==================== signed_stall_buffer
`src/rtl/signed_buffer_pkg.sv`:
```
// Shared helpers for the signed stall buffer:
// tap select width and tap clamping.
package signed_buffer_pkg;

  function automatic int tap_width(input int d);
    return (d > 0) ? $clog2(d + 1) : 1;
  endfunction

  function automatic int clamp_tap(input int sel, input int d);
    return (sel > d) ? d : sel;
  endfunction

endpackage

```
`src/rtl/signed_stall_lane.sv`:
```
// One channel of the delay line: column 0 is the live
// sample, columns 1..depth advance only on in_valid.
module signed_stall_lane #(
  parameter int bitwidth = 8,
  parameter int depth    = 5
) (
  input  logic                       clk,
  input  logic                       rstb,
  input  logic signed [bitwidth-1:0] in,
  input  logic                       in_valid,
  input  logic                       flush,
  output logic signed [bitwidth-1:0] hist [depth:0]
);

  assign hist[0] = in;

  if (depth > 0) begin : g_stages
    logic signed [bitwidth-1:0] stage_q [1:depth];
    logic signed [bitwidth-1:0] stage_d [1:depth];

    // Flush beats shift: the current sample never enters history.
    always_comb begin
      stage_d = stage_q;
      if (flush) begin
        for (int k = 1; k <= depth; k++) stage_d[k] = '0;
      end else if (in_valid) begin
        stage_d[1] = in;
        for (int k = 2; k <= depth; k++) stage_d[k] = stage_q[k-1];
      end
    end

    always_ff @(posedge clk or negedge rstb) begin
      if (!rstb) begin
        for (int k = 1; k <= depth; k++) stage_q[k] <= '0;
      end else begin
        stage_q <= stage_d;
      end
    end

    for (genvar k = 1; k <= depth; k++) begin : g_out
      assign hist[k] = stage_q[k];
    end
  end else begin : g_none
    logic unused_ok;
    assign unused_ok = ^{clk, rstb, in_valid, flush};
  end

endmodule

```
`src/rtl/signed_stall_buffer.sv`:
```
// Multi-lane signed history window with stall, flush,
// shared fill counter and a clamped tap mux.
module signed_stall_buffer
  import signed_buffer_pkg::*;
#(
  parameter int numChannels = 16,
  parameter int bitwidth    = 8,
  parameter int depth       = 5
) (
  input  logic                          clk,
  input  logic                          rstb,
  input  logic signed [bitwidth-1:0]    in [numChannels-1:0],
  input  logic                          in_valid,
  input  logic                          flush,
  input  logic [tap_width(depth)-1:0]   tap_sel,
  output logic signed [bitwidth-1:0]    buffer [numChannels-1:0][depth:0],
  output logic signed [bitwidth-1:0]    tap_out [numChannels-1:0],
  output logic                          tap_valid,
  output logic [tap_width(depth)-1:0]   fill_count,
  output logic                          full
);

  localparam int TW = tap_width(depth);
  localparam logic [TW-1:0] DMAX = TW'(depth);

  logic [TW-1:0] sel_c;

  for (genvar ch = 0; ch < numChannels; ch++) begin : g_lane
    signed_stall_lane #(
      .bitwidth(bitwidth),
      .depth   (depth)
    ) u_lane (
      .clk     (clk),
      .rstb    (rstb),
      .in      (in[ch]),
      .in_valid(in_valid),
      .flush   (flush),
      .hist    (buffer[ch])
    );
    assign tap_out[ch] = buffer[ch][sel_c];
  end

  if (depth > 0) begin : g_fill
    logic [TW-1:0] fill_q, fill_d;

    always_comb begin
      fill_d = fill_q;
      if (flush) fill_d = '0;
      else if (in_valid && fill_q != DMAX) fill_d = fill_q + TW'(1);
    end

    always_ff @(posedge clk or negedge rstb) begin
      if (!rstb) fill_q <= '0;
      else       fill_q <= fill_d;
    end

    assign fill_count = fill_q;
  end else begin : g_nofill
    assign fill_count = '0;
  end

  assign sel_c     = TW'(clamp_tap(int'(tap_sel), depth));
  assign tap_valid = (sel_c <= fill_count);
  assign full      = (fill_count == DMAX);

endmodule

```
`config.mk`:
```
export PLATFORM = sky130hd
export DESIGN_NAME = signed_stall_buffer
export DESIGN_NICKNAME = d
export VERILOG_FILES = /design/src/rtl/signed_buffer_pkg.sv /design/src/rtl/signed_stall_lane.sv /design/src/rtl/signed_stall_buffer.sv
export SDC_FILE = /design/constraint.sdc
export NUM_CORES = 1
export LEC_CHECK = 0
export CORE_AREA = 2 2 402 404
export CTS_CLUSTER_DIAMETER = 60
export DETAILED_ROUTE_END_ITERATION = 8
export DIE_AREA = 0 0 404 406
export PLACE_DENSITY = 0.54
export SYNTH_ARGS = -nofsm -noshare
export SYNTH_HDL_FRONTEND = slang
export SYNTH_SLANG_ARGS = --single-unit
```
`constraint.sdc`:
```
create_clock -name clk -period 3.5 [get_ports clk]
set_input_delay 1.05 -clock clk [delete_from_list [all_inputs] [get_ports clk]]
set_output_delay 1.05 -clock clk [all_outputs]
set_load 0.02 [all_outputs]
```
**signed_stall_buffer: sizing map**

Bar = 100 um.
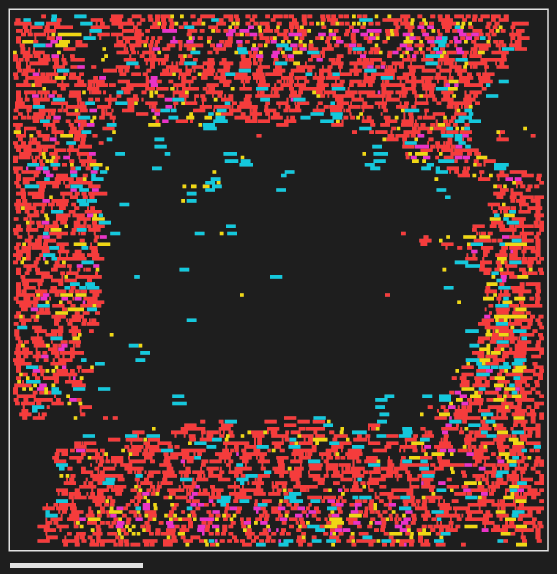
cyan -> _6 and larger  # cells 319, most used clkbuf_16
red -> _0 and _1 cells  # cells 3207, most used clkdlybuf4s50_1
yellow -> _3 and _4 cells  # cells 442, most used buf_4
magenta -> _2 cells  # cells 219, most used a221oi_2
area growth from synthesis to final layout: 58.9%
post-layout worst setup margin: -145 ps
count of non-CTS buffers in the layout: 1450
cell area after layout: 53500 um2

==> run summary <==
Physical implementation.

- The fraction of final layout cells sized beyond drive strength 1 is 0.234.
- The clock tree from TritonCTS is done.
- The die boundary height is 406 um.
- The met2 routed wirelength is 82.0 mm.
- The switching share of total power is 0.294.
- The final reports fail on setup timing.
- The core area is between 150000 and 200000 um2.
- In the global route stage, met1 resource usage came out at 0.242.
- The critical path endpoint category is a primary output.
- The final setup slack of the worst path is -145 ps.
- In this run, synthesis produced a sequential element count of 643.
- Per the post-synthesis report, the nets total 3099.
- The global routing report lists combined usage of all routing layers as 0.193.
- The share of synthesized area spent on multiplexers is 0.266.
- The warning total across the stage logs is 30.
- The area share of and-or/or-and cells after synthesis is 0.0854.
- The clock passes through at most 3 buffers.
- Per the layout area report, the register area comes to 16100 um2.
- The group drawing the most power is clock.
- For this run, global-route usage on met3 was measured as 0.0494.
- The count of endpoints failing hold in the final timing report is 0.
- Averaged over all synthesized cells, the footprint is 11.4 um2.
- The detailed router's first-iteration violation count is about 1.9k.
- From the final report, the count of setup violators was given as 28.
- The flow ran to the end, but the final reports show violations.
- The filler cells instantiated in the layout total 16.0k.
- The tally of non-filler cells in the final layout is roughly 6.3k.
- The power report lists the sequential group at 0.00788 W.
- Measured on the final layout, buffering overhead outside the clock network stands at 0.285.
- The number of non-clock inverters in the layout is 2.
- The initial antenna violation count was 4.
- The cell type with the highest occurrence count on the critical path is buf_12.
- The worst clock skew on the final layout is 35.9 ps.
- The area of placed instances is 47600 um2.
- Once detail routing completed, the nets flagged for antenna violations numbered 0.
- Row generation in the floorplan step produced 147 rows.
- The CTS clock-pin slew for the worst setup and hold paths is 60 ps.
- Headroom to the max-slew limit came out at 0.334.
- By instance count after routing, the leading logic cell types are clkdlybuf4s50_1, mux2i_1, dfrtp_1.
- The most common cell in the synthesized netlist is mux2i_1.
- The wire length recorded after detailed routing is approximately 170 mm.
- The layout report gives the register share of total cell area as 0.301.
- The count of clock-net buffers in the final layout is 113.
- The cell count in the Yosys report is between 2k and 3k.
- Per STA, the worst path is made up of buf_12 -> nand2b_4 -> buf_12 -> buf_16 -> a211oi_4 -> a221oi_2 -> buf_4 -> buf_12.
- The flow inserted 2086 tap cells.
- The TritonCTS sink count is 643.
- The biggest area contributor in the post-synthesis netlist is dfrtp_1.
- The number of flip-flops and latches is 643.
- The highest clock rate is 0.274 GHz.
- Per the synthesis report, the XOR/XNOR share of the synthesized area is 0.000260.
- The global-route wire length before repair is 229 mm.
- The combinational gate count is 1942.
- Per the final report, the share of cell area in clock cells is 0.0537.
- The die width is a little over 400 um.
- At the floorplan stage, the core utilization is reported as 0.211.
- For the worst-skew pair, the clock arrives at the later sink with an insertion delay of 670 ps.
critical path, delay by kind of cell:
family / cells / cell delay, ps
AOI/OAI and AO/OA: 2 / 580
and+or+nand+nor: 1 / 180
buffers and inverters: 5 / 740
worst paths after layout:
check,startpoint,endpoint,slack (ps),cells past startpoint
hold / removal,rstb,g_lane[2].u_lane.hist[8]$_DFFE_PN0P_,360,1
hold reg to reg,g_lane[14].u_lane.hist[41]$_DFFE_PN0P_,g_lane[14].u_lane.hist[41]$_DFFE_PN0P_,560,2
setup reg to reg,fill_count[0]$_DFFE_PN0P_,fill_count[1]$_DFFE_PN0P_,2100,4
min in group clk,g_lane[14].u_lane.hist[41]$_DFFE_PN0P_,g_lane[14].u_lane.hist[41]$_DFFE_PN0P_,560,2
setup / recovery,tap_sel[2],tap_out[39],-140,8
max in group asynchronous,rstb,g_lane[4].u_lane.hist[12]$_DFFE_PN0P_,2020,2
timing repair:
action / CTS / global route
setup endpoints to repair: 131 / 116
buffers inserted: 62 / 36
gates resized: 635 / 154
pin swaps: 57 / 56
cloned: 12 / 13

==================== disp_scan7
**disp_scan7: layout detail**

Bar = 10 um. Window x 24 to 64, y 2 to 42 um. Cells in gray, sequential cells in the stronger gray; small squares are vias.
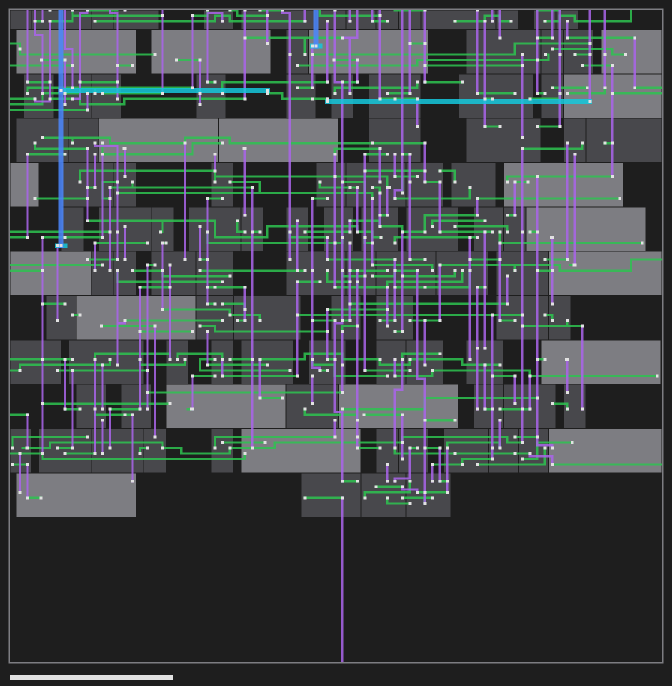
**disp_scan7: signal wires on met1**

Bar = 20 um. Supply wires on this layer in gray. Cells faint in the background.
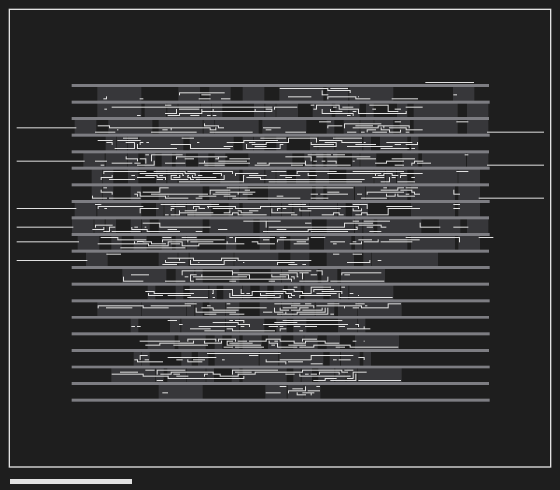
**disp_scan7: routing congestion**

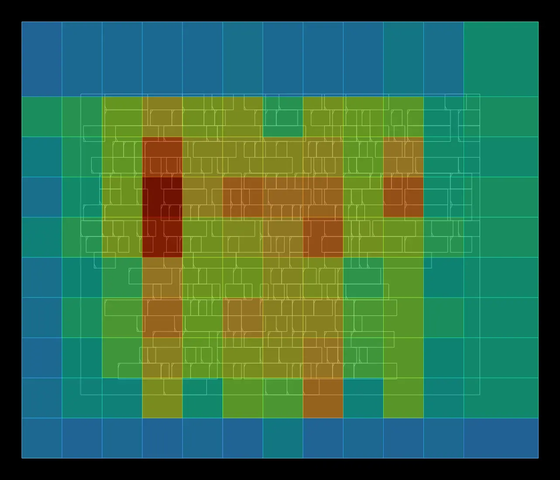
## config.mk

```make
export PLATFORM = sky130hd
export DESIGN_NAME = disp_scan7
export DESIGN_NICKNAME = d
export VERILOG_FILES = /design/src/rtl/disp_pkg.sv /design/src/rtl/seg7_dec.sv /design/src/rtl/disp_scan7.sv
export SDC_FILE = /design/constraint.sdc
export NUM_CORES = 1
export LEC_CHECK = 0
export CORE_ASPECT_RATIO = 0.8
export CORE_MARGIN = 10
export CORE_UTILIZATION = 50
export CTS_BUF_LIST = sky130_fd_sc_hd__clkbuf_2
export DETAILED_ROUTE_END_ITERATION = 16
export PLACE_DENSITY = 0.82
export SKIP_LAST_GASP = 1
export SLEW_MARGIN = 20
export SYNTH_ARGS = -nofsm -noshare
export SYNTH_HDL_FRONTEND = slang
export SYNTH_SLANG_ARGS = --single-unit
```

## constraint.sdc

```tcl
create_clock -name clk -period 3.5 [get_ports clk]
set_input_delay 0.525 -clock clk [delete_from_list [all_inputs] [get_ports clk]]
set_output_delay 0.525 -clock clk [all_outputs]
set_load 0.05 [all_outputs]
```

## src/rtl/disp_pkg.sv

```systemverilog
// Shared constants and types for 7-segment display blocks.
// Active-low segment patterns {g,f,e,d,c,b,a}, anode-off value, digit index type.
package disp_pkg;

  typedef logic [1:0] dig_idx_t;

  localparam logic [3:0] AN_OFF   = 4'b1111;

  localparam logic [6:0] SEG_OFF  = 7'b1111111;
  localparam logic [6:0] SEG_0    = 7'b1000000;
  localparam logic [6:0] SEG_1    = 7'b1111001;
  localparam logic [6:0] SEG_2    = 7'b0100100;
  localparam logic [6:0] SEG_3    = 7'b0110000;
  localparam logic [6:0] SEG_4    = 7'b0011001;
  localparam logic [6:0] SEG_5    = 7'b0010010;
  localparam logic [6:0] SEG_6    = 7'b0000010;
  localparam logic [6:0] SEG_7    = 7'b1111000;
  localparam logic [6:0] SEG_8    = 7'b0000000;
  localparam logic [6:0] SEG_9    = 7'b0010000;
  localparam logic [6:0] SEG_DASH = 7'b0111111;
  localparam logic [6:0] SEG_A    = SEG_DASH;
  localparam logic [6:0] SEG_B    = SEG_DASH;
  localparam logic [6:0] SEG_C    = SEG_DASH;
  localparam logic [6:0] SEG_D    = SEG_DASH;
  localparam logic [6:0] SEG_E    = SEG_DASH;
  localparam logic [6:0] SEG_F    = SEG_DASH;

endpackage

```

## src/rtl/seg7_dec.sv

```systemverilog
// Combinational BCD to active-low 7-segment decoder; 10..15 show a dash.
// Ports: i_dig[3:0] digit value, o_seg[6:0] segments {g,f,e,d,c,b,a}.
module seg7_dec
  import disp_pkg::*;
(
  input  logic [3:0] i_dig,
  output logic [6:0] o_seg
);

  always_comb begin
    o_seg = SEG_DASH;
    unique case (i_dig)
      4'd0:    o_seg = SEG_0;
      4'd1:    o_seg = SEG_1;
      4'd2:    o_seg = SEG_2;
      4'd3:    o_seg = SEG_3;
      4'd4:    o_seg = SEG_4;
      4'd5:    o_seg = SEG_5;
      4'd6:    o_seg = SEG_6;
      4'd7:    o_seg = SEG_7;
      4'd8:    o_seg = SEG_8;
      4'd9:    o_seg = SEG_9;
      default: o_seg = SEG_DASH;
    endcase
  end

endmodule

```

## src/rtl/disp_scan7.sv

```systemverilog
// 4-digit common-anode 7-seg scanner with per-frame digit snapshot.
// Ports: clk, rst (sync, active-high), hour1/hour0/min1/min0 BCD in,
// an[3:0] anodes, seg[6:0], dp (all active low). Option: DISP_COLON_BLINK_EN.
module disp_scan7
  import disp_pkg::*;
#(
  parameter int CLK_HZ    = 50000000,
  parameter int SCAN_DIV  = 50000,
  parameter int BLANK_CYC = 500
) (
  input  logic       clk,
  input  logic       rst,
  input  logic [1:0] hour1,
  input  logic [3:0] hour0,
  input  logic [2:0] min1,
  input  logic [3:0] min0,
  output logic [3:0] an,
  output logic [6:0] seg,
  output logic       dp
);

  localparam int CW = $clog2(SCAN_DIV);

  logic [CW-1:0] r_cnt;
  dig_idx_t      r_idx;
  logic [12:0]   r_snap;
  logic          w_wrap;
  logic [3:0]    w_dig;
  logic [6:0]    w_seg;
  logic          w_dp_sep;

  assign w_wrap = (r_cnt == CW'(SCAN_DIV - 1));

  always_ff @(posedge clk) begin
    if (rst) begin
      r_cnt  <= '0;
      r_idx  <= '0;
      r_snap <= '0;
    end else begin
      r_cnt <= w_wrap ? '0 : r_cnt + 1'b1;
      if (w_wrap)
        r_idx <= r_idx + 1'b1;
      // Latch new digits only at the frame boundary to avoid tearing.
      if (w_wrap && r_idx == 2'd3)
        r_snap <= {hour1, hour0, min1, min0};
    end
  end

  always_comb begin
    w_dig = '0;
    unique case (r_idx)
      2'd0: w_dig = r_snap[3:0];
      2'd1: w_dig = {1'b0, r_snap[6:4]};
      2'd2: w_dig = r_snap[10:7];
      2'd3: w_dig = {2'b00, r_snap[12:11]};
    endcase
  end

  seg7_dec u_dec (
    .i_dig (w_dig),
    .o_seg (w_seg)
  );

`ifdef DISP_COLON_BLINK_EN
  localparam int HALF = CLK_HZ / 2;
  localparam int BW   = (HALF > 1) ? $clog2(HALF) : 1;

  logic [BW-1:0] r_bcnt;
  logic          r_blink;

  always_ff @(posedge clk) begin
    if (rst) begin
      r_bcnt  <= '0;
      r_blink <= 1'b0;
    end else if (r_bcnt == BW'(HALF - 1)) begin
      r_bcnt  <= '0;
      r_blink <= ~r_blink;
    end else begin
      r_bcnt <= r_bcnt + 1'b1;
    end
  end

  assign w_dp_sep = ~r_blink;
`else
  assign w_dp_sep = 1'b0;
`endif

  always_ff @(posedge clk) begin
    if (rst) begin
      an  <= AN_OFF;
      seg <= SEG_OFF;
      dp  <= 1'b1;
    end else if (r_cnt < CW'(BLANK_CYC)) begin
      an  <= AN_OFF;
      seg <= SEG_OFF;
      dp  <= 1'b1;
    end else begin
      an  <= ~(4'b0001 << r_idx);
      // Blank a leading zero on the hours tens digit, anode stays on.
      seg <= (r_idx == 2'd3 && r_snap[12:11] == 2'b00) ? SEG_OFF : w_seg;
      dp  <= (r_idx == 2'd2) ? w_dp_sep : 1'b1;
    end
  end

endmodule

```

==> run summary <==
Physical implementation.

- The flow ran to the end, and the final reports show no timing, DRC or antenna violations.
- In this run, synthesis produced a sequential element count of 42.
- The flip-flop count of the largest register after layout is 16.
- The met2 routed wirelength is 1.56 mm.
- Per the repair_timing log after CTS, setup buffers inserted total 0.
- The number of buffer and inverter instances along the worst setup path is 1.
- The number of cells traversed by the worst register-to-register path is 7.
- The data arrival time reported for the critical path is 2590 ps.
- The deepest clock path buffer count is 2.
- After the last flow step, the layout net total stands at 263.
- The post-route met1 wirelength is 1.94 mm.
- The number of clock sinks came to 42.
- Of the total synthesized cell area, the portion taken by XOR and XNOR cells is 0.0603.
- For this design, the CTS-stage hold fixing added 0 buffers.
- In this run, the synthesized area fraction spent on adder and majority cells is recorded as 0.0596.
- The initial antenna violation count is 0.
About 'layout detail' of disp_scan7:
cyan -> metal 3
blue -> metal 4
green -> metal 1
purple -> metal 2
cells with their middle in the window = 98
netlist names of flops here include = `r_cnt` (13), `an` (2), `r_snap` (2)
most frequent = dfxtp_1 (18), nor2_1 (15)
sequential cells in the window = 18

About 'signal wires on met1' of disp_scan7:
nets with wire on the layer = 241
main direction = horizontal

About 'routing congestion' of disp_scan7:
Top Usage Layer GRT: met1
met2 GRT Util: 0.157
Global Route met1 Usage: 0.160
met3 layer usage reported by global route: 0.0388

[report_power, final]
group / switching [W] / total (W) / internal [W] / leakage, nW
clock: 0.000150 / 0.000265 / 0.000115 / 0.0365
combinational: 0.0000104 / 0.0000272 / 0.0000168 / 0.382
sequential: 0.00000346 / 0.000485 / 0.000482 / 0.339
total: 0.000163 / 0.000777 / 0.000614 / 0.758
[final cells by class]
class,instances,area share
Timing Repair Buffer,27,0.121
Tap cell,42,0.0238
Clock buffer,5,0.0113
Inverter,9,0.0153
Multi-Input combinational cell,154,0.433
Clock inverter,2,0.0153
Sequential cell,42,0.381
[synth_stat cells, types with 2 or more instances]
library cell	n	area share
ha_1	9	0.060
and4_1	2	0.0093
clkbuf_2	2	0.0053
nor3_1	3	0.0079
o21ai_0	18	0.048
nand3_1	21	0.056
a21oi_1	19	0.050
a211oi_1	2	0.0079
buf_2	2	0.0053
nand4_1	4	0.013
nor4_1	4	0.013
inv_1	9	0.018
xnor2_1	8	0.037
nand2_1	13	0.026
o221ai_1	2	0.0093
clkbuf_1	8	0.016
nor2_1	21	0.042
xor2_1	5	0.023
and3_1	2	0.0066
dfxtp_1	42	0.45

==================== nxn_single_crossbar_ctrl_flat
`src/rtl/nxn_single_crossbar_ctrl_if.sv`:
```
// rtl/nxn_single_crossbar_ctrl_if.sv - handshake bundle between port buffers, crossbar and controller
// master: buffer/crossbar side; slave: the arbiter/sequencer.
interface nxn_single_crossbar_ctrl_if #(
   parameter int PORT_N = 5,
   parameter int SEL_W  = $clog2(PORT_N)
);
   logic [PORT_N-1:0]       req_i;
   logic [PORT_N*SEL_W-1:0] dst_i;
   logic [PORT_N-1:0]       last_i;
   logic [PORT_N-1:0]       out_rdy_i;
   logic [PORT_N-1:0]       ack_o;
   logic [SEL_W-1:0]        in_sel_o;
   logic [SEL_W-1:0]        out_sel_o;
   logic                    xfer_vld_o;
   logic [PORT_N-1:0]       out_vld_o;
   logic                    busy_o;
   logic                    timeout_o;

   modport master (
      output req_i, dst_i, last_i, out_rdy_i,
      input  ack_o, in_sel_o, out_sel_o, xfer_vld_o, out_vld_o, busy_o, timeout_o
   );

   modport slave (
      input  req_i, dst_i, last_i, out_rdy_i,
      output ack_o, in_sel_o, out_sel_o, xfer_vld_o, out_vld_o, busy_o, timeout_o
   );
endinterface

```
`src/rtl/nxn_single_crossbar_ctrl.sv`:
```
// rtl/nxn_single_crossbar_ctrl.sv - round-robin packet arbiter/sequencer for a single-path NxN crossbar
// Optional stall watchdog with forced release: define XBAR_CTRL_TIMEOUT_EN.
module nxn_single_crossbar_ctrl #(
   parameter int PORT_N      = 5,
   parameter int SEL_W       = $clog2(PORT_N),
   parameter int TIMEOUT_CYC = 16
) (
   input  logic                     clk_i,
   input  logic                     rst_i,
   nxn_single_crossbar_ctrl_if.slave bus
);

   typedef enum logic {IDLE, LOCKED} state_t;

   state_t            state;
   logic [SEL_W-1:0]  rr_ptr;
   logic [SEL_W-1:0]  in_sel;
   logic [SEL_W-1:0]  out_sel;

   logic [PORT_N-1:0] elig;
   logic              found;
   logic [SEL_W-1:0]  win;
   logic [SEL_W-1:0]  win_dst;
   logic [SEL_W-1:0]  next_ptr;
   logic              xfer;
   logic [PORT_N-1:0] ack;
   logic [PORT_N-1:0] out_vld;
   int                idx;

`ifdef XBAR_CTRL_TIMEOUT_EN
   localparam int CNT_W = $clog2(TIMEOUT_CYC + 1);
   logic [CNT_W-1:0]  stall_cnt;
   logic              timeout_q;
`endif

   // A request whose destination is out of range is invisible to arbitration.
   always_comb begin
      elig = '0;
      for (int k = 0; k < PORT_N; k++) begin
         elig[k] = bus.req_i[k] && (int'(bus.dst_i[SEL_W*k +: SEL_W]) < PORT_N);
      end
   end

   always_comb begin
      found = 1'b0;
      win   = '0;
      idx   = 0;
      for (int i = 0; i < PORT_N; i++) begin
         idx = int'(rr_ptr) + i;
         if (idx >= PORT_N) idx = idx - PORT_N;
         if (!found && elig[idx]) begin
            found = 1'b1;
            win   = SEL_W'(idx);
         end
      end
   end

   assign win_dst  = bus.dst_i[SEL_W*int'(win) +: SEL_W];
   assign next_ptr = (int'(in_sel) == PORT_N - 1) ? '0 : in_sel + SEL_W'(1);
   assign xfer     = (state == LOCKED) && bus.req_i[in_sel] && bus.out_rdy_i[out_sel];

   always_comb begin
      ack     = '0;
      out_vld = '0;
      if (xfer) begin
         ack[in_sel]     = 1'b1;
         out_vld[out_sel] = 1'b1;
      end
   end

   always_ff @(posedge clk_i) begin
      if (rst_i) begin
         state   <= IDLE;
         rr_ptr  <= '0;
         in_sel  <= '0;
         out_sel <= '0;
`ifdef XBAR_CTRL_TIMEOUT_EN
         stall_cnt <= '0;
         timeout_q <= 1'b0;
`endif
      end else begin
`ifdef XBAR_CTRL_TIMEOUT_EN
         timeout_q <= 1'b0;
`endif
         case (state)
            IDLE: begin
               if (found) begin
                  in_sel  <= win;
                  out_sel <= win_dst;
                  state   <= LOCKED;
`ifdef XBAR_CTRL_TIMEOUT_EN
                  stall_cnt <= '0;
`endif
               end
            end
            LOCKED: begin
               if (xfer) begin
`ifdef XBAR_CTRL_TIMEOUT_EN
                  stall_cnt <= '0;
`endif
                  if (bus.last_i[in_sel]) begin
                     state  <= IDLE;
                     rr_ptr <= next_ptr;
                  end
               end
`ifdef XBAR_CTRL_TIMEOUT_EN
               // Watchdog release: the stalled packet is dropped without an ack.
               else if (stall_cnt == CNT_W'(TIMEOUT_CYC)) begin
                  state     <= IDLE;
                  rr_ptr    <= next_ptr;
                  stall_cnt <= '0;
                  timeout_q <= 1'b1;
               end else begin
                  stall_cnt <= stall_cnt + CNT_W'(1);
               end
`endif
            end
            default: state <= IDLE;
         endcase
      end
   end

   assign bus.ack_o      = ack;
   assign bus.out_vld_o  = out_vld;
   assign bus.xfer_vld_o = xfer;
   assign bus.in_sel_o   = in_sel;
   assign bus.out_sel_o  = out_sel;
   assign bus.busy_o     = (state == LOCKED);

`ifdef XBAR_CTRL_TIMEOUT_EN
   assign bus.timeout_o = timeout_q;
`else
   // Always 0: the watchdog is absent, TIMEOUT_CYC only appears to keep it referenced.
   assign bus.timeout_o = (TIMEOUT_CYC < 0);
`endif

endmodule

```
`src/flat_wrapper.sv`:
```
// flat-port wrapper written by rule: the top's interface ports become plain ports
module nxn_single_crossbar_ctrl_flat 
#(
   parameter int PORT_N      = 5,
   parameter int SEL_W       = $clog2(PORT_N),
   parameter int TIMEOUT_CYC = 16
)
  (clk_i, rst_i, bus_req_i, bus_dst_i, bus_last_i, bus_out_rdy_i, bus_ack_o, bus_in_sel_o, bus_out_sel_o, bus_xfer_vld_o, bus_out_vld_o, bus_busy_o, bus_timeout_o);
  nxn_single_crossbar_ctrl_if #(.PORT_N(PORT_N), .SEL_W(SEL_W)) bus_i ();
  input  logic clk_i;
  input  logic rst_i;
  input wire logic [$bits(bus_i.req_i)-1:0] bus_req_i;
  input wire logic [$bits(bus_i.dst_i)-1:0] bus_dst_i;
  input wire logic [$bits(bus_i.last_i)-1:0] bus_last_i;
  input wire logic [$bits(bus_i.out_rdy_i)-1:0] bus_out_rdy_i;
  output wire logic [$bits(bus_i.ack_o)-1:0] bus_ack_o;
  output wire logic [$bits(bus_i.in_sel_o)-1:0] bus_in_sel_o;
  output wire logic [$bits(bus_i.out_sel_o)-1:0] bus_out_sel_o;
  output wire logic [$bits(bus_i.xfer_vld_o)-1:0] bus_xfer_vld_o;
  output wire logic [$bits(bus_i.out_vld_o)-1:0] bus_out_vld_o;
  output wire logic [$bits(bus_i.busy_o)-1:0] bus_busy_o;
  output wire logic [$bits(bus_i.timeout_o)-1:0] bus_timeout_o;
  assign bus_i.req_i = bus_req_i;
  assign bus_i.dst_i = bus_dst_i;
  assign bus_i.last_i = bus_last_i;
  assign bus_i.out_rdy_i = bus_out_rdy_i;
  assign bus_ack_o = bus_i.ack_o;
  assign bus_in_sel_o = bus_i.in_sel_o;
  assign bus_out_sel_o = bus_i.out_sel_o;
  assign bus_xfer_vld_o = bus_i.xfer_vld_o;
  assign bus_out_vld_o = bus_i.out_vld_o;
  assign bus_busy_o = bus_i.busy_o;
  assign bus_timeout_o = bus_i.timeout_o;
  nxn_single_crossbar_ctrl #(.PORT_N(PORT_N), .SEL_W(SEL_W), .TIMEOUT_CYC(TIMEOUT_CYC)) u_core (.clk_i(clk_i), .rst_i(rst_i), .bus(bus_i));
endmodule
```
`config.mk`:
```
export PLATFORM = sky130hd
export DESIGN_NAME = nxn_single_crossbar_ctrl_flat
export DESIGN_NICKNAME = d
export VERILOG_FILES = /design/src/rtl/nxn_single_crossbar_ctrl_if.sv /design/src/rtl/nxn_single_crossbar_ctrl.sv /design/src/flat_wrapper.sv
export SDC_FILE = /design/constraint.sdc
export NUM_CORES = 1
export LEC_CHECK = 0
export ABC_AREA = 1
export CAP_MARGIN = 0
export CELL_PAD_IN_SITES_DETAIL_PLACEMENT = 0
export CELL_PAD_IN_SITES_GLOBAL_PLACEMENT = 2
export CORE_MARGIN = 1
export CORE_UTILIZATION = 25
export CTS_CLUSTER_SIZE = 40
export DETAILED_ROUTE_END_ITERATION = 10
export GPL_ROUTABILITY_DRIVEN = 0
export PLACE_DENSITY = 0.93
export SYNTH_ARGS = -nofsm -noshare
export SYNTH_HDL_FRONTEND = slang
export SYNTH_SLANG_ARGS = --single-unit
```
`constraint.sdc`:
```
create_clock -name clk_i -period 3.4 [get_ports clk_i]
set_clock_uncertainty 0.05 [all_clocks]
set_input_delay 0.34 -clock clk_i [delete_from_list [all_inputs] [get_ports clk_i]]
set_output_delay 0.34 -clock clk_i [all_outputs]
set_load 0.005 [all_outputs]
```
**nxn_single_crossbar_ctrl_flat: signal wires on met1**

Bar = 20 um. Supply wires on this layer in gray. Cells faint in the background.
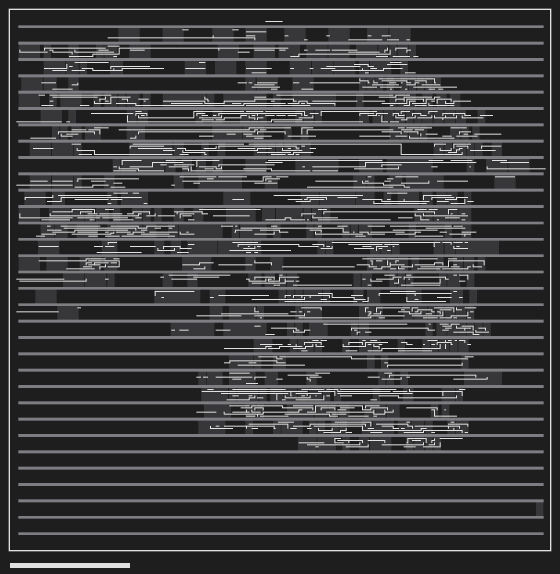
share of all routed wire = 49%
nets with wire on the layer = 385
longest straight run = 28.1 um
main direction = horizontal
wire length on this layer = 3010 um
final wirelength: 6.17 mm
Global Route met1 Usage: 0.213
via count: 2304

**nxn_single_crossbar_ctrl_flat: layout detail**

Bar = 10 um. Window x 25 to 65, y 7 to 47 um. Cells in gray, sequential cells in the stronger gray; small squares are vias.
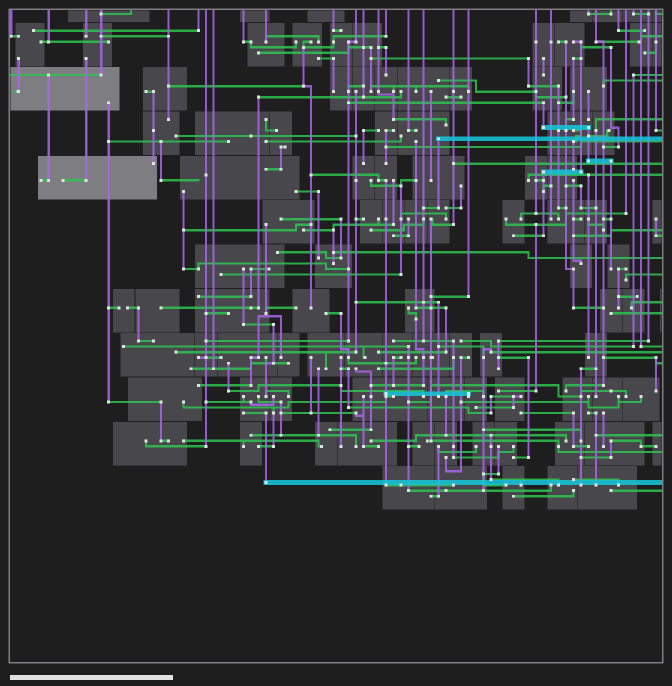
cyan -> metal 3
purple -> metal 2
green -> metal 1
netlist names of flops here include = `u_core.rr_ptr` (2)
cells with their middle in the window = 88
sequential cells in the window = 2
most frequent = nand2_1 (29), nand3_1 (8), inv_1 (7)

==> run summary <==
Physical implementation.

- The run finished with clean final reports.
- The power report lists the combinational group at 0.00177 W.
- The core area is 7370 um2.
- The detailed router finished its first iteration with approximately 150 violations.
- Leaving out fill and tap cells, the most frequent cells in the layout are nand2_1, clkdlybuf4s50_1, nand3_1.
- STA classifies the critical path startpoint as a flop.
- The met2 routed wirelength is approximately 2.8 mm.
- Counting along the longest clock path gives a buffer depth of 2.
- The share of async-settable or async-resettable flops after synthesis is 0.
- The last timing report of the flow puts the setup violation total at 0.
- The number of sequential cells reported for the layout is 10.
- Buffers inserted to repair hold after CTS numbered 0.
- Per the synthesis report, the number of distinct cell types is 40.
- The post-synthesis share of cell area spent on and, or, nand and nor gates is 0.528.
- In the final routing, the length of wire on met1 measures roughly 3.0 mm.
- In the placement report, post-DP HPWL is listed as between 5 and 6 mm.
- The top cell type by total area after synthesis is nand2_1.
- Per the STA report, the cell with the highest stage delay on the worst path is fa_1.
- The area share of and-or/or-and cells after synthesis is 0.142.
- The initial antenna violation count is 0.
- Summing all multi-input logic gate instances after layout gives 1490 um2.
- Leaving out the clock tree, the finished layout contains a buffer count of 52.
- The cell sitting at the root of the clock tree is a clkbuf_8.
- Counting pins that exceed their max-slew limit in the final report gives 0.
- The setup TNS is 0 ps.
- The timing report shows the most common cell along the critical path to be nand2_1.
- The global-route layer with the greatest usage is met2.
- The area of the synthesized netlist per yosys stat is 1930 um2.
- Leaving out fill and tap cells, the most frequent cell in the layout is nand2_1.
-- path summary, 6_finish.rpt --
kind                                                     from                                   end  slack [ps]  depth (start not counted)
worst max-delay path            u_core.rr_ptr[0]$_SDFFE_PP0P_  u_core.bus.out_sel_o[0]$_SDFFE_PP0P_         280                         17
worst min-delay path             u_core.bus.busy_o$_SDFF_PP0_          u_core.bus.busy_o$_SDFF_PP0_         450                          2
worst max register to register  u_core.rr_ptr[0]$_SDFFE_PP0P_  u_core.bus.out_sel_o[0]$_SDFFE_PP0P_         280                         17
worst min register to register   u_core.bus.busy_o$_SDFF_PP0_          u_core.bus.busy_o$_SDFF_PP0_         450                          2
-- per-stage QoR --
| step | setup slack (ps) | power, W | area [um2] | hold slack [ps] | instances |
|---|---|---|---|---|---|
| 2_1_floorplan | 607 | 0.00154 | 1930 | 359 | 333 |
| 3_3_place_gp | 308 | 0.00197 | 2520 | 451 | 477 |
| 3_5_place_dp | 314 | 0.00196 | 2520 | 434 | 477 |
| 4_1_cts | 307 | 0.00212 | 2580 | 445 | 481 |
| 5_1_grt | 23.4 | 0.00240 | 2590 | 467 | 482 |
| 6_report | 278 | 0.00215 | 2590 | 450 | 482 |

==================== bt_uart_tx_flat
**bt_uart_tx_flat: routing congestion**

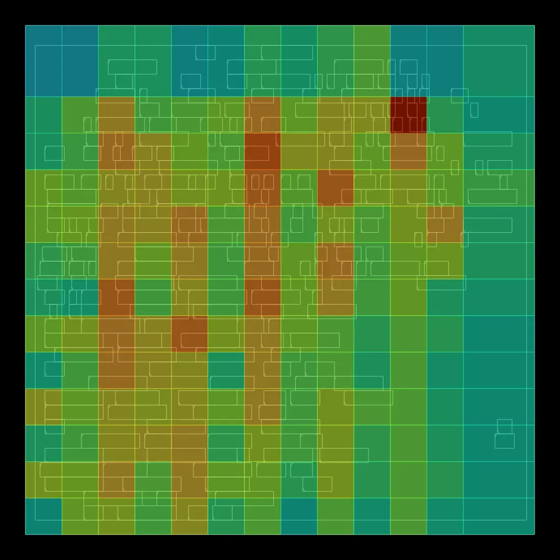
**bt_uart_tx_flat: met2 routing**

Bar = 20 um. Cells faint in the background.
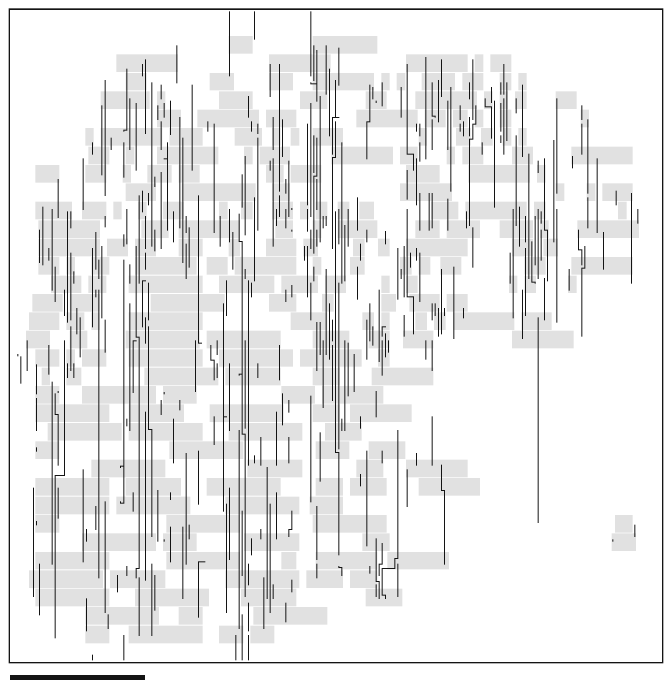
File: src/rtl/bt_uart_tx_pkg.sv
// Shared UART definitions for the Bluetooth link.
// The Rx side imports the same clock and baud defaults, so both ends agree on bit timing.
package bt_uart_tx_pkg;

  typedef enum logic [1:0] {
    TX_IDLE  = 2'd0,
    TX_START = 2'd1,
    TX_DATA  = 2'd2,
    TX_STOP  = 2'd3
  } tx_state_e;

  localparam int unsigned DATA_BITS  = 8;
  localparam logic        STOP_LEVEL = 1'b1;
  localparam logic        IDLE_LEVEL = 1'b1;

  localparam int unsigned DEFAULT_CLK_HZ = 16000000;
  localparam int unsigned DEFAULT_BAUD   = 9600;

endpackage

File: src/rtl/bt_uart_tx_if.sv
// Byte producer handshake into the UART transmitter.
interface bt_uart_tx_if;
  logic [7:0] tx_data;
  logic       tx_valid;
  logic       tx_ready;

  modport master (output tx_data, output tx_valid, input tx_ready);
  modport slave  (input tx_data, input tx_valid, output tx_ready);
endinterface

File: src/rtl/bt_uart_tx_byte_fifo.sv
// Parameterized synchronous circular FIFO with async active-low reset.
// Pushes while full and pops while empty are ignored.
module byte_fifo #(
  parameter  int unsigned Width  = 8,
  parameter  int unsigned Depth  = 4,
  localparam int unsigned AddrW  = $clog2(Depth),
  localparam int unsigned CountW = AddrW + 1
) (
  input  logic              i_clk,
  input  logic              i_rst_n,
  input  logic              i_push,
  input  logic [Width-1:0]  i_wdata,
  input  logic              i_pop,
  output logic [Width-1:0]  o_rdata,
  output logic              o_full,
  output logic              o_empty,
  output logic [CountW-1:0] o_count
);

  logic [Width-1:0]  r_mem [Depth];
  logic [AddrW-1:0]  r_wr_ptr;
  logic [AddrW-1:0]  r_rd_ptr;
  logic [CountW-1:0] r_count;
  logic              w_push;
  logic              w_pop;

  always_comb begin
    o_full  = (r_count == CountW'(Depth));
    o_empty = (r_count == '0);
    o_count = r_count;
    o_rdata = r_mem[r_rd_ptr];
    w_push  = i_push && !o_full;
    w_pop   = i_pop && !o_empty;
  end

  always_ff @(posedge i_clk) begin
    if (w_push) r_mem[r_wr_ptr] <= i_wdata;
  end

  // Depth is a power of two, so pointers wrap naturally.
  always_ff @(posedge i_clk or negedge i_rst_n) begin
    if (!i_rst_n) begin
      r_wr_ptr <= '0;
      r_rd_ptr <= '0;
      r_count  <= '0;
    end else begin
      if (w_push) r_wr_ptr <= r_wr_ptr + AddrW'(1);
      if (w_pop)  r_rd_ptr <= r_rd_ptr + AddrW'(1);
      case ({w_push, w_pop})
        2'b10:   r_count <= r_count + CountW'(1);
        2'b01:   r_count <= r_count - CountW'(1);
        default: r_count <= r_count;
      endcase
    end
  end

endmodule

File: src/rtl/bt_uart_tx.sv
// UART 8N1 transmitter feeding the Bluetooth module's Rx line.
// Bytes are queued in a small FIFO and serialized LSB-first; stop and next start abut.
module bt_uart_tx
  import bt_uart_tx_pkg::*;
#(
  parameter  int unsigned CLK_HZ       = DEFAULT_CLK_HZ,
  parameter  int unsigned BAUD         = DEFAULT_BAUD,
  parameter  int unsigned FIFO_DEPTH   = 4,
  localparam int unsigned CLKS_PER_BIT = CLK_HZ / BAUD,
  localparam int unsigned CntW         = $clog2(CLKS_PER_BIT),
  localparam int unsigned CountW       = $clog2(FIFO_DEPTH) + 1
) (
  input  logic              WF_CLK,
  input  logic              WF_BUTTON,
  bt_uart_tx_if.slave       bus,
  output logic              Tx,
  output logic              busy,
  output logic [CountW-1:0] fifo_count
);

  tx_state_e        r_state, w_state_d;
  logic [CntW-1:0]  r_bit_cnt, w_bit_cnt_d;
  logic [2:0]       r_idx, w_idx_d;
  logic [7:0]       r_shift, w_shift_d;
  logic             r_tx, w_tx_d;
  logic             w_push, w_pop, w_full, w_empty, w_bit_end;
  logic [7:0]       w_fifo_rdata;

  byte_fifo #(
    .Width (8),
    .Depth (FIFO_DEPTH)
  ) u_fifo (
    .i_clk   (WF_CLK),
    .i_rst_n (WF_BUTTON),
    .i_push  (w_push),
    .i_wdata (bus.tx_data),
    .i_pop   (w_pop),
    .o_rdata (w_fifo_rdata),
    .o_full  (w_full),
    .o_empty (w_empty),
    .o_count (fifo_count)
  );

  assign w_bit_end = (r_bit_cnt == CntW'(CLKS_PER_BIT - 1));

  always_ff @(posedge WF_CLK or negedge WF_BUTTON) begin
    if (!WF_BUTTON) begin
      r_state   <= TX_IDLE;
      r_bit_cnt <= '0;
      r_idx     <= '0;
      r_shift   <= '0;
      r_tx      <= IDLE_LEVEL;
    end else begin
      r_state   <= w_state_d;
      r_bit_cnt <= w_bit_cnt_d;
      r_idx     <= w_idx_d;
      r_shift   <= w_shift_d;
      r_tx      <= w_tx_d;
    end
  end

  always_comb begin
    w_state_d   = r_state;
    w_bit_cnt_d = r_bit_cnt + CntW'(1);
    w_idx_d     = r_idx;
    w_shift_d   = r_shift;
    w_tx_d      = r_tx;
    case (r_state)
      TX_IDLE: begin
        w_bit_cnt_d = '0;
        w_tx_d      = IDLE_LEVEL;
        if (!w_empty) begin
          w_shift_d = w_fifo_rdata;
          w_tx_d    = 1'b0;
          w_state_d = TX_START;
        end
      end
      TX_START: begin
        if (w_bit_end) begin
          w_bit_cnt_d = '0;
          w_tx_d      = r_shift[0];
          w_idx_d     = '0;
          w_state_d   = TX_DATA;
        end
      end
      TX_DATA: begin
        if (w_bit_end) begin
          w_bit_cnt_d = '0;
          if (r_idx == 3'(DATA_BITS - 1)) begin
            w_tx_d    = STOP_LEVEL;
            w_state_d = TX_STOP;
          end else begin
            w_shift_d = {1'b0, r_shift[7:1]};
            w_tx_d    = r_shift[1];
            w_idx_d   = r_idx + 3'd1;
          end
        end
      end
      TX_STOP: begin
        if (w_bit_end) begin
          w_bit_cnt_d = '0;
          // Chain straight into the next start bit when more bytes wait.
          if (!w_empty) begin
            w_shift_d = w_fifo_rdata;
            w_tx_d    = 1'b0;
            w_state_d = TX_START;
          end else begin
            w_tx_d    = IDLE_LEVEL;
            w_state_d = TX_IDLE;
          end
        end
      end
      default: begin
        w_bit_cnt_d = '0;
        w_tx_d      = IDLE_LEVEL;
        w_state_d   = TX_IDLE;
      end
    endcase
  end

  always_comb begin
    bus.tx_ready = !w_full;
    w_push       = bus.tx_valid && !w_full;
    w_pop        = !w_empty && ((r_state == TX_IDLE) || ((r_state == TX_STOP) && w_bit_end));
    busy         = (r_state != TX_IDLE) || (fifo_count != '0);
    Tx           = r_tx;
  end

endmodule

File: src/flat_wrapper.sv
// flat-port wrapper written by rule: the top's interface ports become plain ports
module bt_uart_tx_flat import bt_uart_tx_pkg::*;
#(
  parameter  int unsigned CLK_HZ       = DEFAULT_CLK_HZ,
  parameter  int unsigned BAUD         = DEFAULT_BAUD,
  parameter  int unsigned FIFO_DEPTH   = 4,
  localparam int unsigned CLKS_PER_BIT = CLK_HZ / BAUD,
  localparam int unsigned CntW         = $clog2(CLKS_PER_BIT),
  localparam int unsigned CountW       = $clog2(FIFO_DEPTH) + 1
)
  (WF_CLK, WF_BUTTON, Tx, busy, fifo_count, bus_tx_data, bus_tx_valid, bus_tx_ready);
  bt_uart_tx_if bus_i ();
  input  logic WF_CLK;
  input  logic WF_BUTTON;
  output logic Tx;
  output logic busy;
  output logic [CountW-1:0] fifo_count;
  input wire logic [$bits(bus_i.tx_data)-1:0] bus_tx_data;
  input wire logic [$bits(bus_i.tx_valid)-1:0] bus_tx_valid;
  output wire logic [$bits(bus_i.tx_ready)-1:0] bus_tx_ready;
  assign bus_i.tx_data = bus_tx_data;
  assign bus_i.tx_valid = bus_tx_valid;
  assign bus_tx_ready = bus_i.tx_ready;
  bt_uart_tx #(.CLK_HZ(CLK_HZ), .BAUD(BAUD), .FIFO_DEPTH(FIFO_DEPTH)) u_core (.WF_CLK(WF_CLK), .WF_BUTTON(WF_BUTTON), .bus(bus_i), .Tx(Tx), .busy(busy), .fifo_count(fifo_count));
endmodule
File: config.mk
export PLATFORM = sky130hd
export DESIGN_NAME = bt_uart_tx_flat
export DESIGN_NICKNAME = d
export VERILOG_FILES = /design/src/rtl/bt_uart_tx_pkg.sv /design/src/rtl/bt_uart_tx_if.sv /design/src/rtl/bt_uart_tx_byte_fifo.sv /design/src/rtl/bt_uart_tx.sv /design/src/flat_wrapper.sv
export SDC_FILE = /design/constraint.sdc
export NUM_CORES = 1
export LEC_CHECK = 0
export CAP_MARGIN = 30
export CELL_PAD_IN_SITES_DETAIL_PLACEMENT = 1
export CELL_PAD_IN_SITES_GLOBAL_PLACEMENT = 1
export CORE_MARGIN = 1.5
export CORE_UTILIZATION = 35
export DETAILED_ROUTE_END_ITERATION = 10
export PLACE_DENSITY = 0.68
export SLEW_MARGIN = 20
export SYNTH_ARGS = -nofsm -noshare
export SYNTH_HDL_FRONTEND = slang
export SYNTH_HIERARCHICAL = 1
export SYNTH_SLANG_ARGS = --single-unit
File: constraint.sdc
create_clock -name WF_CLK -period 3.62 [get_ports WF_CLK]
set_input_delay 0.543 -clock WF_CLK [delete_from_list [all_inputs] [get_ports WF_CLK]]
set_output_delay 0.543 -clock WF_CLK [all_outputs]
set_load 0.005 [all_outputs]
==> run summary <==
Physical implementation.

- The worst pin sits at a relative slew slack of 0.553.
- For flop-to-flop paths, the worst setup slack is between 700 and 800 ps.
- The portion of total power attributed to the clock network is 0.358.
- According to the floorplan report, the placeable core area is 8340 um2.
- In this run the vertical extent of the chip is 96.3 um.
- Of the post-synthesis cell area, the dominant cell type holds 0.316.
- The run finished with clean final reports.
- The biggest fanout along the worst timing path is 5.
- The maximum number of pins on one net before global-route repair is 33.
- The area fraction in full adders, half adders and majority gates is 0.0641.
- For the pin with the worst max-slew slack, the measured transition is 670 ps.
- Detailed placement finished with a half-perimeter wire length of approximately 3.7 mm.
- The placement row count is 33.
- The largest stage delay on the critical path is roughly 600 ps.
- The share of power burned in combinational logic is 0.161.
- The share of the yosys chip area belonging to registers is 0.579.
- In this run, post-CTS repair resized a total of 0 instances.
- The register share of total power is 0.481.
- Of all flip-flops after synthesis, the portion carrying an async set or reset was 0.500.
- At floorplan, the net count of the design was reported as approximately 240.
- Dividing the detail-routed via count by the number of cells gives 4.91.
- Per the run report, area growth between synthesis and finish was 16.5%.
- The layout net count is ~260.
- The count of pins over their slew limit is 0.
- The critical path is of the flop to flop type.
- The TritonCTS sink count is 64.
## Picture notes: 'routing congestion' of bt_uart_tx_flat
met3 layer usage reported by global route: 0.0379
routed wire length per instance: 15.5 um
met2 GRT Util: 0.221
GRT Resource Usage Total: 0.134
post-layout util: 0.425

## Picture notes: 'met2 routing' of bt_uart_tx_flat
longest straight run = 42.5 um
nets with wire on the layer = 224
share of all routed wire = 49%
wire length on this layer = 2620 um
main direction = vertical
via count: 1699
final wirelength: 5.36 mm

[per-stage QoR]
step / cell area [um2] / setup WS [ps] / cells / hold WS, ps / total power, W
after floorplan: 3040 / 1000 / 213 / 247 / 0.00114
after global placement: 3320 / 852 / 330 / 494 / 0.00126
after detailed placement: 3320 / 785 / 330 / 490 / 0.00127
after CTS: 3550 / 755 / 346 / 514 / 0.00198
after global routing: 3550 / 548 / 346 / 526 / 0.00205
final: 3550 / 777 / 346 / 512 / 0.00194
[layout make-up]
| class | instances | share of cell area |
|---|---|---|
| Sequential cell | 64 | 0.497 |
| Multi-Input combinational cell | 131 | 0.341 |
| Timing Repair Buffer | 17 | 0.0473 |
| Tap cell | 105 | 0.0371 |
| Clock buffer | 9 | 0.0349 |
| Clock inverter | 7 | 0.0289 |
| Inverter | 13 | 0.0138 |
[worst max-delay path, delay by kind of cell, from the launching register on]
| kind | cells | cell delay, ps |
|---|---|---|
| AND/OR/NAND/NOR | 4 | 1130 |
| adder cells (fa/ha/maj) | 2 | 560 |
| flip-flops | 1 | 420 |
| XOR/XNOR | 2 | 300 |
| AND-OR/OR-AND | 2 | 300 |
| buffers and inverters | 1 | 60 |

==================== btb_update
<file path="config.mk">
export PLATFORM = sky130hd
export DESIGN_NAME = btb_update
export DESIGN_NICKNAME = d
export VERILOG_FILES = /design/src/rtl/my_pkg.sv /design/src/rtl/btb_counter.sv /design/src/rtl/btb_update.sv
export SDC_FILE = /design/constraint.sdc
export NUM_CORES = 1
export LEC_CHECK = 0
export CORE_AREA = 2 2 227 229
export CTS_CLUSTER_SIZE = 40
export DETAILED_ROUTE_END_ITERATION = 16
export DIE_AREA = 0 0 229 231
export PLACE_DENSITY = 0.72
export SETUP_SLACK_MARGIN = 0.1
export SLEW_MARGIN = 20
export SYNTH_ARGS = -nofsm -noshare
export SYNTH_HDL_FRONTEND = slang
export SYNTH_HIERARCHICAL = 1
export SYNTH_SLANG_ARGS = --single-unit
</file>
<file path="constraint.sdc">
create_clock -name CLK -period 3.1 [get_ports CLK]
set_clock_uncertainty 0.15 [all_clocks]
set_input_delay 0.93 -clock CLK [delete_from_list [all_inputs] [get_ports CLK]]
set_output_delay 0.93 -clock CLK [all_outputs]
set_load 0.02 [all_outputs]
</file>
<file path="src/rtl/my_pkg.sv">
// Shared types for the branch target buffer: entry/lookup structs, update record, FSM states.
// BTB_COUNTER_EN selects a 2-bit saturating counter; otherwise CNT[1] holds the last outcome.
package my_pkg;
  localparam int BTB_ENTRIES = 8;
  localparam int BTB_IDX_W   = 3;
  localparam int BTB_TAG_W   = 6;
  localparam int BTB_TA_W    = 32;

  typedef struct packed {
    logic                 v;
    logic [BTB_TAG_W-1:0] tag;
    logic [BTB_TA_W-1:0]  ta;
    logic                 t;
  } CACHE_BRANCH;

  typedef struct packed {
    logic                 v;
    logic [BTB_TAG_W-1:0] tag;
    logic [BTB_TA_W-1:0]  ta;
    logic [1:0]           cnt;
  } btb_entry_t;

  typedef struct packed {
    logic [BTB_IDX_W-1:0] idx;
    logic [BTB_TAG_W-1:0] tag;
    logic                 taken;
    logic                 jump;
    logic [BTB_TA_W-1:0]  target;
  } btb_upd_t;

  typedef enum logic [1:0] {IDLE, DRAIN, FLUSH} btb_state_e;

`ifdef BTB_COUNTER_EN
  localparam logic [1:0] CNT_RST = 2'b01;
`else
  // last-outcome mode keeps CNT[0] at zero, including out of reset
  localparam logic [1:0] CNT_RST = 2'b00;
`endif

  // PC[4:2]==101 with PC[7] set is folded onto slot 7 for both lookup and update
  function automatic logic [BTB_IDX_W-1:0] btb_index(input logic [2:0] lo, input logic pc7);
    return (lo == 3'b101 && pc7) ? 3'b111 : lo;
  endfunction
endpackage

</file>
<file path="src/rtl/btb_counter.sv">
// Next-state logic for an entry's CNT field on a hit.
// BTB_COUNTER_EN: saturating counter; otherwise last-outcome bit in CNT[1].
module btb_counter (
  input  logic [1:0] cnt,
  input  logic       taken,
  input  logic       jump,
  output logic [1:0] cnt_nxt
);
`ifdef BTB_COUNTER_EN
  always_comb begin
    cnt_nxt = cnt;
    if (jump)                  cnt_nxt = 2'b11;
    else if (taken) begin
      if (cnt != 2'b11)        cnt_nxt = cnt + 2'd1;
    end else if (cnt != 2'b00) cnt_nxt = cnt - 2'd1;
  end
`else
  logic cnt_unused;
  assign cnt_unused = ^cnt;
  assign cnt_nxt    = {taken | jump, 1'b0};
`endif
endmodule

</file>
<file path="src/rtl/btb_update.sv">
// 8-entry flop BTB with a 2-stage update pipe (S1 read+forward, S2 compute+write)
// and an IDLE->DRAIN->FLUSH invalidation sequencer.
module btb_update import my_pkg::*; (
  input  logic        CLK,
  input  logic        RST_n,
  input  logic        upd_valid,
  output logic        upd_ready,
  input  logic [8:0]  upd_pc,
  input  logic        upd_taken,
  input  logic        upd_jump,
  input  logic [31:0] upd_target,
  input  logic        flush,
  input  logic [5:0]  lk_pc,
  output CACHE_BRANCH lk_out,
  output logic        busy
);
  localparam int STAGES = 2;

  btb_entry_t [BTB_ENTRIES-1:0] entries;
  btb_state_e                   state, state_nxt;
  logic [BTB_IDX_W-1:0]         fcnt, lk_idx;
  logic [STAGES:1]              vld_pipe;
  btb_upd_t                     s1, s2;
  btb_entry_t                   s1_cur, s2_old, s2_new;
  logic [1:0]                   s2_cnt_nxt;
  logic                         accept, s2_hit, lk_unused;

  assign busy      = (state != IDLE);
  assign upd_ready = (state == IDLE) && !flush;
  assign accept    = upd_valid && upd_ready;

  always_comb begin
    state_nxt = state;
    case (state)
      IDLE:    if (flush) state_nxt = DRAIN;
      DRAIN:   if (vld_pipe == '0) state_nxt = FLUSH;
      FLUSH:   if (fcnt == 3'(BTB_ENTRIES-1)) state_nxt = IDLE;
      default: state_nxt = IDLE;
    endcase
  end

  // S2's result bypasses the array so back-to-back updates to one slot chain correctly
  assign s1_cur = (vld_pipe[2] && s2.idx == s1.idx) ? s2_new : entries[s1.idx];

  btb_counter u_cnt (.cnt(s2_old.cnt), .taken(s2.taken), .jump(s2.jump), .cnt_nxt(s2_cnt_nxt));

  assign s2_hit = s2_old.v && (s2_old.tag == s2.tag);

  always_comb begin
    s2_new = s2_old;
    if (s2_hit) begin
      s2_new.ta  = s2.target;
      s2_new.cnt = s2_cnt_nxt;
    end else if (s2.taken || s2.jump) begin
      s2_new.v   = 1'b1;
      s2_new.tag = s2.tag;
      s2_new.ta  = s2.target;
      s2_new.cnt = s2.jump ? s2_cnt_nxt : 2'b10;
    end
  end

  always_ff @(posedge CLK or negedge RST_n) begin
    if (!RST_n) begin
      state    <= IDLE;
      fcnt     <= '0;
      vld_pipe <= '0;
      s1       <= '0;
      s2       <= '0;
      s2_old   <= '0;
      for (int i = 0; i < BTB_ENTRIES; i++)
        entries[i] <= '{v: 1'b0, tag: '0, ta: '0, cnt: CNT_RST};
    end else begin
      state    <= state_nxt;
      vld_pipe <= {vld_pipe[STAGES-1:1], accept};
      if (accept)
        s1 <= '{idx: btb_index(upd_pc[2:0], upd_pc[5]), tag: upd_pc[8:3],
                taken: upd_taken, jump: upd_jump, target: upd_target};
      if (vld_pipe[1]) begin
        s2     <= s1;
        s2_old <= s1_cur;
      end
      if (vld_pipe[2]) entries[s2.idx] <= s2_new;
      if (state == FLUSH) begin
        entries[fcnt].v <= 1'b0;
        fcnt            <= fcnt + 1'b1;
      end
    end
  end

  assign lk_idx    = btb_index(lk_pc[2:0], lk_pc[5]);
  assign lk_unused = ^lk_pc[4:3];

  always_comb begin
    lk_out = '0;
    if (entries[lk_idx].v && !busy)
      lk_out = '{v: 1'b1, tag: entries[lk_idx].tag, ta: entries[lk_idx].ta,
                 t: entries[lk_idx].cnt[1]};
  end
endmodule
</file>
**btb_update: sizing map**

Bar = 50 um.
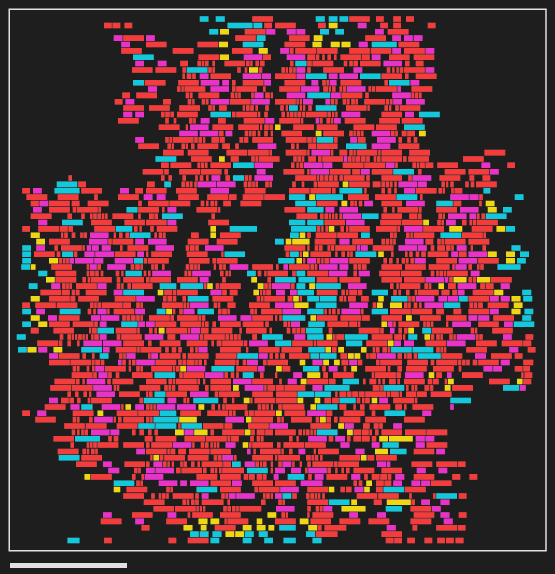
yellow -> _3 and _4 cells  # cells 133, most used buf_4
cyan -> _6 and larger  # cells 182, most used buf_6
magenta -> _2 cells  # cells 330, most used mux2_2
red -> _0 and _1 cells  # cells 1490, most used dfrtp_1

==> run summary <==
Physical implementation.

- The flow ran to the end, but the final reports show violations.
- The final reports fail on setup timing.
- The largest stage delay on the critical path is roughly 200 ps.
- The minimum clock period after layout is around 3400 ps.
- The wire length recorded after detailed routing is 64.8 mm.
- The switching power summed over all nets is 0.00984 W.
- The worst pin sits at a relative slew slack of 0.326.
- Per STA, the library cell used most along the worst path is buf_12.
- The CTS clock-pin slew for the worst setup and hold paths is 60 ps.
- The number of nets still failing antenna checks after routing is 0.
- The first-pass iteration count of the detailed router is 5.
- For this block, the initial DRC count from the detailed router was 1630.
- The CTS log lists the clock sinks for this run as 453.
- TritonCTS built the clock tree.
- The count of endpoints failing setup in the final report is 40.
- The initial antenna violation count was 1.
- The biggest fanout along the worst timing path is 8.
- Setup slack on the critical path of the routed design comes to -338 ps.
- The script logs the ratio of routed vias to standard cells as 5.98.
- The post-CTS hold buffer count recorded in the log is 0.
- The cell area power density is between 900 and 1000 nW/um2.
- The report counts max-capacitance violations totalling 0.
- Across all stage logs, warnings added up to 31.
- Internal power comes to 0.0176 W.
- The share of total power dissipated in sequential elements is 0.382.
- Per the OpenROAD power report, leakage power amounts to 11.7 nW.
- In the finished design the tool counted flip-flops and latches totalling between 400 and 500.
- The share of total power dissipated in combinational logic is 0.384.
-- stage by stage --
stage	utilization	hold WS (ps)	power, W	setup slack (ps)	instances
global route	0.542	146	0.0289	-377	2815
detailed placement	0.483	338	0.0202	-1320	2685
CTS	0.540	130	0.0274	-343	2814
global placement	0.483	323	0.0197	-1290	2685
floorplan	-	202	0.0171	-69.7	1968
finish	0.542	130	0.0274	-338	2815
-- worst max path at each step --
stage | startpoint | endpoint | slack [ps] | cells after the start
2_1_floorplan | lk_pc[1] | lk_out[0] | -70 | 8
3_3_place_gp | lk_pc[2] | lk_out[31] | -1290 | 9
3_5_place_dp | lk_pc[2] | lk_out[32] | -1320 | 9
4_1_cts | lk_pc[1] | lk_out[14] | -340 | 8
5_1_grt | lk_pc[0] | lk_out[31] | -380 | 11
6_report | lk_pc[0] | lk_out[31] | -340 | 11
-- cells in the final DEF (no fill, tap or decap), drive strengths merged, types with 21 or more instances in the layout --
cell           count
a31oi             23
nor2             170
nand2            245
clkbuf            70
mux4             120
dfrtp            453
mux2             142
o21ai            250
mux2i             83
clkdlybuf4s50     45
buf              186
a21oi            200
nor2b             42
o22ai             21

==================== counter
**counter: met2 routing**

Bar = 20 um. Cells faint in the background.
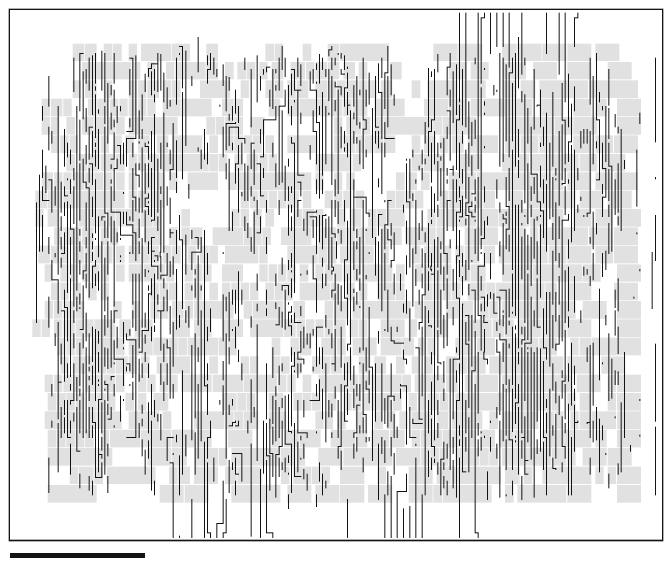
**counter: routing congestion**

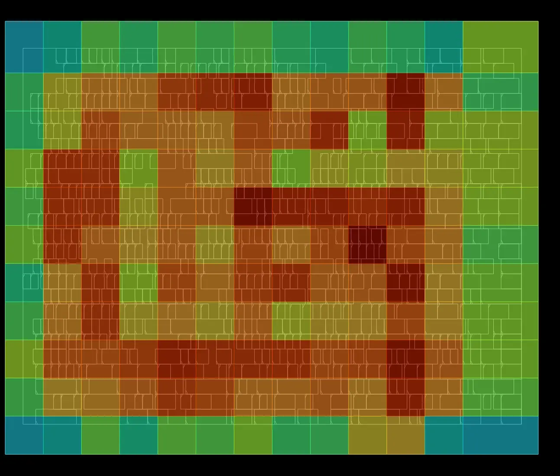
**counter: layout detail**

Bar = 10 um. Window x 28 to 68, y 4 to 44 um. Cells in gray, sequential cells in the stronger gray; small squares are vias.
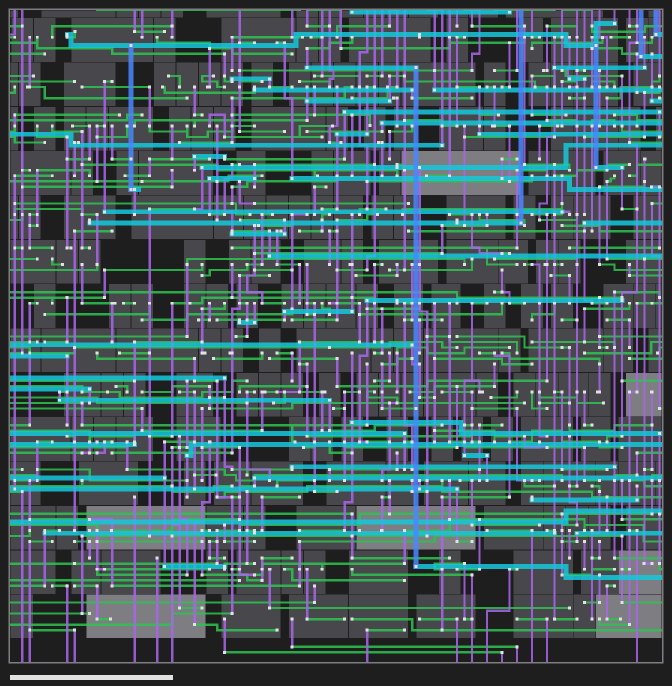
## src/rtl/counter.sv

```systemverilog
// Parameterized up/down counter with synchronous clear, parallel load, count enable and optional saturation.
// Q and wrap are registered (one cycle after the controlling edge); at_max/at_zero decode Q combinationally.
module counter #(
  parameter int unsigned           WIDTH       = 32,
  parameter logic [WIDTH-1:0]      RESET_VALUE = '0,
  parameter bit                    SATURATE    = 1'b0
) (
  input  logic             clock,
  input  logic             reset,
  input  logic             clear,
  input  logic             load,
  input  logic [WIDTH-1:0] D,
  input  logic             en,
  input  logic             up,
  output logic [WIDTH-1:0] Q,
  output logic             wrap,
  output logic             at_max,
  output logic             at_zero
);

  logic [WIDTH-1:0] count_q, count_d;
  logic             wrap_q, wrap_d;

  // Returns {wrap, next}; at a boundary either wraps (flagging it) or holds when saturating.
  function automatic logic [WIDTH:0] next_count(input logic [WIDTH-1:0] cur, input logic dir);
    logic             at_bound;
    logic [WIDTH-1:0] stepped;
    at_bound = dir ? (&cur) : (cur == '0);
    stepped  = dir ? (cur + WIDTH'(1)) : (cur - WIDTH'(1));
    if (at_bound && SATURATE) begin
      return {1'b0, cur};
    end
    return {at_bound, stepped};
  endfunction

  always_comb begin
    count_d = count_q;
    wrap_d  = 1'b0;
    if (clear) begin
      count_d = RESET_VALUE;
    end else if (load) begin
      count_d = D;
    end else if (en) begin
      {wrap_d, count_d} = next_count(count_q, up);
    end
  end

  always_ff @(posedge clock) begin
    if (reset) begin
      count_q <= RESET_VALUE;
      wrap_q  <= 1'b0;
    end else begin
      count_q <= count_d;
      wrap_q  <= wrap_d;
    end
  end

  assign Q       = count_q;
  assign wrap    = wrap_q;
  assign at_max  = &count_q;
  assign at_zero = (count_q == '0);

endmodule

```

## config.mk

```make
export PLATFORM = sky130hd
export DESIGN_NAME = counter
export DESIGN_NICKNAME = d
export VERILOG_FILES = /design/src/rtl/counter.sv
export SDC_FILE = /design/constraint.sdc
export NUM_CORES = 1
export LEC_CHECK = 0
export ABC_AREA = 1
export CAP_MARGIN = 25
export CORE_ASPECT_RATIO = 0.8
export CORE_MARGIN = 3
export CORE_UTILIZATION = 58
export DETAILED_ROUTE_END_ITERATION = 8
export MAX_ROUTING_LAYER = met4
export PLACE_DENSITY = 0.85
export SETUP_SLACK_MARGIN = 0.15
export SLEW_MARGIN = 10
export SYNTH_ARGS = -nofsm -noshare
export SYNTH_HDL_FRONTEND = slang
export SYNTH_SLANG_ARGS = --single-unit
```

## constraint.sdc

```tcl
create_clock -name clock -period 6.2 [get_ports clock]
set_input_delay 1.86 -clock clock [delete_from_list [all_inputs] [get_ports clock]]
set_output_delay 1.86 -clock clock [all_outputs]
set_load 0.01 [all_outputs]
```

==> run summary <==
Physical implementation.

- Of the total standard cell area in the layout, the multi-input combinational portion is 0.560.
- The fraction of final layout cells sized beyond drive strength 1 is 0.0501.
- For this block, the initial DRC count from the detailed router was approximately 600.
- The initial antenna violation count came to 0.
- The count of clock-net buffers in the final layout is 7.
- Looking at the worst setup and hold paths, the clock pins of their registers show a slew of 90 ps.
- The area fraction in full adders, half adders and majority gates is 0.104.
- The final max-slew violation count recorded for this run is 0.
- The sequential power reported by the tool is approximately 0.00024 W.
- According to the tapcell log, the count of inserted taps is 81.
- At the later pin of the worst-skew pair, clock insertion delay measures between 200 and 300 ps.
- The detail route stage leaves a number of antenna-violating nets equal to 0.
- The area taken by sequential standard cells is reported as 661 um2.
- The overall global routing resource usage is 0.382.
- The layout net count is ~810.
- The cell count in the Yosys report is 665.
- The power report lists the combinational group at 0.000259 W.
- The worst-case headroom to the max-slew limit is 0.539.
- Signal nets in the final route climb as high as met4.
- The number of warnings reported in the yosys synthesis log is 0.
- The top-area cell type share of the netlist area is 0.225.
- The number of inserted diodes is 0.
- The total clock buffers created by CTS is 5.
- The depth of the worst hold-timing path is 2.
- Dividing the final minimum period by the clock period gives 0.724.
- The highest-delay cell along the critical path is inv_1.
- Internal power comes to 0.000457 W.
- For this design the static power due to leakage is around 2.5 nW.
- The buffer cell driving the clock tree root is clkbuf_8.
- The data required time reported for the critical path is 6420 ps.
- The number of flops mapped to enable cells by yosys is 0.
- The post-synthesis cell type count is 30.
- Of the synthesized area, sequential elements account for 0.174.
- In the layout the commonest cells are nand2_1, inv_1, clkdlybuf4s50_1.
- The via count of the first global-routing pass is 4275.
- Leaving out the clock tree, the finished layout contains a buffer count of slightly below 80.
- The first global-routing pass estimated 21.7 mm of wire.
- The combinational gate count is around 500.
- The clock H-tree reported by CTS has 2 levels.
- STA classifies the critical path startpoint as an input pin.
- The biggest fanout along the worst timing path is 17.
- The post-route worst hold slack is 565 ps.
- The critical path endpoint category is a flop.
- In this run the VDD rail shows a maximum IR drop of 0.0817 mV.
- The TritonCTS sink count is 33.
- For reference, the final report shows the hold violation count at 0.
- The number of hold buffers added after CTS is 0.
- The final layout report lists a non-clock inverter count of 114.
- The initialized floorplan defines 25 standard-cell rows.
- The share of cell area taken by flip-flops and latches is 0.140.
- The report counts max-capacitance violations totalling 0.
- The startpoint of the lowest-slack register-to-register path is Q[0]$_SDFFE_PP0P_.
- The core region is 6130 um2.
- By instance count after routing, the leading logic cell type is nand2_1.
- The portion of total power attributed to the clock network is 0.308.
- The highest clock rate is between 0.2 and 0.25 GHz.
- The synthesized design contains 33 register bits.
- The warning total across the stage logs is 27.
- The number of buffers inserted by post-CTS setup repair is 0.
- The share of async-settable or async-resettable flops after synthesis is 0.
- The run finished with clean final reports.
- Per the layout report, the design carries roughly 510 filler cells.
- The floorplan step set the die height to just under 80 um.
- The STA report counts the stages on the worst setup path as 15.
- The half-perimeter wire length after detailed placement is 11.1 mm.
- The number of buffer and inverter instances along the worst setup path is 4.
- The share of synthesized area spent on multiplexers is 0.
- The synthesis report names the predominant flop master as dfxtp_1.
Notes on 'met2 routing' of counter above:
longest straight run = 34.5 um
nets with wire on the layer = 670
wire length on this layer = 5400 um
met2 GRT Util: 0.507
via count: 4834
final wirelength: 14.0 mm

Notes on 'routing congestion' of counter above:
routed wire length per instance: 17.1 um
met3 layer usage reported by global route: 0.145

Notes on 'layout detail' of counter above:
blue -> metal 4
green -> metal 1
purple -> metal 2
cyan -> metal 3
cells with their middle in the window = 198
sequential cells in the window = 5
most frequent = nand2_1 (75), inv_1 (33), clkdlybuf4s50_1 (14)
netlist names of flops here include = `Q` (5)

-- flip-flops by register name (all words and copies together) (netlist names) --
name,cells
Q,32
wrap,1
-- through the flow --
| step | instance area, um2 | cells | power [W] | setup slack, ps | utilization |
|---|---|---|---|---|---|
| finish | 4730 | 819 | 0.000721 | 1710 | 0.772 |
| global route | 4730 | 819 | 0.000754 | 1540 | 0.772 |
| CTS | 4700 | 817 | 0.000705 | 1630 | 0.767 |
| detailed placement | 4580 | 809 | 0.000490 | 1330 | 0.748 |
| global placement | 4580 | 809 | 0.000484 | 1420 | 0.748 |
| floorplan | 3790 | 665 | 0.000393 | 2470 | - |
-- routing by layer --
metal  track usage  vias up
li1              -     2291
met1         0.546     2134
met2         0.507      379
met3         0.145       30
met4        0.0826        0
met5             -        -
-- path summary, 6_finish.rpt --
kind,end,slack [ps]
hold / removal,Q[8]$_SDFFE_PP0P_,560
hold reg to reg,Q[8]$_SDFFE_PP0P_,560
setup reg to reg,Q[24]$_SDFFE_PP0P_,3790
setup / recovery,Q[26]$_SDFFE_PP0P_,1710

==================== fp8_op_arbiter_flat
**fp8_op_arbiter_flat: layout detail**

Bar = 10 um. Window x 15 to 55, y 1 to 41 um. Cells in gray, sequential cells in the stronger gray; small squares are vias.
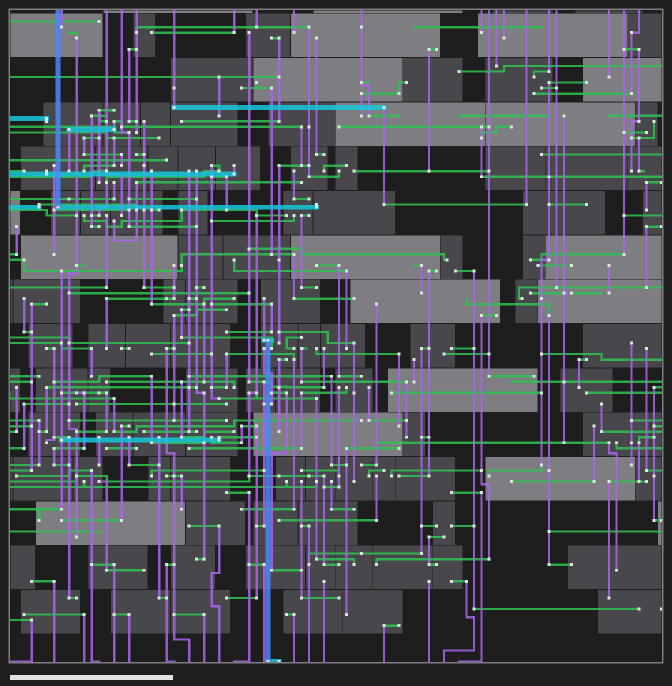
**fp8_op_arbiter_flat: sizing map**

Bar = 20 um.
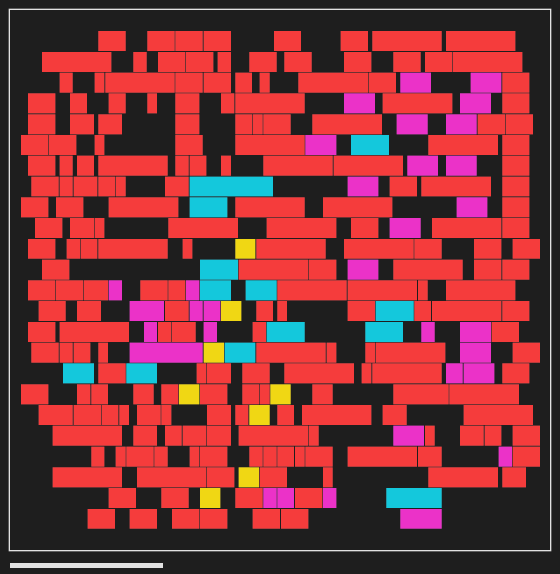
## src/rtl/fp8_op_arbiter_if.sv

```systemverilog
// Request, datapath and response signals between the FP8 arbiter and its neighbours.
// The slave modport is the arbiter side; master is the requester/datapath side.
interface fp8_op_arbiter_if #(
   parameter int unsigned W = 8
);
   logic         req0_valid;
   logic         req0_ready;
   logic [W-1:0] req0_a;
   logic [W-1:0] req0_b;
   logic         req0_op;
   logic         req1_valid;
   logic         req1_ready;
   logic [W-1:0] req1_a;
   logic [W-1:0] req1_b;
   logic         req1_op;
   logic         dp_valid;
   logic [W-1:0] dp_a;
   logic [W-1:0] dp_b;
   logic         dp_op;
   logic [W-1:0] dp_result;
   logic         rsp0_valid;
   logic [W-1:0] rsp0_data;
   logic         rsp1_valid;
   logic [W-1:0] rsp1_data;

   modport slave (
      input  req0_valid, req0_a, req0_b, req0_op,
      input  req1_valid, req1_a, req1_b, req1_op,
      input  dp_result,
      output req0_ready, req1_ready,
      output dp_valid, dp_a, dp_b, dp_op,
      output rsp0_valid, rsp0_data, rsp1_valid, rsp1_data
   );

   modport master (
      output req0_valid, req0_a, req0_b, req0_op,
      output req1_valid, req1_a, req1_b, req1_op,
      output dp_result,
      input  req0_ready, req1_ready,
      input  dp_valid, dp_a, dp_b, dp_op,
      input  rsp0_valid, rsp0_data, rsp1_valid, rsp1_data
   );
endinterface

```

## src/rtl/fp8_op_arbiter.sv

```systemverilog
// Round-robin arbiter sharing one fixed-latency FP8 datapath between two requesters,
// with a tag pipe that steers each result back to the requester that issued it.
module fp8_op_arbiter #(
   parameter int unsigned LAT = 2,
   parameter int unsigned W   = 8
) (
   input  logic                clk,
   input  logic                rst_n,
   input  logic                i_ena,
   output logic                o_busy,
   fp8_op_arbiter_if.slave     bus
);
   localparam int unsigned CNT_W = $clog2(LAT + 3);

   logic             w_grant_vld;
   logic             w_grant;
   logic [W-1:0]     w_sel_a;
   logic [W-1:0]     w_sel_b;
   logic             w_sel_op;
   logic             w_out_vld;
   logic             w_out_tag;
   logic             w_dec;
   logic [CNT_W-1:0] w_cnt_nxt;

   logic             r_last_grant;
   logic             r_dp_valid;
   logic             r_dp_tag;
   logic             r_dp_op;
   logic [W-1:0]     r_dp_a;
   logic [W-1:0]     r_dp_b;
   logic [LAT-1:0]   r_pipe_vld;
   logic [LAT-1:0]   r_pipe_tag;
   logic             r_rsp0_valid;
   logic             r_rsp1_valid;
   logic [W-1:0]     r_rsp0_data;
   logic [W-1:0]     r_rsp1_data;
   logic [CNT_W-1:0] r_cnt;

   // Grant: under contention, the requester not served last time wins.
   always_comb begin
      w_grant_vld = 1'b0;
      w_grant     = 1'b0;
      if (i_ena) begin
         if (bus.req0_valid && bus.req1_valid) begin
            w_grant_vld = 1'b1;
            w_grant     = ~r_last_grant;
         end else if (bus.req0_valid) begin
            w_grant_vld = 1'b1;
            w_grant     = 1'b0;
         end else if (bus.req1_valid) begin
            w_grant_vld = 1'b1;
            w_grant     = 1'b1;
         end
      end
      bus.req0_ready = w_grant_vld & ~w_grant;
      bus.req1_ready = w_grant_vld &  w_grant;
   end

   assign w_sel_a  = w_grant ? bus.req1_a  : bus.req0_a;
   assign w_sel_b  = w_grant ? bus.req1_b  : bus.req0_b;
   assign w_sel_op = w_grant ? bus.req1_op : bus.req0_op;

   // Launch register: operands held between launches, strobe only on accept.
   always_ff @(posedge clk or negedge rst_n) begin
      if (!rst_n) begin
         r_last_grant <= 1'b1;
         r_dp_valid   <= 1'b0;
         r_dp_tag     <= 1'b0;
         r_dp_op      <= 1'b0;
         r_dp_a       <= '0;
         r_dp_b       <= '0;
      end else begin
         r_dp_valid <= w_grant_vld;
         if (w_grant_vld) begin
            r_last_grant <= w_grant;
            r_dp_tag     <= w_grant;
            r_dp_op      <= w_sel_op;
            r_dp_a       <= w_sel_a;
            r_dp_b       <= w_sel_b;
         end
      end
   end

   // Tag pipe tracks the datapath so its last stage lines up with dp_result.
   always_ff @(posedge clk or negedge rst_n) begin
      if (!rst_n) begin
         r_pipe_vld <= '0;
         r_pipe_tag <= '0;
      end else begin
         r_pipe_vld[0] <= r_dp_valid;
         r_pipe_tag[0] <= r_dp_tag;
         for (int i = 1; i < int'(LAT); i++) begin
            r_pipe_vld[i] <= r_pipe_vld[i-1];
            r_pipe_tag[i] <= r_pipe_tag[i-1];
         end
      end
   end

   assign w_out_vld = r_pipe_vld[LAT-1];
   assign w_out_tag = r_pipe_tag[LAT-1];

   always_ff @(posedge clk or negedge rst_n) begin
      if (!rst_n) begin
         r_rsp0_valid <= 1'b0;
         r_rsp1_valid <= 1'b0;
         r_rsp0_data  <= '0;
         r_rsp1_data  <= '0;
      end else begin
         r_rsp0_valid <= w_out_vld & ~w_out_tag;
         r_rsp1_valid <= w_out_vld &  w_out_tag;
         if (w_out_vld && !w_out_tag) r_rsp0_data <= bus.dp_result;
         if (w_out_vld &&  w_out_tag) r_rsp1_data <= bus.dp_result;
      end
   end

   // In-flight count: bounded by pipe depth, so it cannot wrap.
   assign w_dec = r_rsp0_valid | r_rsp1_valid;

   always_comb begin
      w_cnt_nxt = r_cnt;
      case ({w_grant_vld, w_dec})
         2'b10:   w_cnt_nxt = r_cnt + CNT_W'(1);
         2'b01:   w_cnt_nxt = r_cnt - CNT_W'(1);
         default: w_cnt_nxt = r_cnt;
      endcase
   end

   always_ff @(posedge clk or negedge rst_n) begin
      if (!rst_n) r_cnt <= '0;
      else        r_cnt <= w_cnt_nxt;
   end

   assign o_busy         = (r_cnt != '0);
   assign bus.dp_valid   = r_dp_valid;
   assign bus.dp_a       = r_dp_a;
   assign bus.dp_b       = r_dp_b;
   assign bus.dp_op      = r_dp_op;
   assign bus.rsp0_valid = r_rsp0_valid;
   assign bus.rsp0_data  = r_rsp0_data;
   assign bus.rsp1_valid = r_rsp1_valid;
   assign bus.rsp1_data  = r_rsp1_data;
endmodule

```

## src/flat_wrapper.sv

```systemverilog
// flat-port wrapper written by rule: the top's interface ports become plain ports
module fp8_op_arbiter_flat 
#(
   parameter int unsigned LAT = 2,
   parameter int unsigned W   = 8
)
  (clk, rst_n, i_ena, o_busy, bus_req0_valid, bus_req0_a, bus_req0_b, bus_req0_op, bus_req1_valid, bus_req1_a, bus_req1_b, bus_req1_op, bus_dp_result, bus_req0_ready, bus_req1_ready, bus_dp_valid, bus_dp_a, bus_dp_b, bus_dp_op, bus_rsp0_valid, bus_rsp0_data, bus_rsp1_valid, bus_rsp1_data);
  fp8_op_arbiter_if #(.W(W)) bus_i ();
  input  logic clk;
  input  logic rst_n;
  input  logic i_ena;
  output logic o_busy;
  input wire logic [$bits(bus_i.req0_valid)-1:0] bus_req0_valid;
  input wire logic [$bits(bus_i.req0_a)-1:0] bus_req0_a;
  input wire logic [$bits(bus_i.req0_b)-1:0] bus_req0_b;
  input wire logic [$bits(bus_i.req0_op)-1:0] bus_req0_op;
  input wire logic [$bits(bus_i.req1_valid)-1:0] bus_req1_valid;
  input wire logic [$bits(bus_i.req1_a)-1:0] bus_req1_a;
  input wire logic [$bits(bus_i.req1_b)-1:0] bus_req1_b;
  input wire logic [$bits(bus_i.req1_op)-1:0] bus_req1_op;
  input wire logic [$bits(bus_i.dp_result)-1:0] bus_dp_result;
  output wire logic [$bits(bus_i.req0_ready)-1:0] bus_req0_ready;
  output wire logic [$bits(bus_i.req1_ready)-1:0] bus_req1_ready;
  output wire logic [$bits(bus_i.dp_valid)-1:0] bus_dp_valid;
  output wire logic [$bits(bus_i.dp_a)-1:0] bus_dp_a;
  output wire logic [$bits(bus_i.dp_b)-1:0] bus_dp_b;
  output wire logic [$bits(bus_i.dp_op)-1:0] bus_dp_op;
  output wire logic [$bits(bus_i.rsp0_valid)-1:0] bus_rsp0_valid;
  output wire logic [$bits(bus_i.rsp0_data)-1:0] bus_rsp0_data;
  output wire logic [$bits(bus_i.rsp1_valid)-1:0] bus_rsp1_valid;
  output wire logic [$bits(bus_i.rsp1_data)-1:0] bus_rsp1_data;
  assign bus_i.req0_valid = bus_req0_valid;
  assign bus_i.req0_a = bus_req0_a;
  assign bus_i.req0_b = bus_req0_b;
  assign bus_i.req0_op = bus_req0_op;
  assign bus_i.req1_valid = bus_req1_valid;
  assign bus_i.req1_a = bus_req1_a;
  assign bus_i.req1_b = bus_req1_b;
  assign bus_i.req1_op = bus_req1_op;
  assign bus_i.dp_result = bus_dp_result;
  assign bus_req0_ready = bus_i.req0_ready;
  assign bus_req1_ready = bus_i.req1_ready;
  assign bus_dp_valid = bus_i.dp_valid;
  assign bus_dp_a = bus_i.dp_a;
  assign bus_dp_b = bus_i.dp_b;
  assign bus_dp_op = bus_i.dp_op;
  assign bus_rsp0_valid = bus_i.rsp0_valid;
  assign bus_rsp0_data = bus_i.rsp0_data;
  assign bus_rsp1_valid = bus_i.rsp1_valid;
  assign bus_rsp1_data = bus_i.rsp1_data;
  fp8_op_arbiter #(.LAT(LAT), .W(W)) u_core (.clk(clk), .rst_n(rst_n), .i_ena(i_ena), .o_busy(o_busy), .bus(bus_i));
endmodule
```

## config.mk

```make
export PLATFORM = sky130hd
export DESIGN_NAME = fp8_op_arbiter_flat
export DESIGN_NICKNAME = d
export VERILOG_FILES = /design/src/rtl/fp8_op_arbiter_if.sv /design/src/rtl/fp8_op_arbiter.sv /design/src/flat_wrapper.sv
export SDC_FILE = /design/constraint.sdc
export NUM_CORES = 1
export LEC_CHECK = 0
export CORE_UTILIZATION = 42
export CTS_CLUSTER_SIZE = 8
export DETAILED_ROUTE_END_ITERATION = 12
export GPL_TIMING_DRIVEN = 0
export PLACE_DENSITY = 0.76
export SYNTH_ARGS = -nofsm -noshare
export SYNTH_HDL_FRONTEND = slang
export SYNTH_SLANG_ARGS = --single-unit
```

## constraint.sdc

```tcl
create_clock -name clk -period 2.2 [get_ports clk]
set_clock_uncertainty 0.1 [all_clocks]
set_input_delay 0.44 -clock clk [delete_from_list [all_inputs] [get_ports clk]]
set_output_delay 0.44 -clock clk [all_outputs]
set_load 0.03 [all_outputs]
```

==> run summary <==
Physical implementation.

- The number of remaining DRC errors is 10.
- The wire length per cell is 15.3 um.
- The buffering overhead is 0.323.
- The worst register-to-register path begins at u_core.bus.rsp1_valid$_DFF_PN0_.
- At the pin with the least slew margin, the transition time is 381 ps.
- The overall chip area is 5000 um2.
- The number of clock buffers added by TritonCTS is 5.
- The area fraction in full adders, half adders and majority gates is 0.0164.
- The pre-antenna-repair detailed-routing pass consisted of 8 iterations.
- The slack of the worst reg-to-reg path is 340 ps.
- The number of antenna diodes in the final layout is 0.
- The area share of and-or/or-and cells after synthesis is 0.185.
- Counting both buffers and inverters, the worst setup path holds a total of 1.
- The warning total across the stage logs is 26.
- The share of power burned in combinational logic is 0.363.
- The chip area line in the Yosys stat output reads 1980 um2.
- The top-area cell type share of the netlist area is 0.555.
- The overall global routing resource usage is 0.200.
- On met2, the global router reports a usage of 0.338.
- The global-route congestion overflow total is 0.
- Counting endpoints that fail hold in the final report gives 0.
- The final reports fail on DRC.
- The total area inside the core boundary comes to 4440 um2.
- The half-perimeter wire length after detailed placement is around 3.4 mm.
- The overall power consumption is 0.00272 W.
- The power report puts the net switching power at 0.000886 W.
- The post-placement worst setup slack is -447 ps.
- The clock H-tree reported by CTS has 2 levels.
- The number of hold buffers added after CTS is 1.
- The flow ran to the end, but the final reports show violations.
- Of the total power, registers draw 0.400.
- The fraction of area in clock buffers and inverters is 0.0394.
- The initial antenna violation count is 0.
- Of the total synthesized cell area, the portion taken by AND, OR, NAND and NOR gates is 0.0555.
- The layout-stage area growth over the synthesis result is 53.8%.
## Picture notes: 'layout detail' of fp8_op_arbiter_flat
purple -> metal 2
cyan -> metal 3
green -> metal 1
blue -> metal 4
most frequent = clkdlybuf4s50_1 (19), dfrtp_1 (15)
sequential cells in the window = 16
netlist names of flops here include = `u_core.bus.dp_b` (5), `u_core.r_pipe_vld` (2)
cells with their middle in the window = 106

## Picture notes: 'sizing map' of fp8_op_arbiter_flat
yellow -> _3 and _4 cells  # cells 8, most used buf_4
magenta -> _2 cells  # cells 32, most used mux2_2
cyan -> _6 and larger  # cells 13, most used clkbuf_8
red -> _0 and _1 cells  # cells 210, most used clkdlybuf4s50_1

[state kept, by name, summed over array words and instances, names as in the netlist]
signal,flops
u_core.bus.dp_a,8
u_core.r_dp_tag,1
u_core.r_pipe_tag,2
u_core.bus.rsp0_data,8
u_core.bus.dp_op,1
u_core.bus.rsp1_valid,1
u_core.bus.dp_b,8
u_core.r_cnt,3
u_core.r_pipe_vld,2
u_core.bus.rsp1_data,8
u_core.r_last_grant,1
u_core.bus.dp_valid,1
u_core.bus.rsp0_valid,1
[worst max-delay path by stage]
stage          slack, ps                              to  depth (start not counted)                            start
2_1_floorplan        150     u_core.r_cnt[2]$_DFFE_PN0P_                          9                            i_ena
3_3_place_gp        -620  u_core.bus.dp_a[4]$_DFFE_PN0N_                          1                            rst_n
3_5_place_dp        -450                  bus_req1_ready                          5                   bus_req0_valid
4_1_cts               20     u_core.r_cnt[2]$_DFFE_PN0P_                          9                   bus_req0_valid
5_1_grt              110                  bus_req0_ready                          5  u_core.r_last_grant$_DFFE_PN1N_
6_report             220                          o_busy                          2      u_core.r_cnt[0]$_DFFE_PN0P_

==================== vga_timing_gen
**vga_timing_gen: signal wires on met1**

Bar = 20 um. Supply wires on this layer in gray. Cells faint in the background.
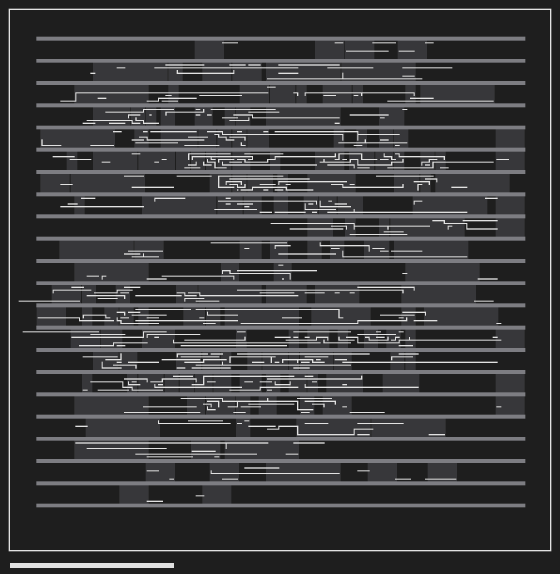
**vga_timing_gen: met2 routing**

Bar = 20 um. Cells faint in the background.
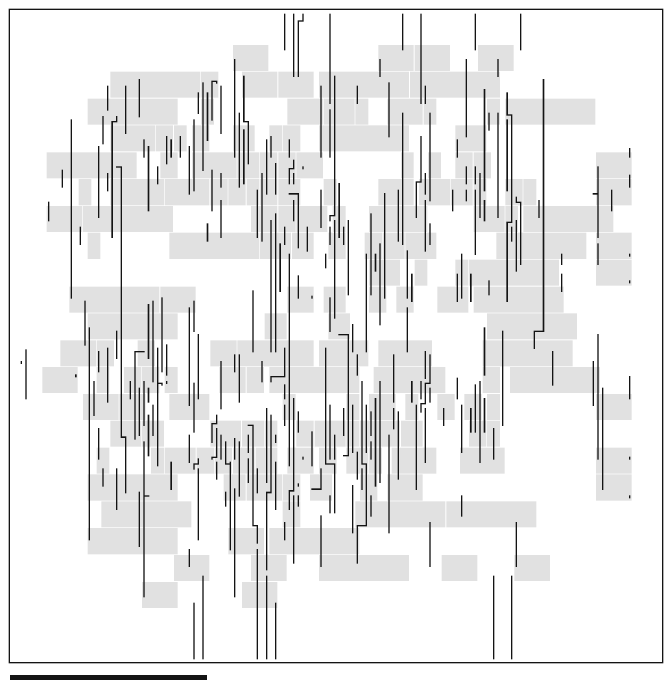
**config.mk**
```make
export PLATFORM = sky130hd
export DESIGN_NAME = vga_timing_gen
export DESIGN_NICKNAME = d
export VERILOG_FILES = /design/src/rtl/vga_pkg.sv /design/src/rtl/vga_axis_counter.sv /design/src/rtl/vga_timing_gen.sv
export SDC_FILE = /design/constraint.sdc
export NUM_CORES = 1
export LEC_CHECK = 0
export CAP_MARGIN = 40
export CORE_MARGIN = 3
export CORE_UTILIZATION = 40
export DETAILED_ROUTE_END_ITERATION = 6
export SLEW_MARGIN = 20
export SYNTH_ARGS = -nofsm -noshare
export SYNTH_HDL_FRONTEND = slang
export SYNTH_SLANG_ARGS = --single-unit
```
**constraint.sdc**
```tcl
create_clock -name clk -period 4.4 [get_ports clk]
set_clock_uncertainty 0.15 [all_clocks]
set_input_delay 0.44 -clock clk [delete_from_list [all_inputs] [get_ports clk]]
set_output_delay 0.44 -clock clk [all_outputs]
set_load 0.01 [all_outputs]
```
**src/rtl/vga_pkg.sv**
```systemverilog
// Shared 640x480@60 timing constants for the VGA timing generator and its helpers.
package vga_pkg;

  localparam int COUNT_W = 10;
  localparam int PIX_DIV = 4;

  typedef logic [COUNT_W-1:0] count_t;

  // Horizontal timing, in pixel slots
  localparam count_t H_TOTAL     = 10'd800;
  localparam count_t H_SYNC      = 10'd96;
  localparam count_t H_VIS_START = 10'd144;
  localparam count_t H_VIS_END   = 10'd783;

  // Vertical timing, in lines
  localparam count_t V_TOTAL     = 10'd525;
  localparam count_t V_SYNC      = 10'd2;
  localparam count_t V_VIS_START = 10'd35;
  localparam count_t V_VIS_END   = 10'd514;

  // Last legal value of each axis; anything at or above it returns to zero
  localparam count_t H_LAST = H_TOTAL - 10'd1;
  localparam count_t V_LAST = V_TOTAL - 10'd1;

endpackage

```
**src/rtl/vga_axis_counter.sv**
```systemverilog
// One axis of the raster: counts inc pulses 0..wrap_at, then returns to 0.
// Values above wrap_at (unreachable in normal operation) also return to 0 on
// the next inc, but only a wrap from exactly wrap_at is reported on wrap.
module vga_axis_counter
  import vga_pkg::*;
(
  input  logic               clk,
  input  logic               rst,
  input  logic               inc,
  input  logic [COUNT_W-1:0] wrap_at,
  output logic [COUNT_W-1:0] count,
  output logic               wrap
);

  count_t count_reg;
  count_t count_next;

  // Next count: hold, step, or return to zero at/after the last value
  always_comb begin
    count_next = count_reg;
    if (inc) begin
      if (count_reg >= wrap_at) begin
        count_next = '0;
      end else begin
        count_next = count_reg + count_t'(1);
      end
    end
  end

  // Count register
  always_ff @(posedge clk or posedge rst) begin
    if (rst) begin
      count_reg <= '0;
    end else begin
      count_reg <= count_next;
    end
  end

  assign count = count_reg;
  assign wrap  = inc && (count_reg == wrap_at);

endmodule

```
**src/rtl/vga_timing_gen.sv**
```systemverilog
// VGA 640x480 timing generator: 100 MHz clk divided by 4 into pixel slots,
// horizontal/vertical raster counters, and registered sync/bright/frame decodes.
module vga_timing_gen
  import vga_pkg::*;
(
  input  logic               clk,
  input  logic               rst,
  output logic               pix_en,
  output logic [COUNT_W-1:0] hCount,
  output logic [COUNT_W-1:0] vCount,
  output logic               hSync,
  output logic               vSync,
  output logic               bright,
  output logic               frame_tick
);

  localparam int DIV_W = $clog2(PIX_DIV);
  localparam logic [DIV_W-1:0] DIV_LAST = DIV_W'(PIX_DIV - 1);

  logic [DIV_W-1:0] div_reg;
  logic             h_wrap;
  logic             v_wrap;
  count_t           h_count;
  count_t           v_count;

  logic h_sync_reg;
  logic v_sync_reg;
  logic bright_reg;
  logic frame_tick_reg;
  logic h_sync_next;
  logic v_sync_next;
  logic bright_next;

  // Free-running pixel-slot divider; wraps naturally at its width
  always_ff @(posedge clk or posedge rst) begin
    if (rst) begin
      div_reg <= '0;
    end else begin
      div_reg <= div_reg + DIV_W'(1);
    end
  end

  assign pix_en = (div_reg == DIV_LAST);

  vga_axis_counter u_h_cnt (
    .clk     (clk),
    .rst     (rst),
    .inc     (pix_en),
    .wrap_at (H_LAST),
    .count   (h_count),
    .wrap    (h_wrap)
  );

  // Lines advance only when the horizontal counter leaves its last pixel
  vga_axis_counter u_v_cnt (
    .clk     (clk),
    .rst     (rst),
    .inc     (h_wrap),
    .wrap_at (V_LAST),
    .count   (v_count),
    .wrap    (v_wrap)
  );

  // Decode of the current counts; registered below so it trails the counts by one clk
  always_comb begin
    h_sync_next = (h_count >= H_SYNC);
    v_sync_next = (v_count >= V_SYNC);
    bright_next = (h_count >= H_VIS_START) && (h_count <= H_VIS_END) &&
                  (v_count >= V_VIS_START) && (v_count <= V_VIS_END);
  end

  // Sync/bright registers and the end-of-frame pulse (lands as both counts hit 0)
  always_ff @(posedge clk or posedge rst) begin
    if (rst) begin
      h_sync_reg     <= 1'b0;
      v_sync_reg     <= 1'b0;
      bright_reg     <= 1'b0;
      frame_tick_reg <= 1'b0;
    end else begin
      h_sync_reg     <= h_sync_next;
      v_sync_reg     <= v_sync_next;
      bright_reg     <= bright_next;
      frame_tick_reg <= v_wrap;
    end
  end

  assign hCount     = h_count;
  assign vCount     = v_count;
  assign hSync      = h_sync_reg;
  assign vSync      = v_sync_reg;
  assign bright     = bright_reg;
  assign frame_tick = frame_tick_reg;

endmodule
```
==> run summary <==
Physical implementation.

- The synthesis log from Yosys contains 0 warnings.
- The script parses the final routing iteration and logs DRC violations as 0.
- The via count of the first global-routing pass is 1052.
- Of the combinational cells, the family taking the most area is simple AND/OR/NAND/NOR gates.
- The arrival time of data at the critical path endpoint is 1660 ps.
- In this run the horizontal extent of the chip is 66.1 um.
- For reference, the critical path is captured by pix_en.
- The timing report gives the biggest stage delay along the critical path as 610 ps.
- The post-synthesis cell type count is 39.
- The count of endpoints failing setup in the final report is 0.
- The number of instances in the synthesized netlist is about 150.
- The count of H-tree levels built during CTS is 1.
- Looking at the critical path, the highest net fanout was 12.
- Leaving out fill and tap cells, the most frequent cells in the layout are dfrtp_1, clkdlybuf4s50_1, nor2_1.
- Once detailed placement completed, the half-perimeter wirelength came to 2.20 mm.
- The run finished with clean final reports.
- The TritonCTS sink count is 26.
- The cell area power density is about 210 nW/um2.
- The placement row count is 21.
- The number of buffer and inverter instances along the worst setup path is 1.
- The timing startpoint of the critical path is div_reg[0]$_DFF_PP0_.
- The layout buffer count excluding clock buffers is 27.
- Hold repair after CTS inserted 0 buffers.
- The quantity of I/O buffers inserted on ports is 26.
- The worst setup path is of the flop to primary output kind.
- The cell count in the Yosys report is ~150.
- The count of endpoints failing hold in the final timing report is 0.
- The floorplan report lists the tap cell count as 46.
- The critical path crosses 2 cells after its start point.
- The critical path in the final layout is reported with a setup slack of 2150 ps.
- In this build the clock could be raised as far as 0.445 GHz.
- In the per-layer breakdown of the detailed-route log, met1 shows 1.50 mm.
- Counting pins that exceed their max-slew limit in the final report gives 0.
- The worst-case headroom to the max-slew limit is 0.641.
- The power report attributes to the clock group a share of 0.332.
- The combinational gate count is 107.
About 'signal wires on met1' of vga_timing_gen:
wire length on this layer = 1500 um
main direction = horizontal
nets with wire on the layer = 155
longest straight run = 23.5 um
share of all routed wire = 51%
final wirelength: 2.91 mm
Global Route met1 Usage: 0.228
via count: 1173

About 'met2 routing' of vga_timing_gen:
longest straight run = 27.4 um
nets with wire on the layer = 149
main direction = vertical
wire length on this layer = 1290 um
met2 GRT Util: 0.219

## through the flow
step           total power (W)  cells  utilization  hold WS [ps]  area [um2]
3_3_place_gp          0.000249    212        0.500           261        1710
5_1_grt               0.000384    217        0.515           324        1760
4_1_cts               0.000374    217        0.515           292        1760
6_report              0.000368    217        0.515           286        1760
3_5_place_dp          0.000251    213        0.504           272        1720
2_1_floorplan         0.000247    149            -           251        1440
## synthesized netlist by cell type, drive strengths merged
master,n,area share
and2,3,0.013
a211o,1,0.0061
o21ai,12,0.042
xor2,4,0.024
o31a,1,0.0061
mux2i,1,0.0069
nand4,7,0.041
nand3,10,0.035
a211oi,1,0.0052
or4b,1,0.0069
o311a,1,0.0069
nor2b,1,0.0043
or4,1,0.0052
and4,3,0.018
a221o,1,0.0069
a2111oi,1,0.010
nor3,7,0.032
a41oi,1,0.0061
o31ai,1,0.0052
ha,5,0.043
clkbuf,3,0.0078
or3,5,0.029
a21o,1,0.0052
nor4,1,0.0043
inv,7,0.018
nor2,13,0.034
xnor2,3,0.018
a21oi,6,0.021
nand2,10,0.026
dfrtp,26,0.45
nand3b,1,0.014
buf,6,0.029
and3,4,0.018

==================== flash_addr_sequencer
**flash_addr_sequencer: met2 routing**

Bar = 20 um. Cells faint in the background.
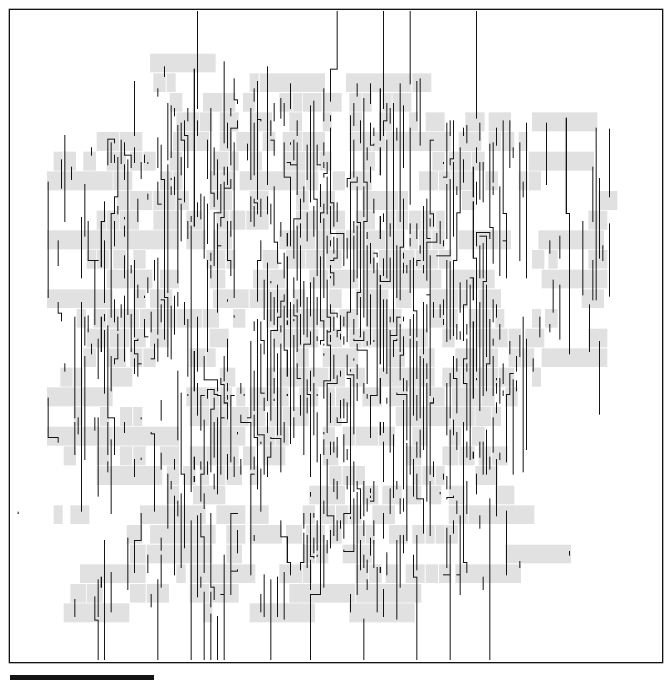
**flash_addr_sequencer: routing congestion**

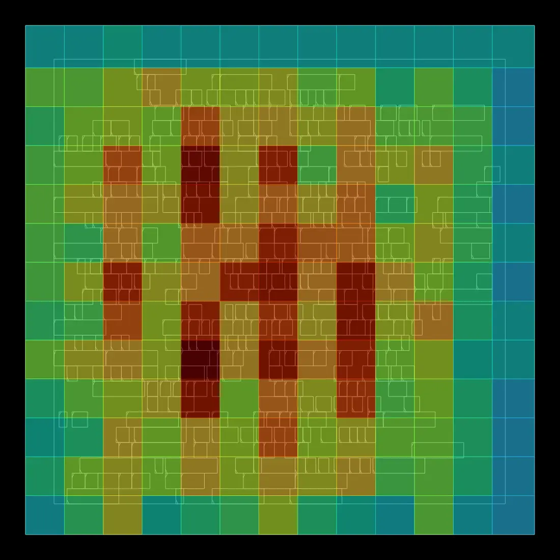
**flash_addr_sequencer: sizing map**

Bar = 20 um.
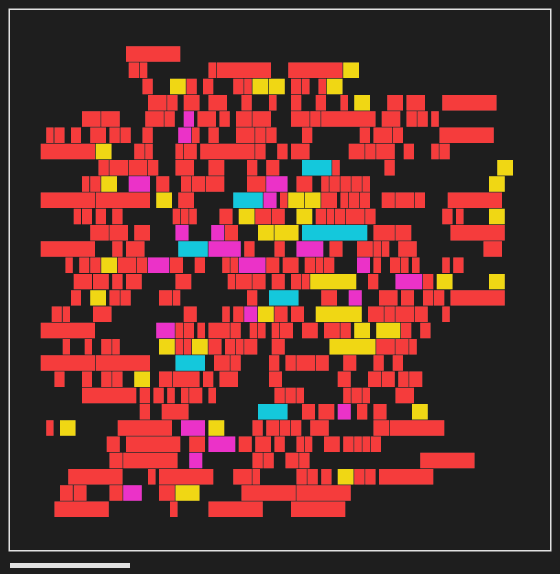
File: config.mk
export PLATFORM = sky130hd
export DESIGN_NAME = flash_addr_sequencer
export DESIGN_NICKNAME = d
export VERILOG_FILES = /design/src/rtl/flash_seq_pkg.sv /design/src/rtl/addr_step_calc.sv /design/src/rtl/flash_addr_sequencer.sv
export SDC_FILE = /design/constraint.sdc
export NUM_CORES = 1
export LEC_CHECK = 0
export CAP_MARGIN = 20
export CORE_MARGIN = 5
export CORE_UTILIZATION = 45
export DETAILED_ROUTE_END_ITERATION = 8
export DONT_BUFFER_PORTS = 1
export SYNTH_ARGS = -nofsm -noshare
export SYNTH_HDL_FRONTEND = slang
export SYNTH_HIERARCHICAL = 1
export SYNTH_SLANG_ARGS = --single-unit
File: constraint.sdc
create_clock -name clk -period 3.44 [get_ports clk]
set_input_delay 0.86 -clock clk [delete_from_list [all_inputs] [get_ports clk]]
set_output_delay 0.86 -clock clk [all_outputs]
set_load 0.005 [all_outputs]
File: src/rtl/flash_seq_pkg.sv
// flash_seq_pkg: state encoding and direction bit positions shared by the flash address sequencer.
package flash_seq_pkg;
    typedef enum logic [1:0] {S_IDLE, S_REQ, S_STEP} state_t;
    localparam int DIR_PLAY_BIT = 1;
    localparam int DIR_REV_BIT  = 0;
endpackage

File: src/rtl/addr_step_calc.sv
// addr_step_calc: next flash address with wrap/stop detection at the programmable region bounds.
module addr_step_calc #(
    parameter int                ADDR_W     = 23,
    parameter logic [ADDR_W-1:0] START_ADDR = '0,
    parameter logic [ADDR_W-1:0] END_ADDR   = ADDR_W'('h7FFFF),
    parameter logic [ADDR_W:0]   STEP       = (ADDR_W+1)'(1)
) (
    input  logic [ADDR_W-1:0] address,
    input  logic              reverse,
    input  logic              loop_en,
    output logic [ADDR_W-1:0] next_addr,
    output logic              wrap,
    output logic              hit_bound
);
    localparam int W = ADDR_W + 2;
    logic [W-1:0] fwd, rev;
    logic over, under, oob;
    // Two guard bits: the sign of (bound - candidate) flags overflow and borrow without constant compares.
    assign fwd       = W'(address) + W'(STEP);
    assign rev       = W'(address) - W'(STEP);
    assign over      = 1'((W'(END_ADDR) - fwd) >> (W-1));
    assign under     = 1'((rev - W'(START_ADDR)) >> (W-1));
    assign oob       = reverse ? under : over;
    assign wrap      = oob && loop_en;
    assign hit_bound = oob && !loop_en;
    assign next_addr = !oob ? (reverse ? ADDR_W'(rev) : ADDR_W'(fwd)) :
                       loop_en ? (reverse ? END_ADDR : START_ADDR) : address;
endmodule

File: src/rtl/flash_addr_sequencer.sv
// flash_addr_sequencer: steps a flash word address per sample tick and issues one held read
// request per step, with pause, loop/one-shot, restart and overrun reporting.
module flash_addr_sequencer
    import flash_seq_pkg::*;
#(
    parameter int                ADDR_W     = 23,
    parameter logic [ADDR_W-1:0] START_ADDR = '0,
    parameter logic [ADDR_W-1:0] END_ADDR   = ADDR_W'('h7FFFF),
    parameter logic [ADDR_W:0]   STEP       = (ADDR_W+1)'(1)
) (
    input  logic              clk,
    input  logic              reset,
    input  logic [1:0]        direction,
    input  logic              loop_en,
    input  logic              restart,
    input  logic              advance,
    input  logic              rd_ack,
    output logic [ADDR_W-1:0] address,
    output logic              rd_req,
    output logic              start,
    output logic              done,
    output logic              wrapped,
    output logic              overrun
);
    state_t state, state_nxt;
    logic [ADDR_W-1:0] calc_addr;
    logic calc_wrap, calc_hit, rev, rev_q, restart_pend, jump;

    addr_step_calc #(
        .ADDR_W(ADDR_W), .START_ADDR(START_ADDR), .END_ADDR(END_ADDR), .STEP(STEP)
    ) u_calc (
        .address(address), .reverse(rev), .loop_en(loop_en),
        .next_addr(calc_addr), .wrap(calc_wrap), .hit_bound(calc_hit)
    );

    assign rev    = direction[DIR_REV_BIT];
    assign rd_req = state == S_REQ;
    // A restart seen during a request replaces the step that follows it.
    assign jump   = state == S_IDLE ? restart : state == S_STEP && (restart || restart_pend);

    always_ff @(posedge clk or posedge reset) begin
        if (reset) state <= S_IDLE;
        else       state <= state_nxt;
    end

    always_comb begin
        state_nxt = state;
        state_nxt = state == S_IDLE ? (advance && direction[DIR_PLAY_BIT] && !done && !restart ? S_REQ : S_IDLE) :
                    state == S_REQ  ? (rd_ack ? S_STEP : S_REQ) : S_IDLE;
    end

    always_ff @(posedge clk or posedge reset) begin
        if (reset) begin
            address      <= START_ADDR;
            restart_pend <= 1'b0;
            rev_q        <= 1'b0;
            start        <= 1'b0;
            done         <= 1'b0;
            wrapped      <= 1'b0;
            overrun      <= 1'b0;
        end else begin
            start        <= rd_req && rd_ack;
            overrun      <= advance && state != S_IDLE;
            restart_pend <= state == S_REQ && (restart_pend || restart);
            rev_q        <= rev;
            wrapped      <= 1'b0;
            if (rev != rev_q) done <= 1'b0;
            if (jump) begin
                address <= rev ? END_ADDR : START_ADDR;
                done    <= 1'b0;
            end else if (state == S_STEP) begin
                address <= calc_addr;
                wrapped <= calc_wrap;
                if (calc_hit) done <= 1'b1;
            end
        end
    end
endmodule

==> run summary <==
Physical implementation.

- The final timing report gives a worst setup slack of 135 ps.
- The smallest clock period supported by the final layout is computed as 3310 ps.
- The initial antenna violation count is 0.
- The global-route track usage on met2 is 0.313.
- The global-route congestion overflow total is 0.
- The violation tally recorded at the end of detailed-routing iteration 0 is 365.
- The met3 wire length is 741 um.
- The die width is 90.3 um.
- The termination of the worst setup path is address[2]$_DFFE_PP0P_.
- The XOR/XNOR share of the synthesized area is 0.0392.
- STA puts the critical path data required time at about 3600 ps.
- The routed design has 8.64 mm of wire.
- The largest voltage drop on the vdd net is about 0.27 mV.
- The buffer cell driving the clock tree root is clkbuf_8.
- The warning tally printed by Yosys for this design is 6.
- In this run the critical path is formed by nand4_1 -> nor3_2 -> a31oi_1 -> a31oi_1 -> or3_4 -> nand2_1 -> a221o_1 -> a21oi_1 -> o21ai_1.
- Per the final report, the share of cell area in non-clock buffers is 0.0710.
- The biggest fanout along the worst timing path is 30.
- The flow ran to the end, and the final reports show no timing, DRC or antenna violations.
- Entering global routing, the biggest net connects 39 pins.
- Setup slack on the worst path after placement came out at 216 ps.
- STA reports a reg2reg setup slack of ~130 ps.
- On the final layout, the worst clock skew is 10.0 ps.
- The net count after synthesis is 394.
- The completed layout was analyzed and its total power is 0.00144 W.
- Dividing the final minimum period by the clock period gives 0.961.
- The synthesis stats list as the most numerous cell nand2_1.
- The warning total across the stage logs is 28.
- Of the cells placed in the final design, the portion with a size suffix greater than 1 is 0.165.
- The post-route worst hold slack is 545 ps.
- The count of endpoints failing setup in the final report is 0.
- The quantity of I/O buffers inserted on ports is 0.
- Counting stages on the worst path, the most repeated cell is a31oi_1.
- The share of async-settable or async-resettable flops after synthesis is 1.00.
- The gate-level netlist out of Yosys references 62 unique cell types.
- The area of placed instances is 3030 um2.
- Yosys reports a chip area of approximately 2900 um2.
- The switching power summed over all nets is about 0.00055 W.
- The wire length per cell is 18.5 um.
- The worst flop-to-flop path endpoint is address[2]$_DFFE_PP0P_.
- After clock tree synthesis, the repair step resized 0 gates.
- The dominant power group in this design is combinational cells.
- In the global route stage, overall resource usage came out at 0.205.
- The TritonCTS sink count is 31.
- The number of non-clock inverters in the layout is 10.
- The critical path class is flop to flop.
- The die boundary height is 90.3 um.
- At the pin with the least slew margin, the transition time is 1070 ps.
- The deepest clock path buffer count is 2.
- Derived from the worst setup path, the maximum achievable clock frequency is 0.303 GHz.
- In this run the core area contains 29 standard-cell rows.
- The via count of the first global-routing pass is 2749.
- The number of remaining DRC errors is 0.
- The number of vias after detailed routing is 2985.
- TritonCTS built the clock tree.
- In this run, the synthesized area fraction spent on adder and majority cells is recorded as 0.00862.
- The netlist area before placement is 2900 um2.
- The power report attributes to the sequential group a share of 0.330.
- The post-synthesis share of cell area spent on and, or, nand and nor gates is 0.310.
- The combinational gate count is between 300 and 400.
Notes on 'met2 routing' of flash_addr_sequencer above:
wire length on this layer = 3830 um
main direction = vertical
nets with wire on the layer = 317
share of all routed wire = 44%

Notes on 'routing congestion' of flash_addr_sequencer above:
met3 layer usage reported by global route: 0.0533
Top Usage Layer GRT: met2

Notes on 'sizing map' of flash_addr_sequencer above:
cyan -> _6 and larger  # cells 7, most used clkbuf_8
magenta -> _2 cells  # cells 21, most used or2_2
red -> _0 and _1 cells  # cells 325, most used nand2_1
yellow -> _3 and _4 cells  # cells 36, most used buf_4
area growth from synthesis to final layout: 9.27%
cell area after layout: 3170 um2
count of non-CTS buffers in the layout: 30

cells in the final DEF, fill, tap and decap left out, types with 4 or more instances in the layout:
master	instances
dfrtp_1	31
inv_1	10
a211o_1	12
or4_1	6
and3_1	6
nor3b_1	9
o21ai_1	24
nor3_1	11
nand4_1	7
o21ai_0	39
a21oi_1	26
a31oi_1	4
nor2_1	13
xnor2_1	11
and2_1	5
buf_4	30
or2_2	7
clkbuf_8	6
o22ai_1	4
or3_1	8
nand3_1	14
nand2_1	44
worst min-delay path by stage:
stage,startpoint,end,depth (start not counted)
5_1_grt,direction[0],rev_q$_DFF_PP0_,0
2_1_floorplan,state[1]$_DFF_PP0_,state[0]$_DFF_PP0_,1
4_1_cts,reset,rev_q$_DFF_PP0_,2
6_report,reset,done$_DFF_PP0_,2
3_3_place_gp,state[1]$_DFF_PP0_,state[0]$_DFF_PP0_,1
3_5_place_dp,state[1]$_DFF_PP0_,state[0]$_DFF_PP0_,1
timing repair:
item	in CTS	in global routing
hold buffers	0	0
endpoints found under the hold margin	0	0
buffers inserted	0	1
endpoints found under the setup margin	0	11
worst max-delay path, delay by kind of cell, from the launching register on:
family,cells,cell delay [ps]
compound gates,5,1540
flops,1,460
simple gates,4,1180

==================== traffic_light_monitor
**traffic_light_monitor: sizing map**

Bar = 20 um.
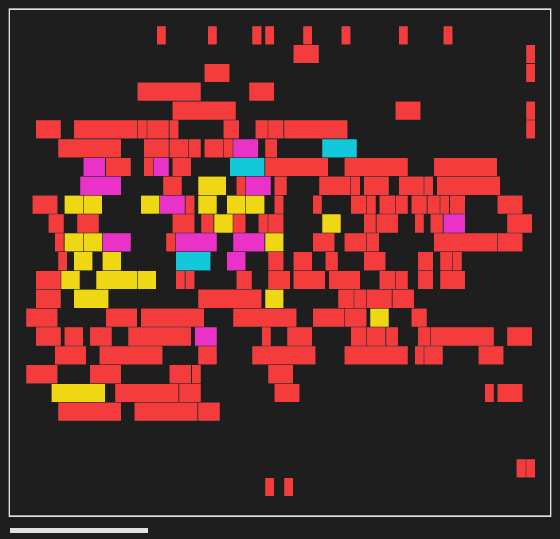
**traffic_light_monitor: met2 routing**

Bar = 20 um. Cells faint in the background.
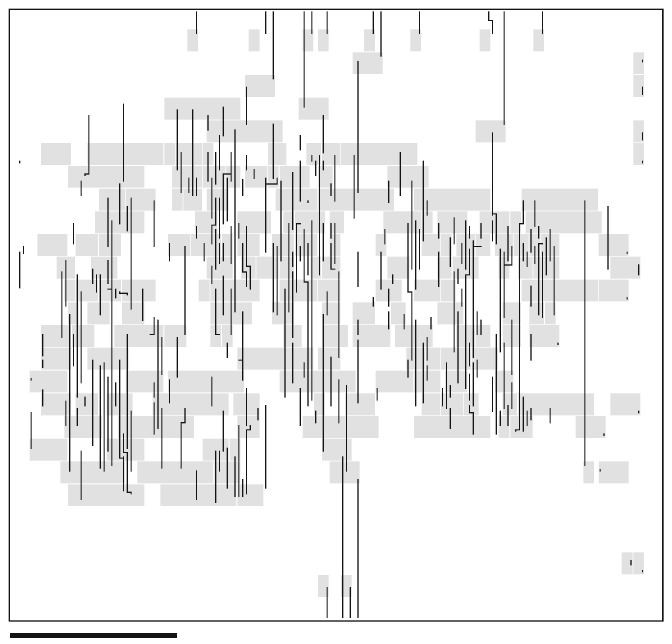
**traffic_light_monitor: layout detail**

Bar = 10 um. Window x 19 to 59, y 2 to 42 um. Cells in gray, sequential cells in the stronger gray; small squares are vias.
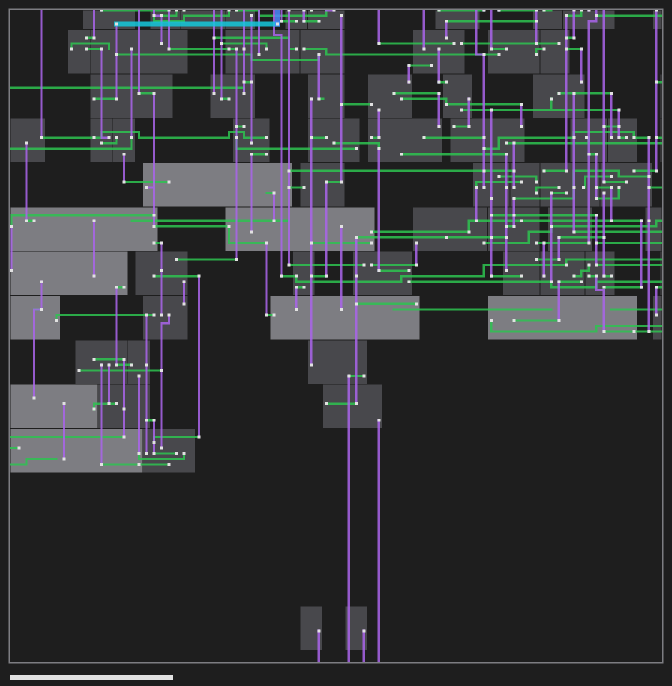
===== src/rtl/traffic_light_monitor.sv =====
// Protocol monitor for a two-direction traffic-light controller: checks lamp patterns,
// phase order and phase durations. Optional loop statistics under TRAFFIC_MONITOR_STATS_EN.
module traffic_light_monitor #(
  parameter int unsigned GREEN_CYCLES  = 30,
  parameter int unsigned YELLOW_CYCLES = 5
) (
  input  logic        clk,
  input  logic        reset,
  input  logic        r1,
  input  logic        y1,
  input  logic        g1,
  input  logic        r2,
  input  logic        y2,
  input  logic        g2,
  input  logic        clear,
  output logic [1:0]  phase,
  output logic        phase_valid,
  output logic        fault,
  output logic [2:0]  fault_code,
  output logic [7:0]  cycle_count,
  output logic [15:0] loop_count
);

  localparam logic [1:0] PH_RG = 2'd0;
  localparam logic [1:0] PH_RY = 2'd1;
  localparam logic [1:0] PH_GR = 2'd2;
  localparam logic [1:0] PH_YR = 2'd3;

  localparam logic [7:0] GREEN_LEN  = 8'(GREEN_CYCLES);
  localparam logic [7:0] YELLOW_LEN = 8'(YELLOW_CYCLES);

  // Returns {legal, phase} for a lamp vector ordered {r1, y1, g1, r2, y2, g2}.
  function automatic logic [2:0] decode(input logic [5:0] lamps);
    case (lamps)
      6'b100_001: decode = {1'b1, PH_RG};
      6'b100_010: decode = {1'b1, PH_RY};
      6'b001_100: decode = {1'b1, PH_GR};
      6'b010_100: decode = {1'b1, PH_YR};
      default:    decode = 3'b000;
    endcase
  endfunction

  logic [5:0] samp_q;
  logic [1:0] phase_q, phase_d;
  logic [7:0] cnt_q, cnt_d;
  logic       timed_q, timed_d;
  logic       fault_q, fault_d;
  logic [2:0] code_q, code_d;

  logic [2:0] in_dec, cur_dec;
  logic       in_legal, cur_valid;
  logic [1:0] in_ph;
  logic [7:0] cur_len, cnt_inc;
  logic       e1, e2, e3, e4, raise, loop_step;
  logic [2:0] new_code;

  always_comb begin
    in_dec    = decode({r1, y1, g1, r2, y2, g2});
    cur_dec   = decode(samp_q);
    in_legal  = in_dec[2];
    in_ph     = in_dec[1:0];
    cur_valid = cur_dec[2];
    cur_len   = phase_q[0] ? YELLOW_LEN : GREEN_LEN;
    cnt_inc   = (cnt_q == 8'hFF) ? cnt_q : cnt_q + 8'd1;
  end

  always_comb begin
    phase_d   = phase_q;
    cnt_d     = 8'd0;
    timed_d   = 1'b0;
    e1        = 1'b0;
    e2        = 1'b0;
    e3        = 1'b0;
    e4        = 1'b0;
    loop_step = 1'b0;
    if (!in_legal) begin
      e1 = 1'b1;
    end else if (cur_valid && (in_ph == phase_q)) begin
      cnt_d   = cnt_inc;
      timed_d = timed_q;
      e4      = timed_q && (cnt_inc == cur_len + 8'd1);
    end else begin
      // A phase is timed only when it follows another legal phase.
      phase_d = in_ph;
      cnt_d   = 8'd1;
      timed_d = cur_valid;
      if (cur_valid && timed_q) begin
        e2        = (in_ph != phase_q + 2'd1);
        e3        = (cnt_q < cur_len);
        loop_step = (phase_q == PH_YR) && (in_ph == PH_RG);
      end
    end
    if (clear) timed_d = 1'b0;
  end

  always_comb begin
    if (e1)      new_code = 3'd1;
    else if (e2) new_code = 3'd2;
    else if (e3) new_code = 3'd3;
    else if (e4) new_code = 3'd4;
    else         new_code = 3'd0;
    raise = e1 | e2 | e3 | e4;

    fault_d = fault_q;
    code_d  = code_q;
    if (clear) begin
      fault_d = raise;
      code_d  = new_code;
    end else if (raise && !fault_q) begin
      fault_d = 1'b1;
      code_d  = new_code;
    end
  end

  always_ff @(posedge clk or posedge reset) begin
    if (reset) begin
      samp_q  <= 6'd0;
      phase_q <= PH_RG;
      cnt_q   <= 8'd0;
      timed_q <= 1'b0;
      fault_q <= 1'b0;
      code_q  <= 3'd0;
    end else begin
      samp_q  <= {r1, y1, g1, r2, y2, g2};
      phase_q <= phase_d;
      cnt_q   <= cnt_d;
      timed_q <= timed_d;
      fault_q <= fault_d;
      code_q  <= code_d;
    end
  end

`ifdef TRAFFIC_MONITOR_STATS_EN
  logic [15:0] loop_q;

  always_ff @(posedge clk or posedge reset) begin
    if (reset) begin
      loop_q <= 16'd0;
    end else if (loop_step && !raise && (loop_q != 16'hFFFF)) begin
      loop_q <= loop_q + 16'd1;
    end
  end

  assign loop_count = loop_q;
`else
  logic unused_loop;
  assign unused_loop = loop_step;
  assign loop_count  = 16'h0000;
`endif

  assign phase       = phase_q;
  assign phase_valid = cur_valid;
  assign fault       = fault_q;
  assign fault_code  = code_q;
  assign cycle_count = cnt_q;

endmodule


===== config.mk =====
export PLATFORM = sky130hd
export DESIGN_NAME = traffic_light_monitor
export DESIGN_NICKNAME = d
export VERILOG_FILES = /design/src/rtl/traffic_light_monitor.sv
export SDC_FILE = /design/constraint.sdc
export NUM_CORES = 1
export LEC_CHECK = 0
export ABC_AREA = 0
export CORE_AREA = 2 2 76 71
export DETAILED_ROUTE_END_ITERATION = 10
export DIE_AREA = 0 0 78 73
export PLACE_DENSITY = 0.61
export SETUP_SLACK_MARGIN = 0.2
export SYNTH_ARGS = -nofsm -noshare
export SYNTH_HDL_FRONTEND = slang
export SYNTH_SLANG_ARGS = --single-unit
export TNS_END_PERCENT = 100

===== constraint.sdc =====
create_clock -name clk -period 2.92 [get_ports clk]
set_clock_uncertainty 0.1 [all_clocks]
set_input_delay 0.584 -clock clk [delete_from_list [all_inputs] [get_ports clk]]
set_output_delay 0.584 -clock clk [all_outputs]
set_load 0.05 [all_outputs]

==> run summary <==
Physical implementation.

- The script parses the final routing iteration and logs DRC violations as 0.
- The area share of and-or/or-and cells after synthesis is 0.153.
- The number of non-clock inverters in the layout is 4.
- The run finished with clean final reports.
- STA classifies the critical path endpoint as a flop.
- The minimum clock period after layout is 2710 ps.
- The count of endpoints failing hold in the final timing report is 0.
- The share of the core area taken by cells at floorplan is 0.286.
- The top cell type by total area after synthesis is dfrtp_1.
- In the finished design, the share of the clock period the worst path needs comes to 0.928.
- The layout report gives the multi-input gate share of total cell area as 0.447.
- The startpoint of the lowest-slack register-to-register path is phase[0]$_DFFE_PP0P_.
- The die covers 5690 um2.
- Sorting the synthesized cells by how often they occur yields dfrtp_1, buf_4, nor2_1, nand2_1.
- The top-area cell type share of the netlist area is 0.367.
- The area fraction in full adders, half adders and majority gates is 0.0350.
- The share of the yosys chip area belonging to registers is 0.367.
- The final report lists the setup-violating endpoint count as 0.
- The XOR/XNOR share of the synthesized area is 0.0594.
- The leakage component of the power was reported as 0.827 nW.
- As reported, the later end of the worst-skew pair has a clock insertion delay of 270 ps.
- The die width is 78 um.
- The flow inserted 67 tap cells.
- STA lists the endpoint of the worst register-to-register path as fault_code[0]$_DFFE_PP0P_.
- The initial antenna violation count is 0.
- The number of clock buffers added by TritonCTS is 3.
- For this run, the detailed router reports a per-instance via density of 4.62.
- The group drawing the most power is sequential cells.
- The post-route worst hold slack is 444 ps.
- 40 I/O pins were placed.
- The startpoint type of the worst setup path is an input pin.
- The placement row count is 25.
About 'sizing map' of traffic_light_monitor:
magenta -> _2 cells  # cells 12
cyan -> _6 and larger  # cells 3, most used clkbuf_8
yellow -> _3 and _4 cells  # cells 21, most used buf_4
red -> _0 and _1 cells  # cells 150, most used dfrtp_1
post-layout worst setup margin: 211 ps
count of non-CTS buffers in the layout: 38
cell area after layout: 1850 um2
area growth from synthesis to final layout: 28.9%

About 'met2 routing' of traffic_light_monitor:
nets with wire on the layer = 176
longest straight run = 31.6 um
main direction = vertical
share of all routed wire = 46%
wire length on this layer = 1380 um

About 'layout detail' of traffic_light_monitor:
cyan -> metal 3
purple -> metal 2
green -> metal 1
blue -> metal 4
most frequent = dfrtp_1 (8), buf_4 (4)
cells with their middle in the window = 53
sequential cells in the window = 8
netlist names of flops here include = `samp_q` (4), `cycle_count` (3)

-- worst max path at each step --
stage                           endpoint  slack, ps  cells past startpoint
3_3_place_gp   fault_code[0]$_DFFE_PP0P_        -50                      8
4_1_cts        fault_code[0]$_DFFE_PP0P_        220                      8
5_1_grt        fault_code[0]$_DFFE_PP0P_        130                      8
2_1_floorplan  fault_code[0]$_DFFE_PP0P_        240                      8
6_report       fault_code[0]$_DFFE_PP0P_        210                      8
3_5_place_dp   fault_code[0]$_DFFE_PP0P_        -70                      8
-- state kept, by name, summed over array words and instances (netlist names) --
| register | flops |
|---|---|
| cycle_count | 8 |
| fault | 1 |
| fault_code | 3 |
| phase | 2 |
| samp_q | 6 |
| timed_q | 1 |
-- what timing repair did --
action	in CTS	in global routing
hold endpoints to repair	0	0
setup buffers	0	3
resized	0	5
endpoints found under the setup margin	0	4
-- critical path, delay by kind of cell --
family / cells / cell delay [ps]
and+or+nand+nor: 2 / 680
buffers and inverters: 1 / 600
AOI/OAI and AO/OA: 4 / 730
xor gates and xnor gates: 1 / 170


==> notes/layouts.md <==
Pictures saved along the way, in no particular order.

Routing congestion.
panel A
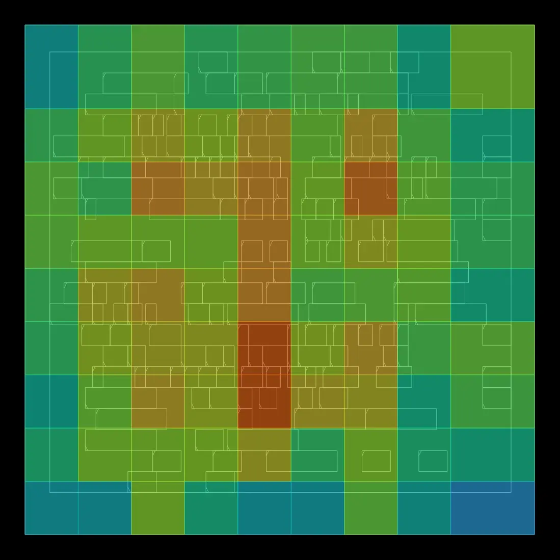
panel B
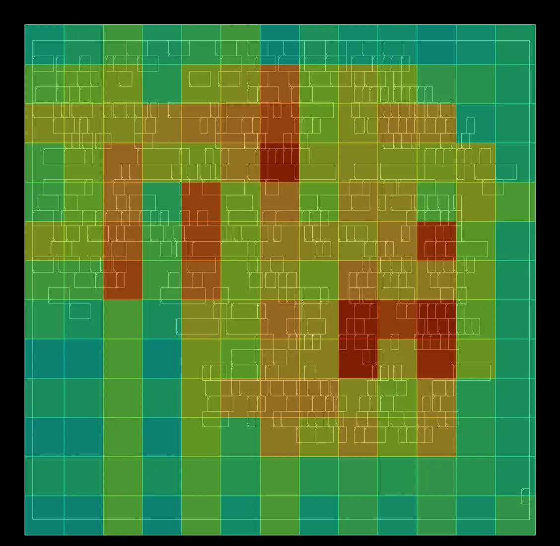
panel C
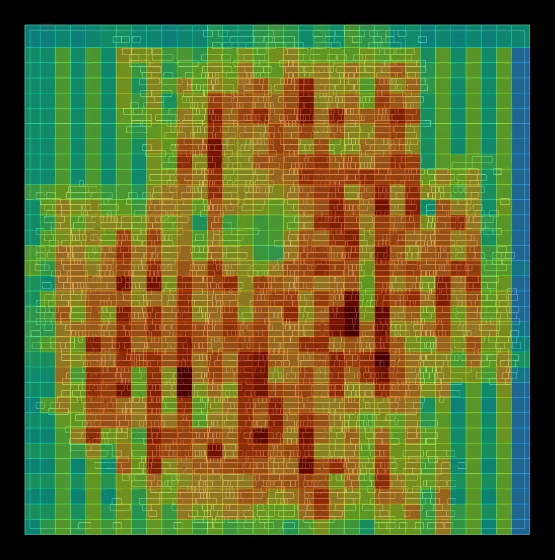
panel D
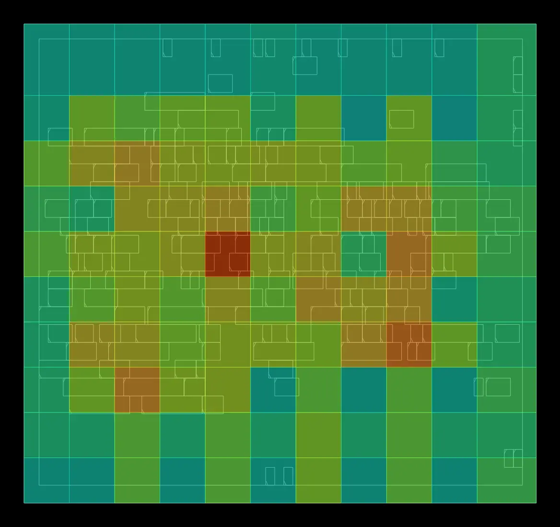
panel E
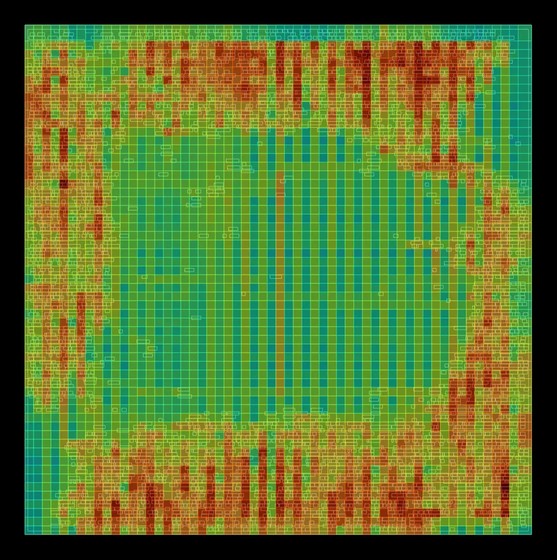
panel F
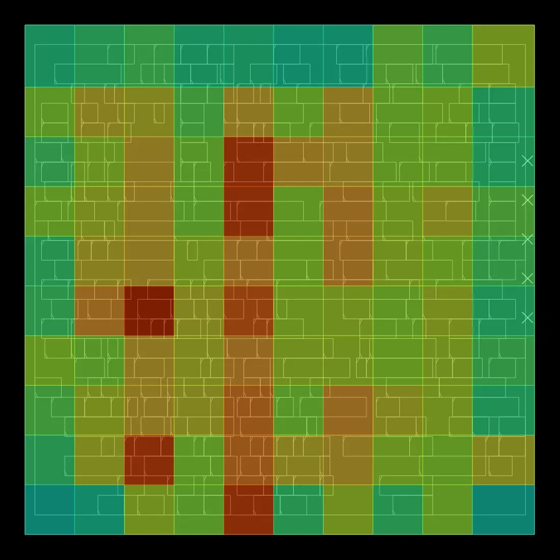
| picture | from |
|---|---|
| panel B | nxn_single_crossbar_ctrl_flat |
| panel E | signed_stall_buffer |
| panel A | vga_timing_gen |
| panel F | fp8_op_arbiter_flat |
| panel D | traffic_light_monitor |
| panel C | btb_update |

Power and IR drop assume default switching activity.
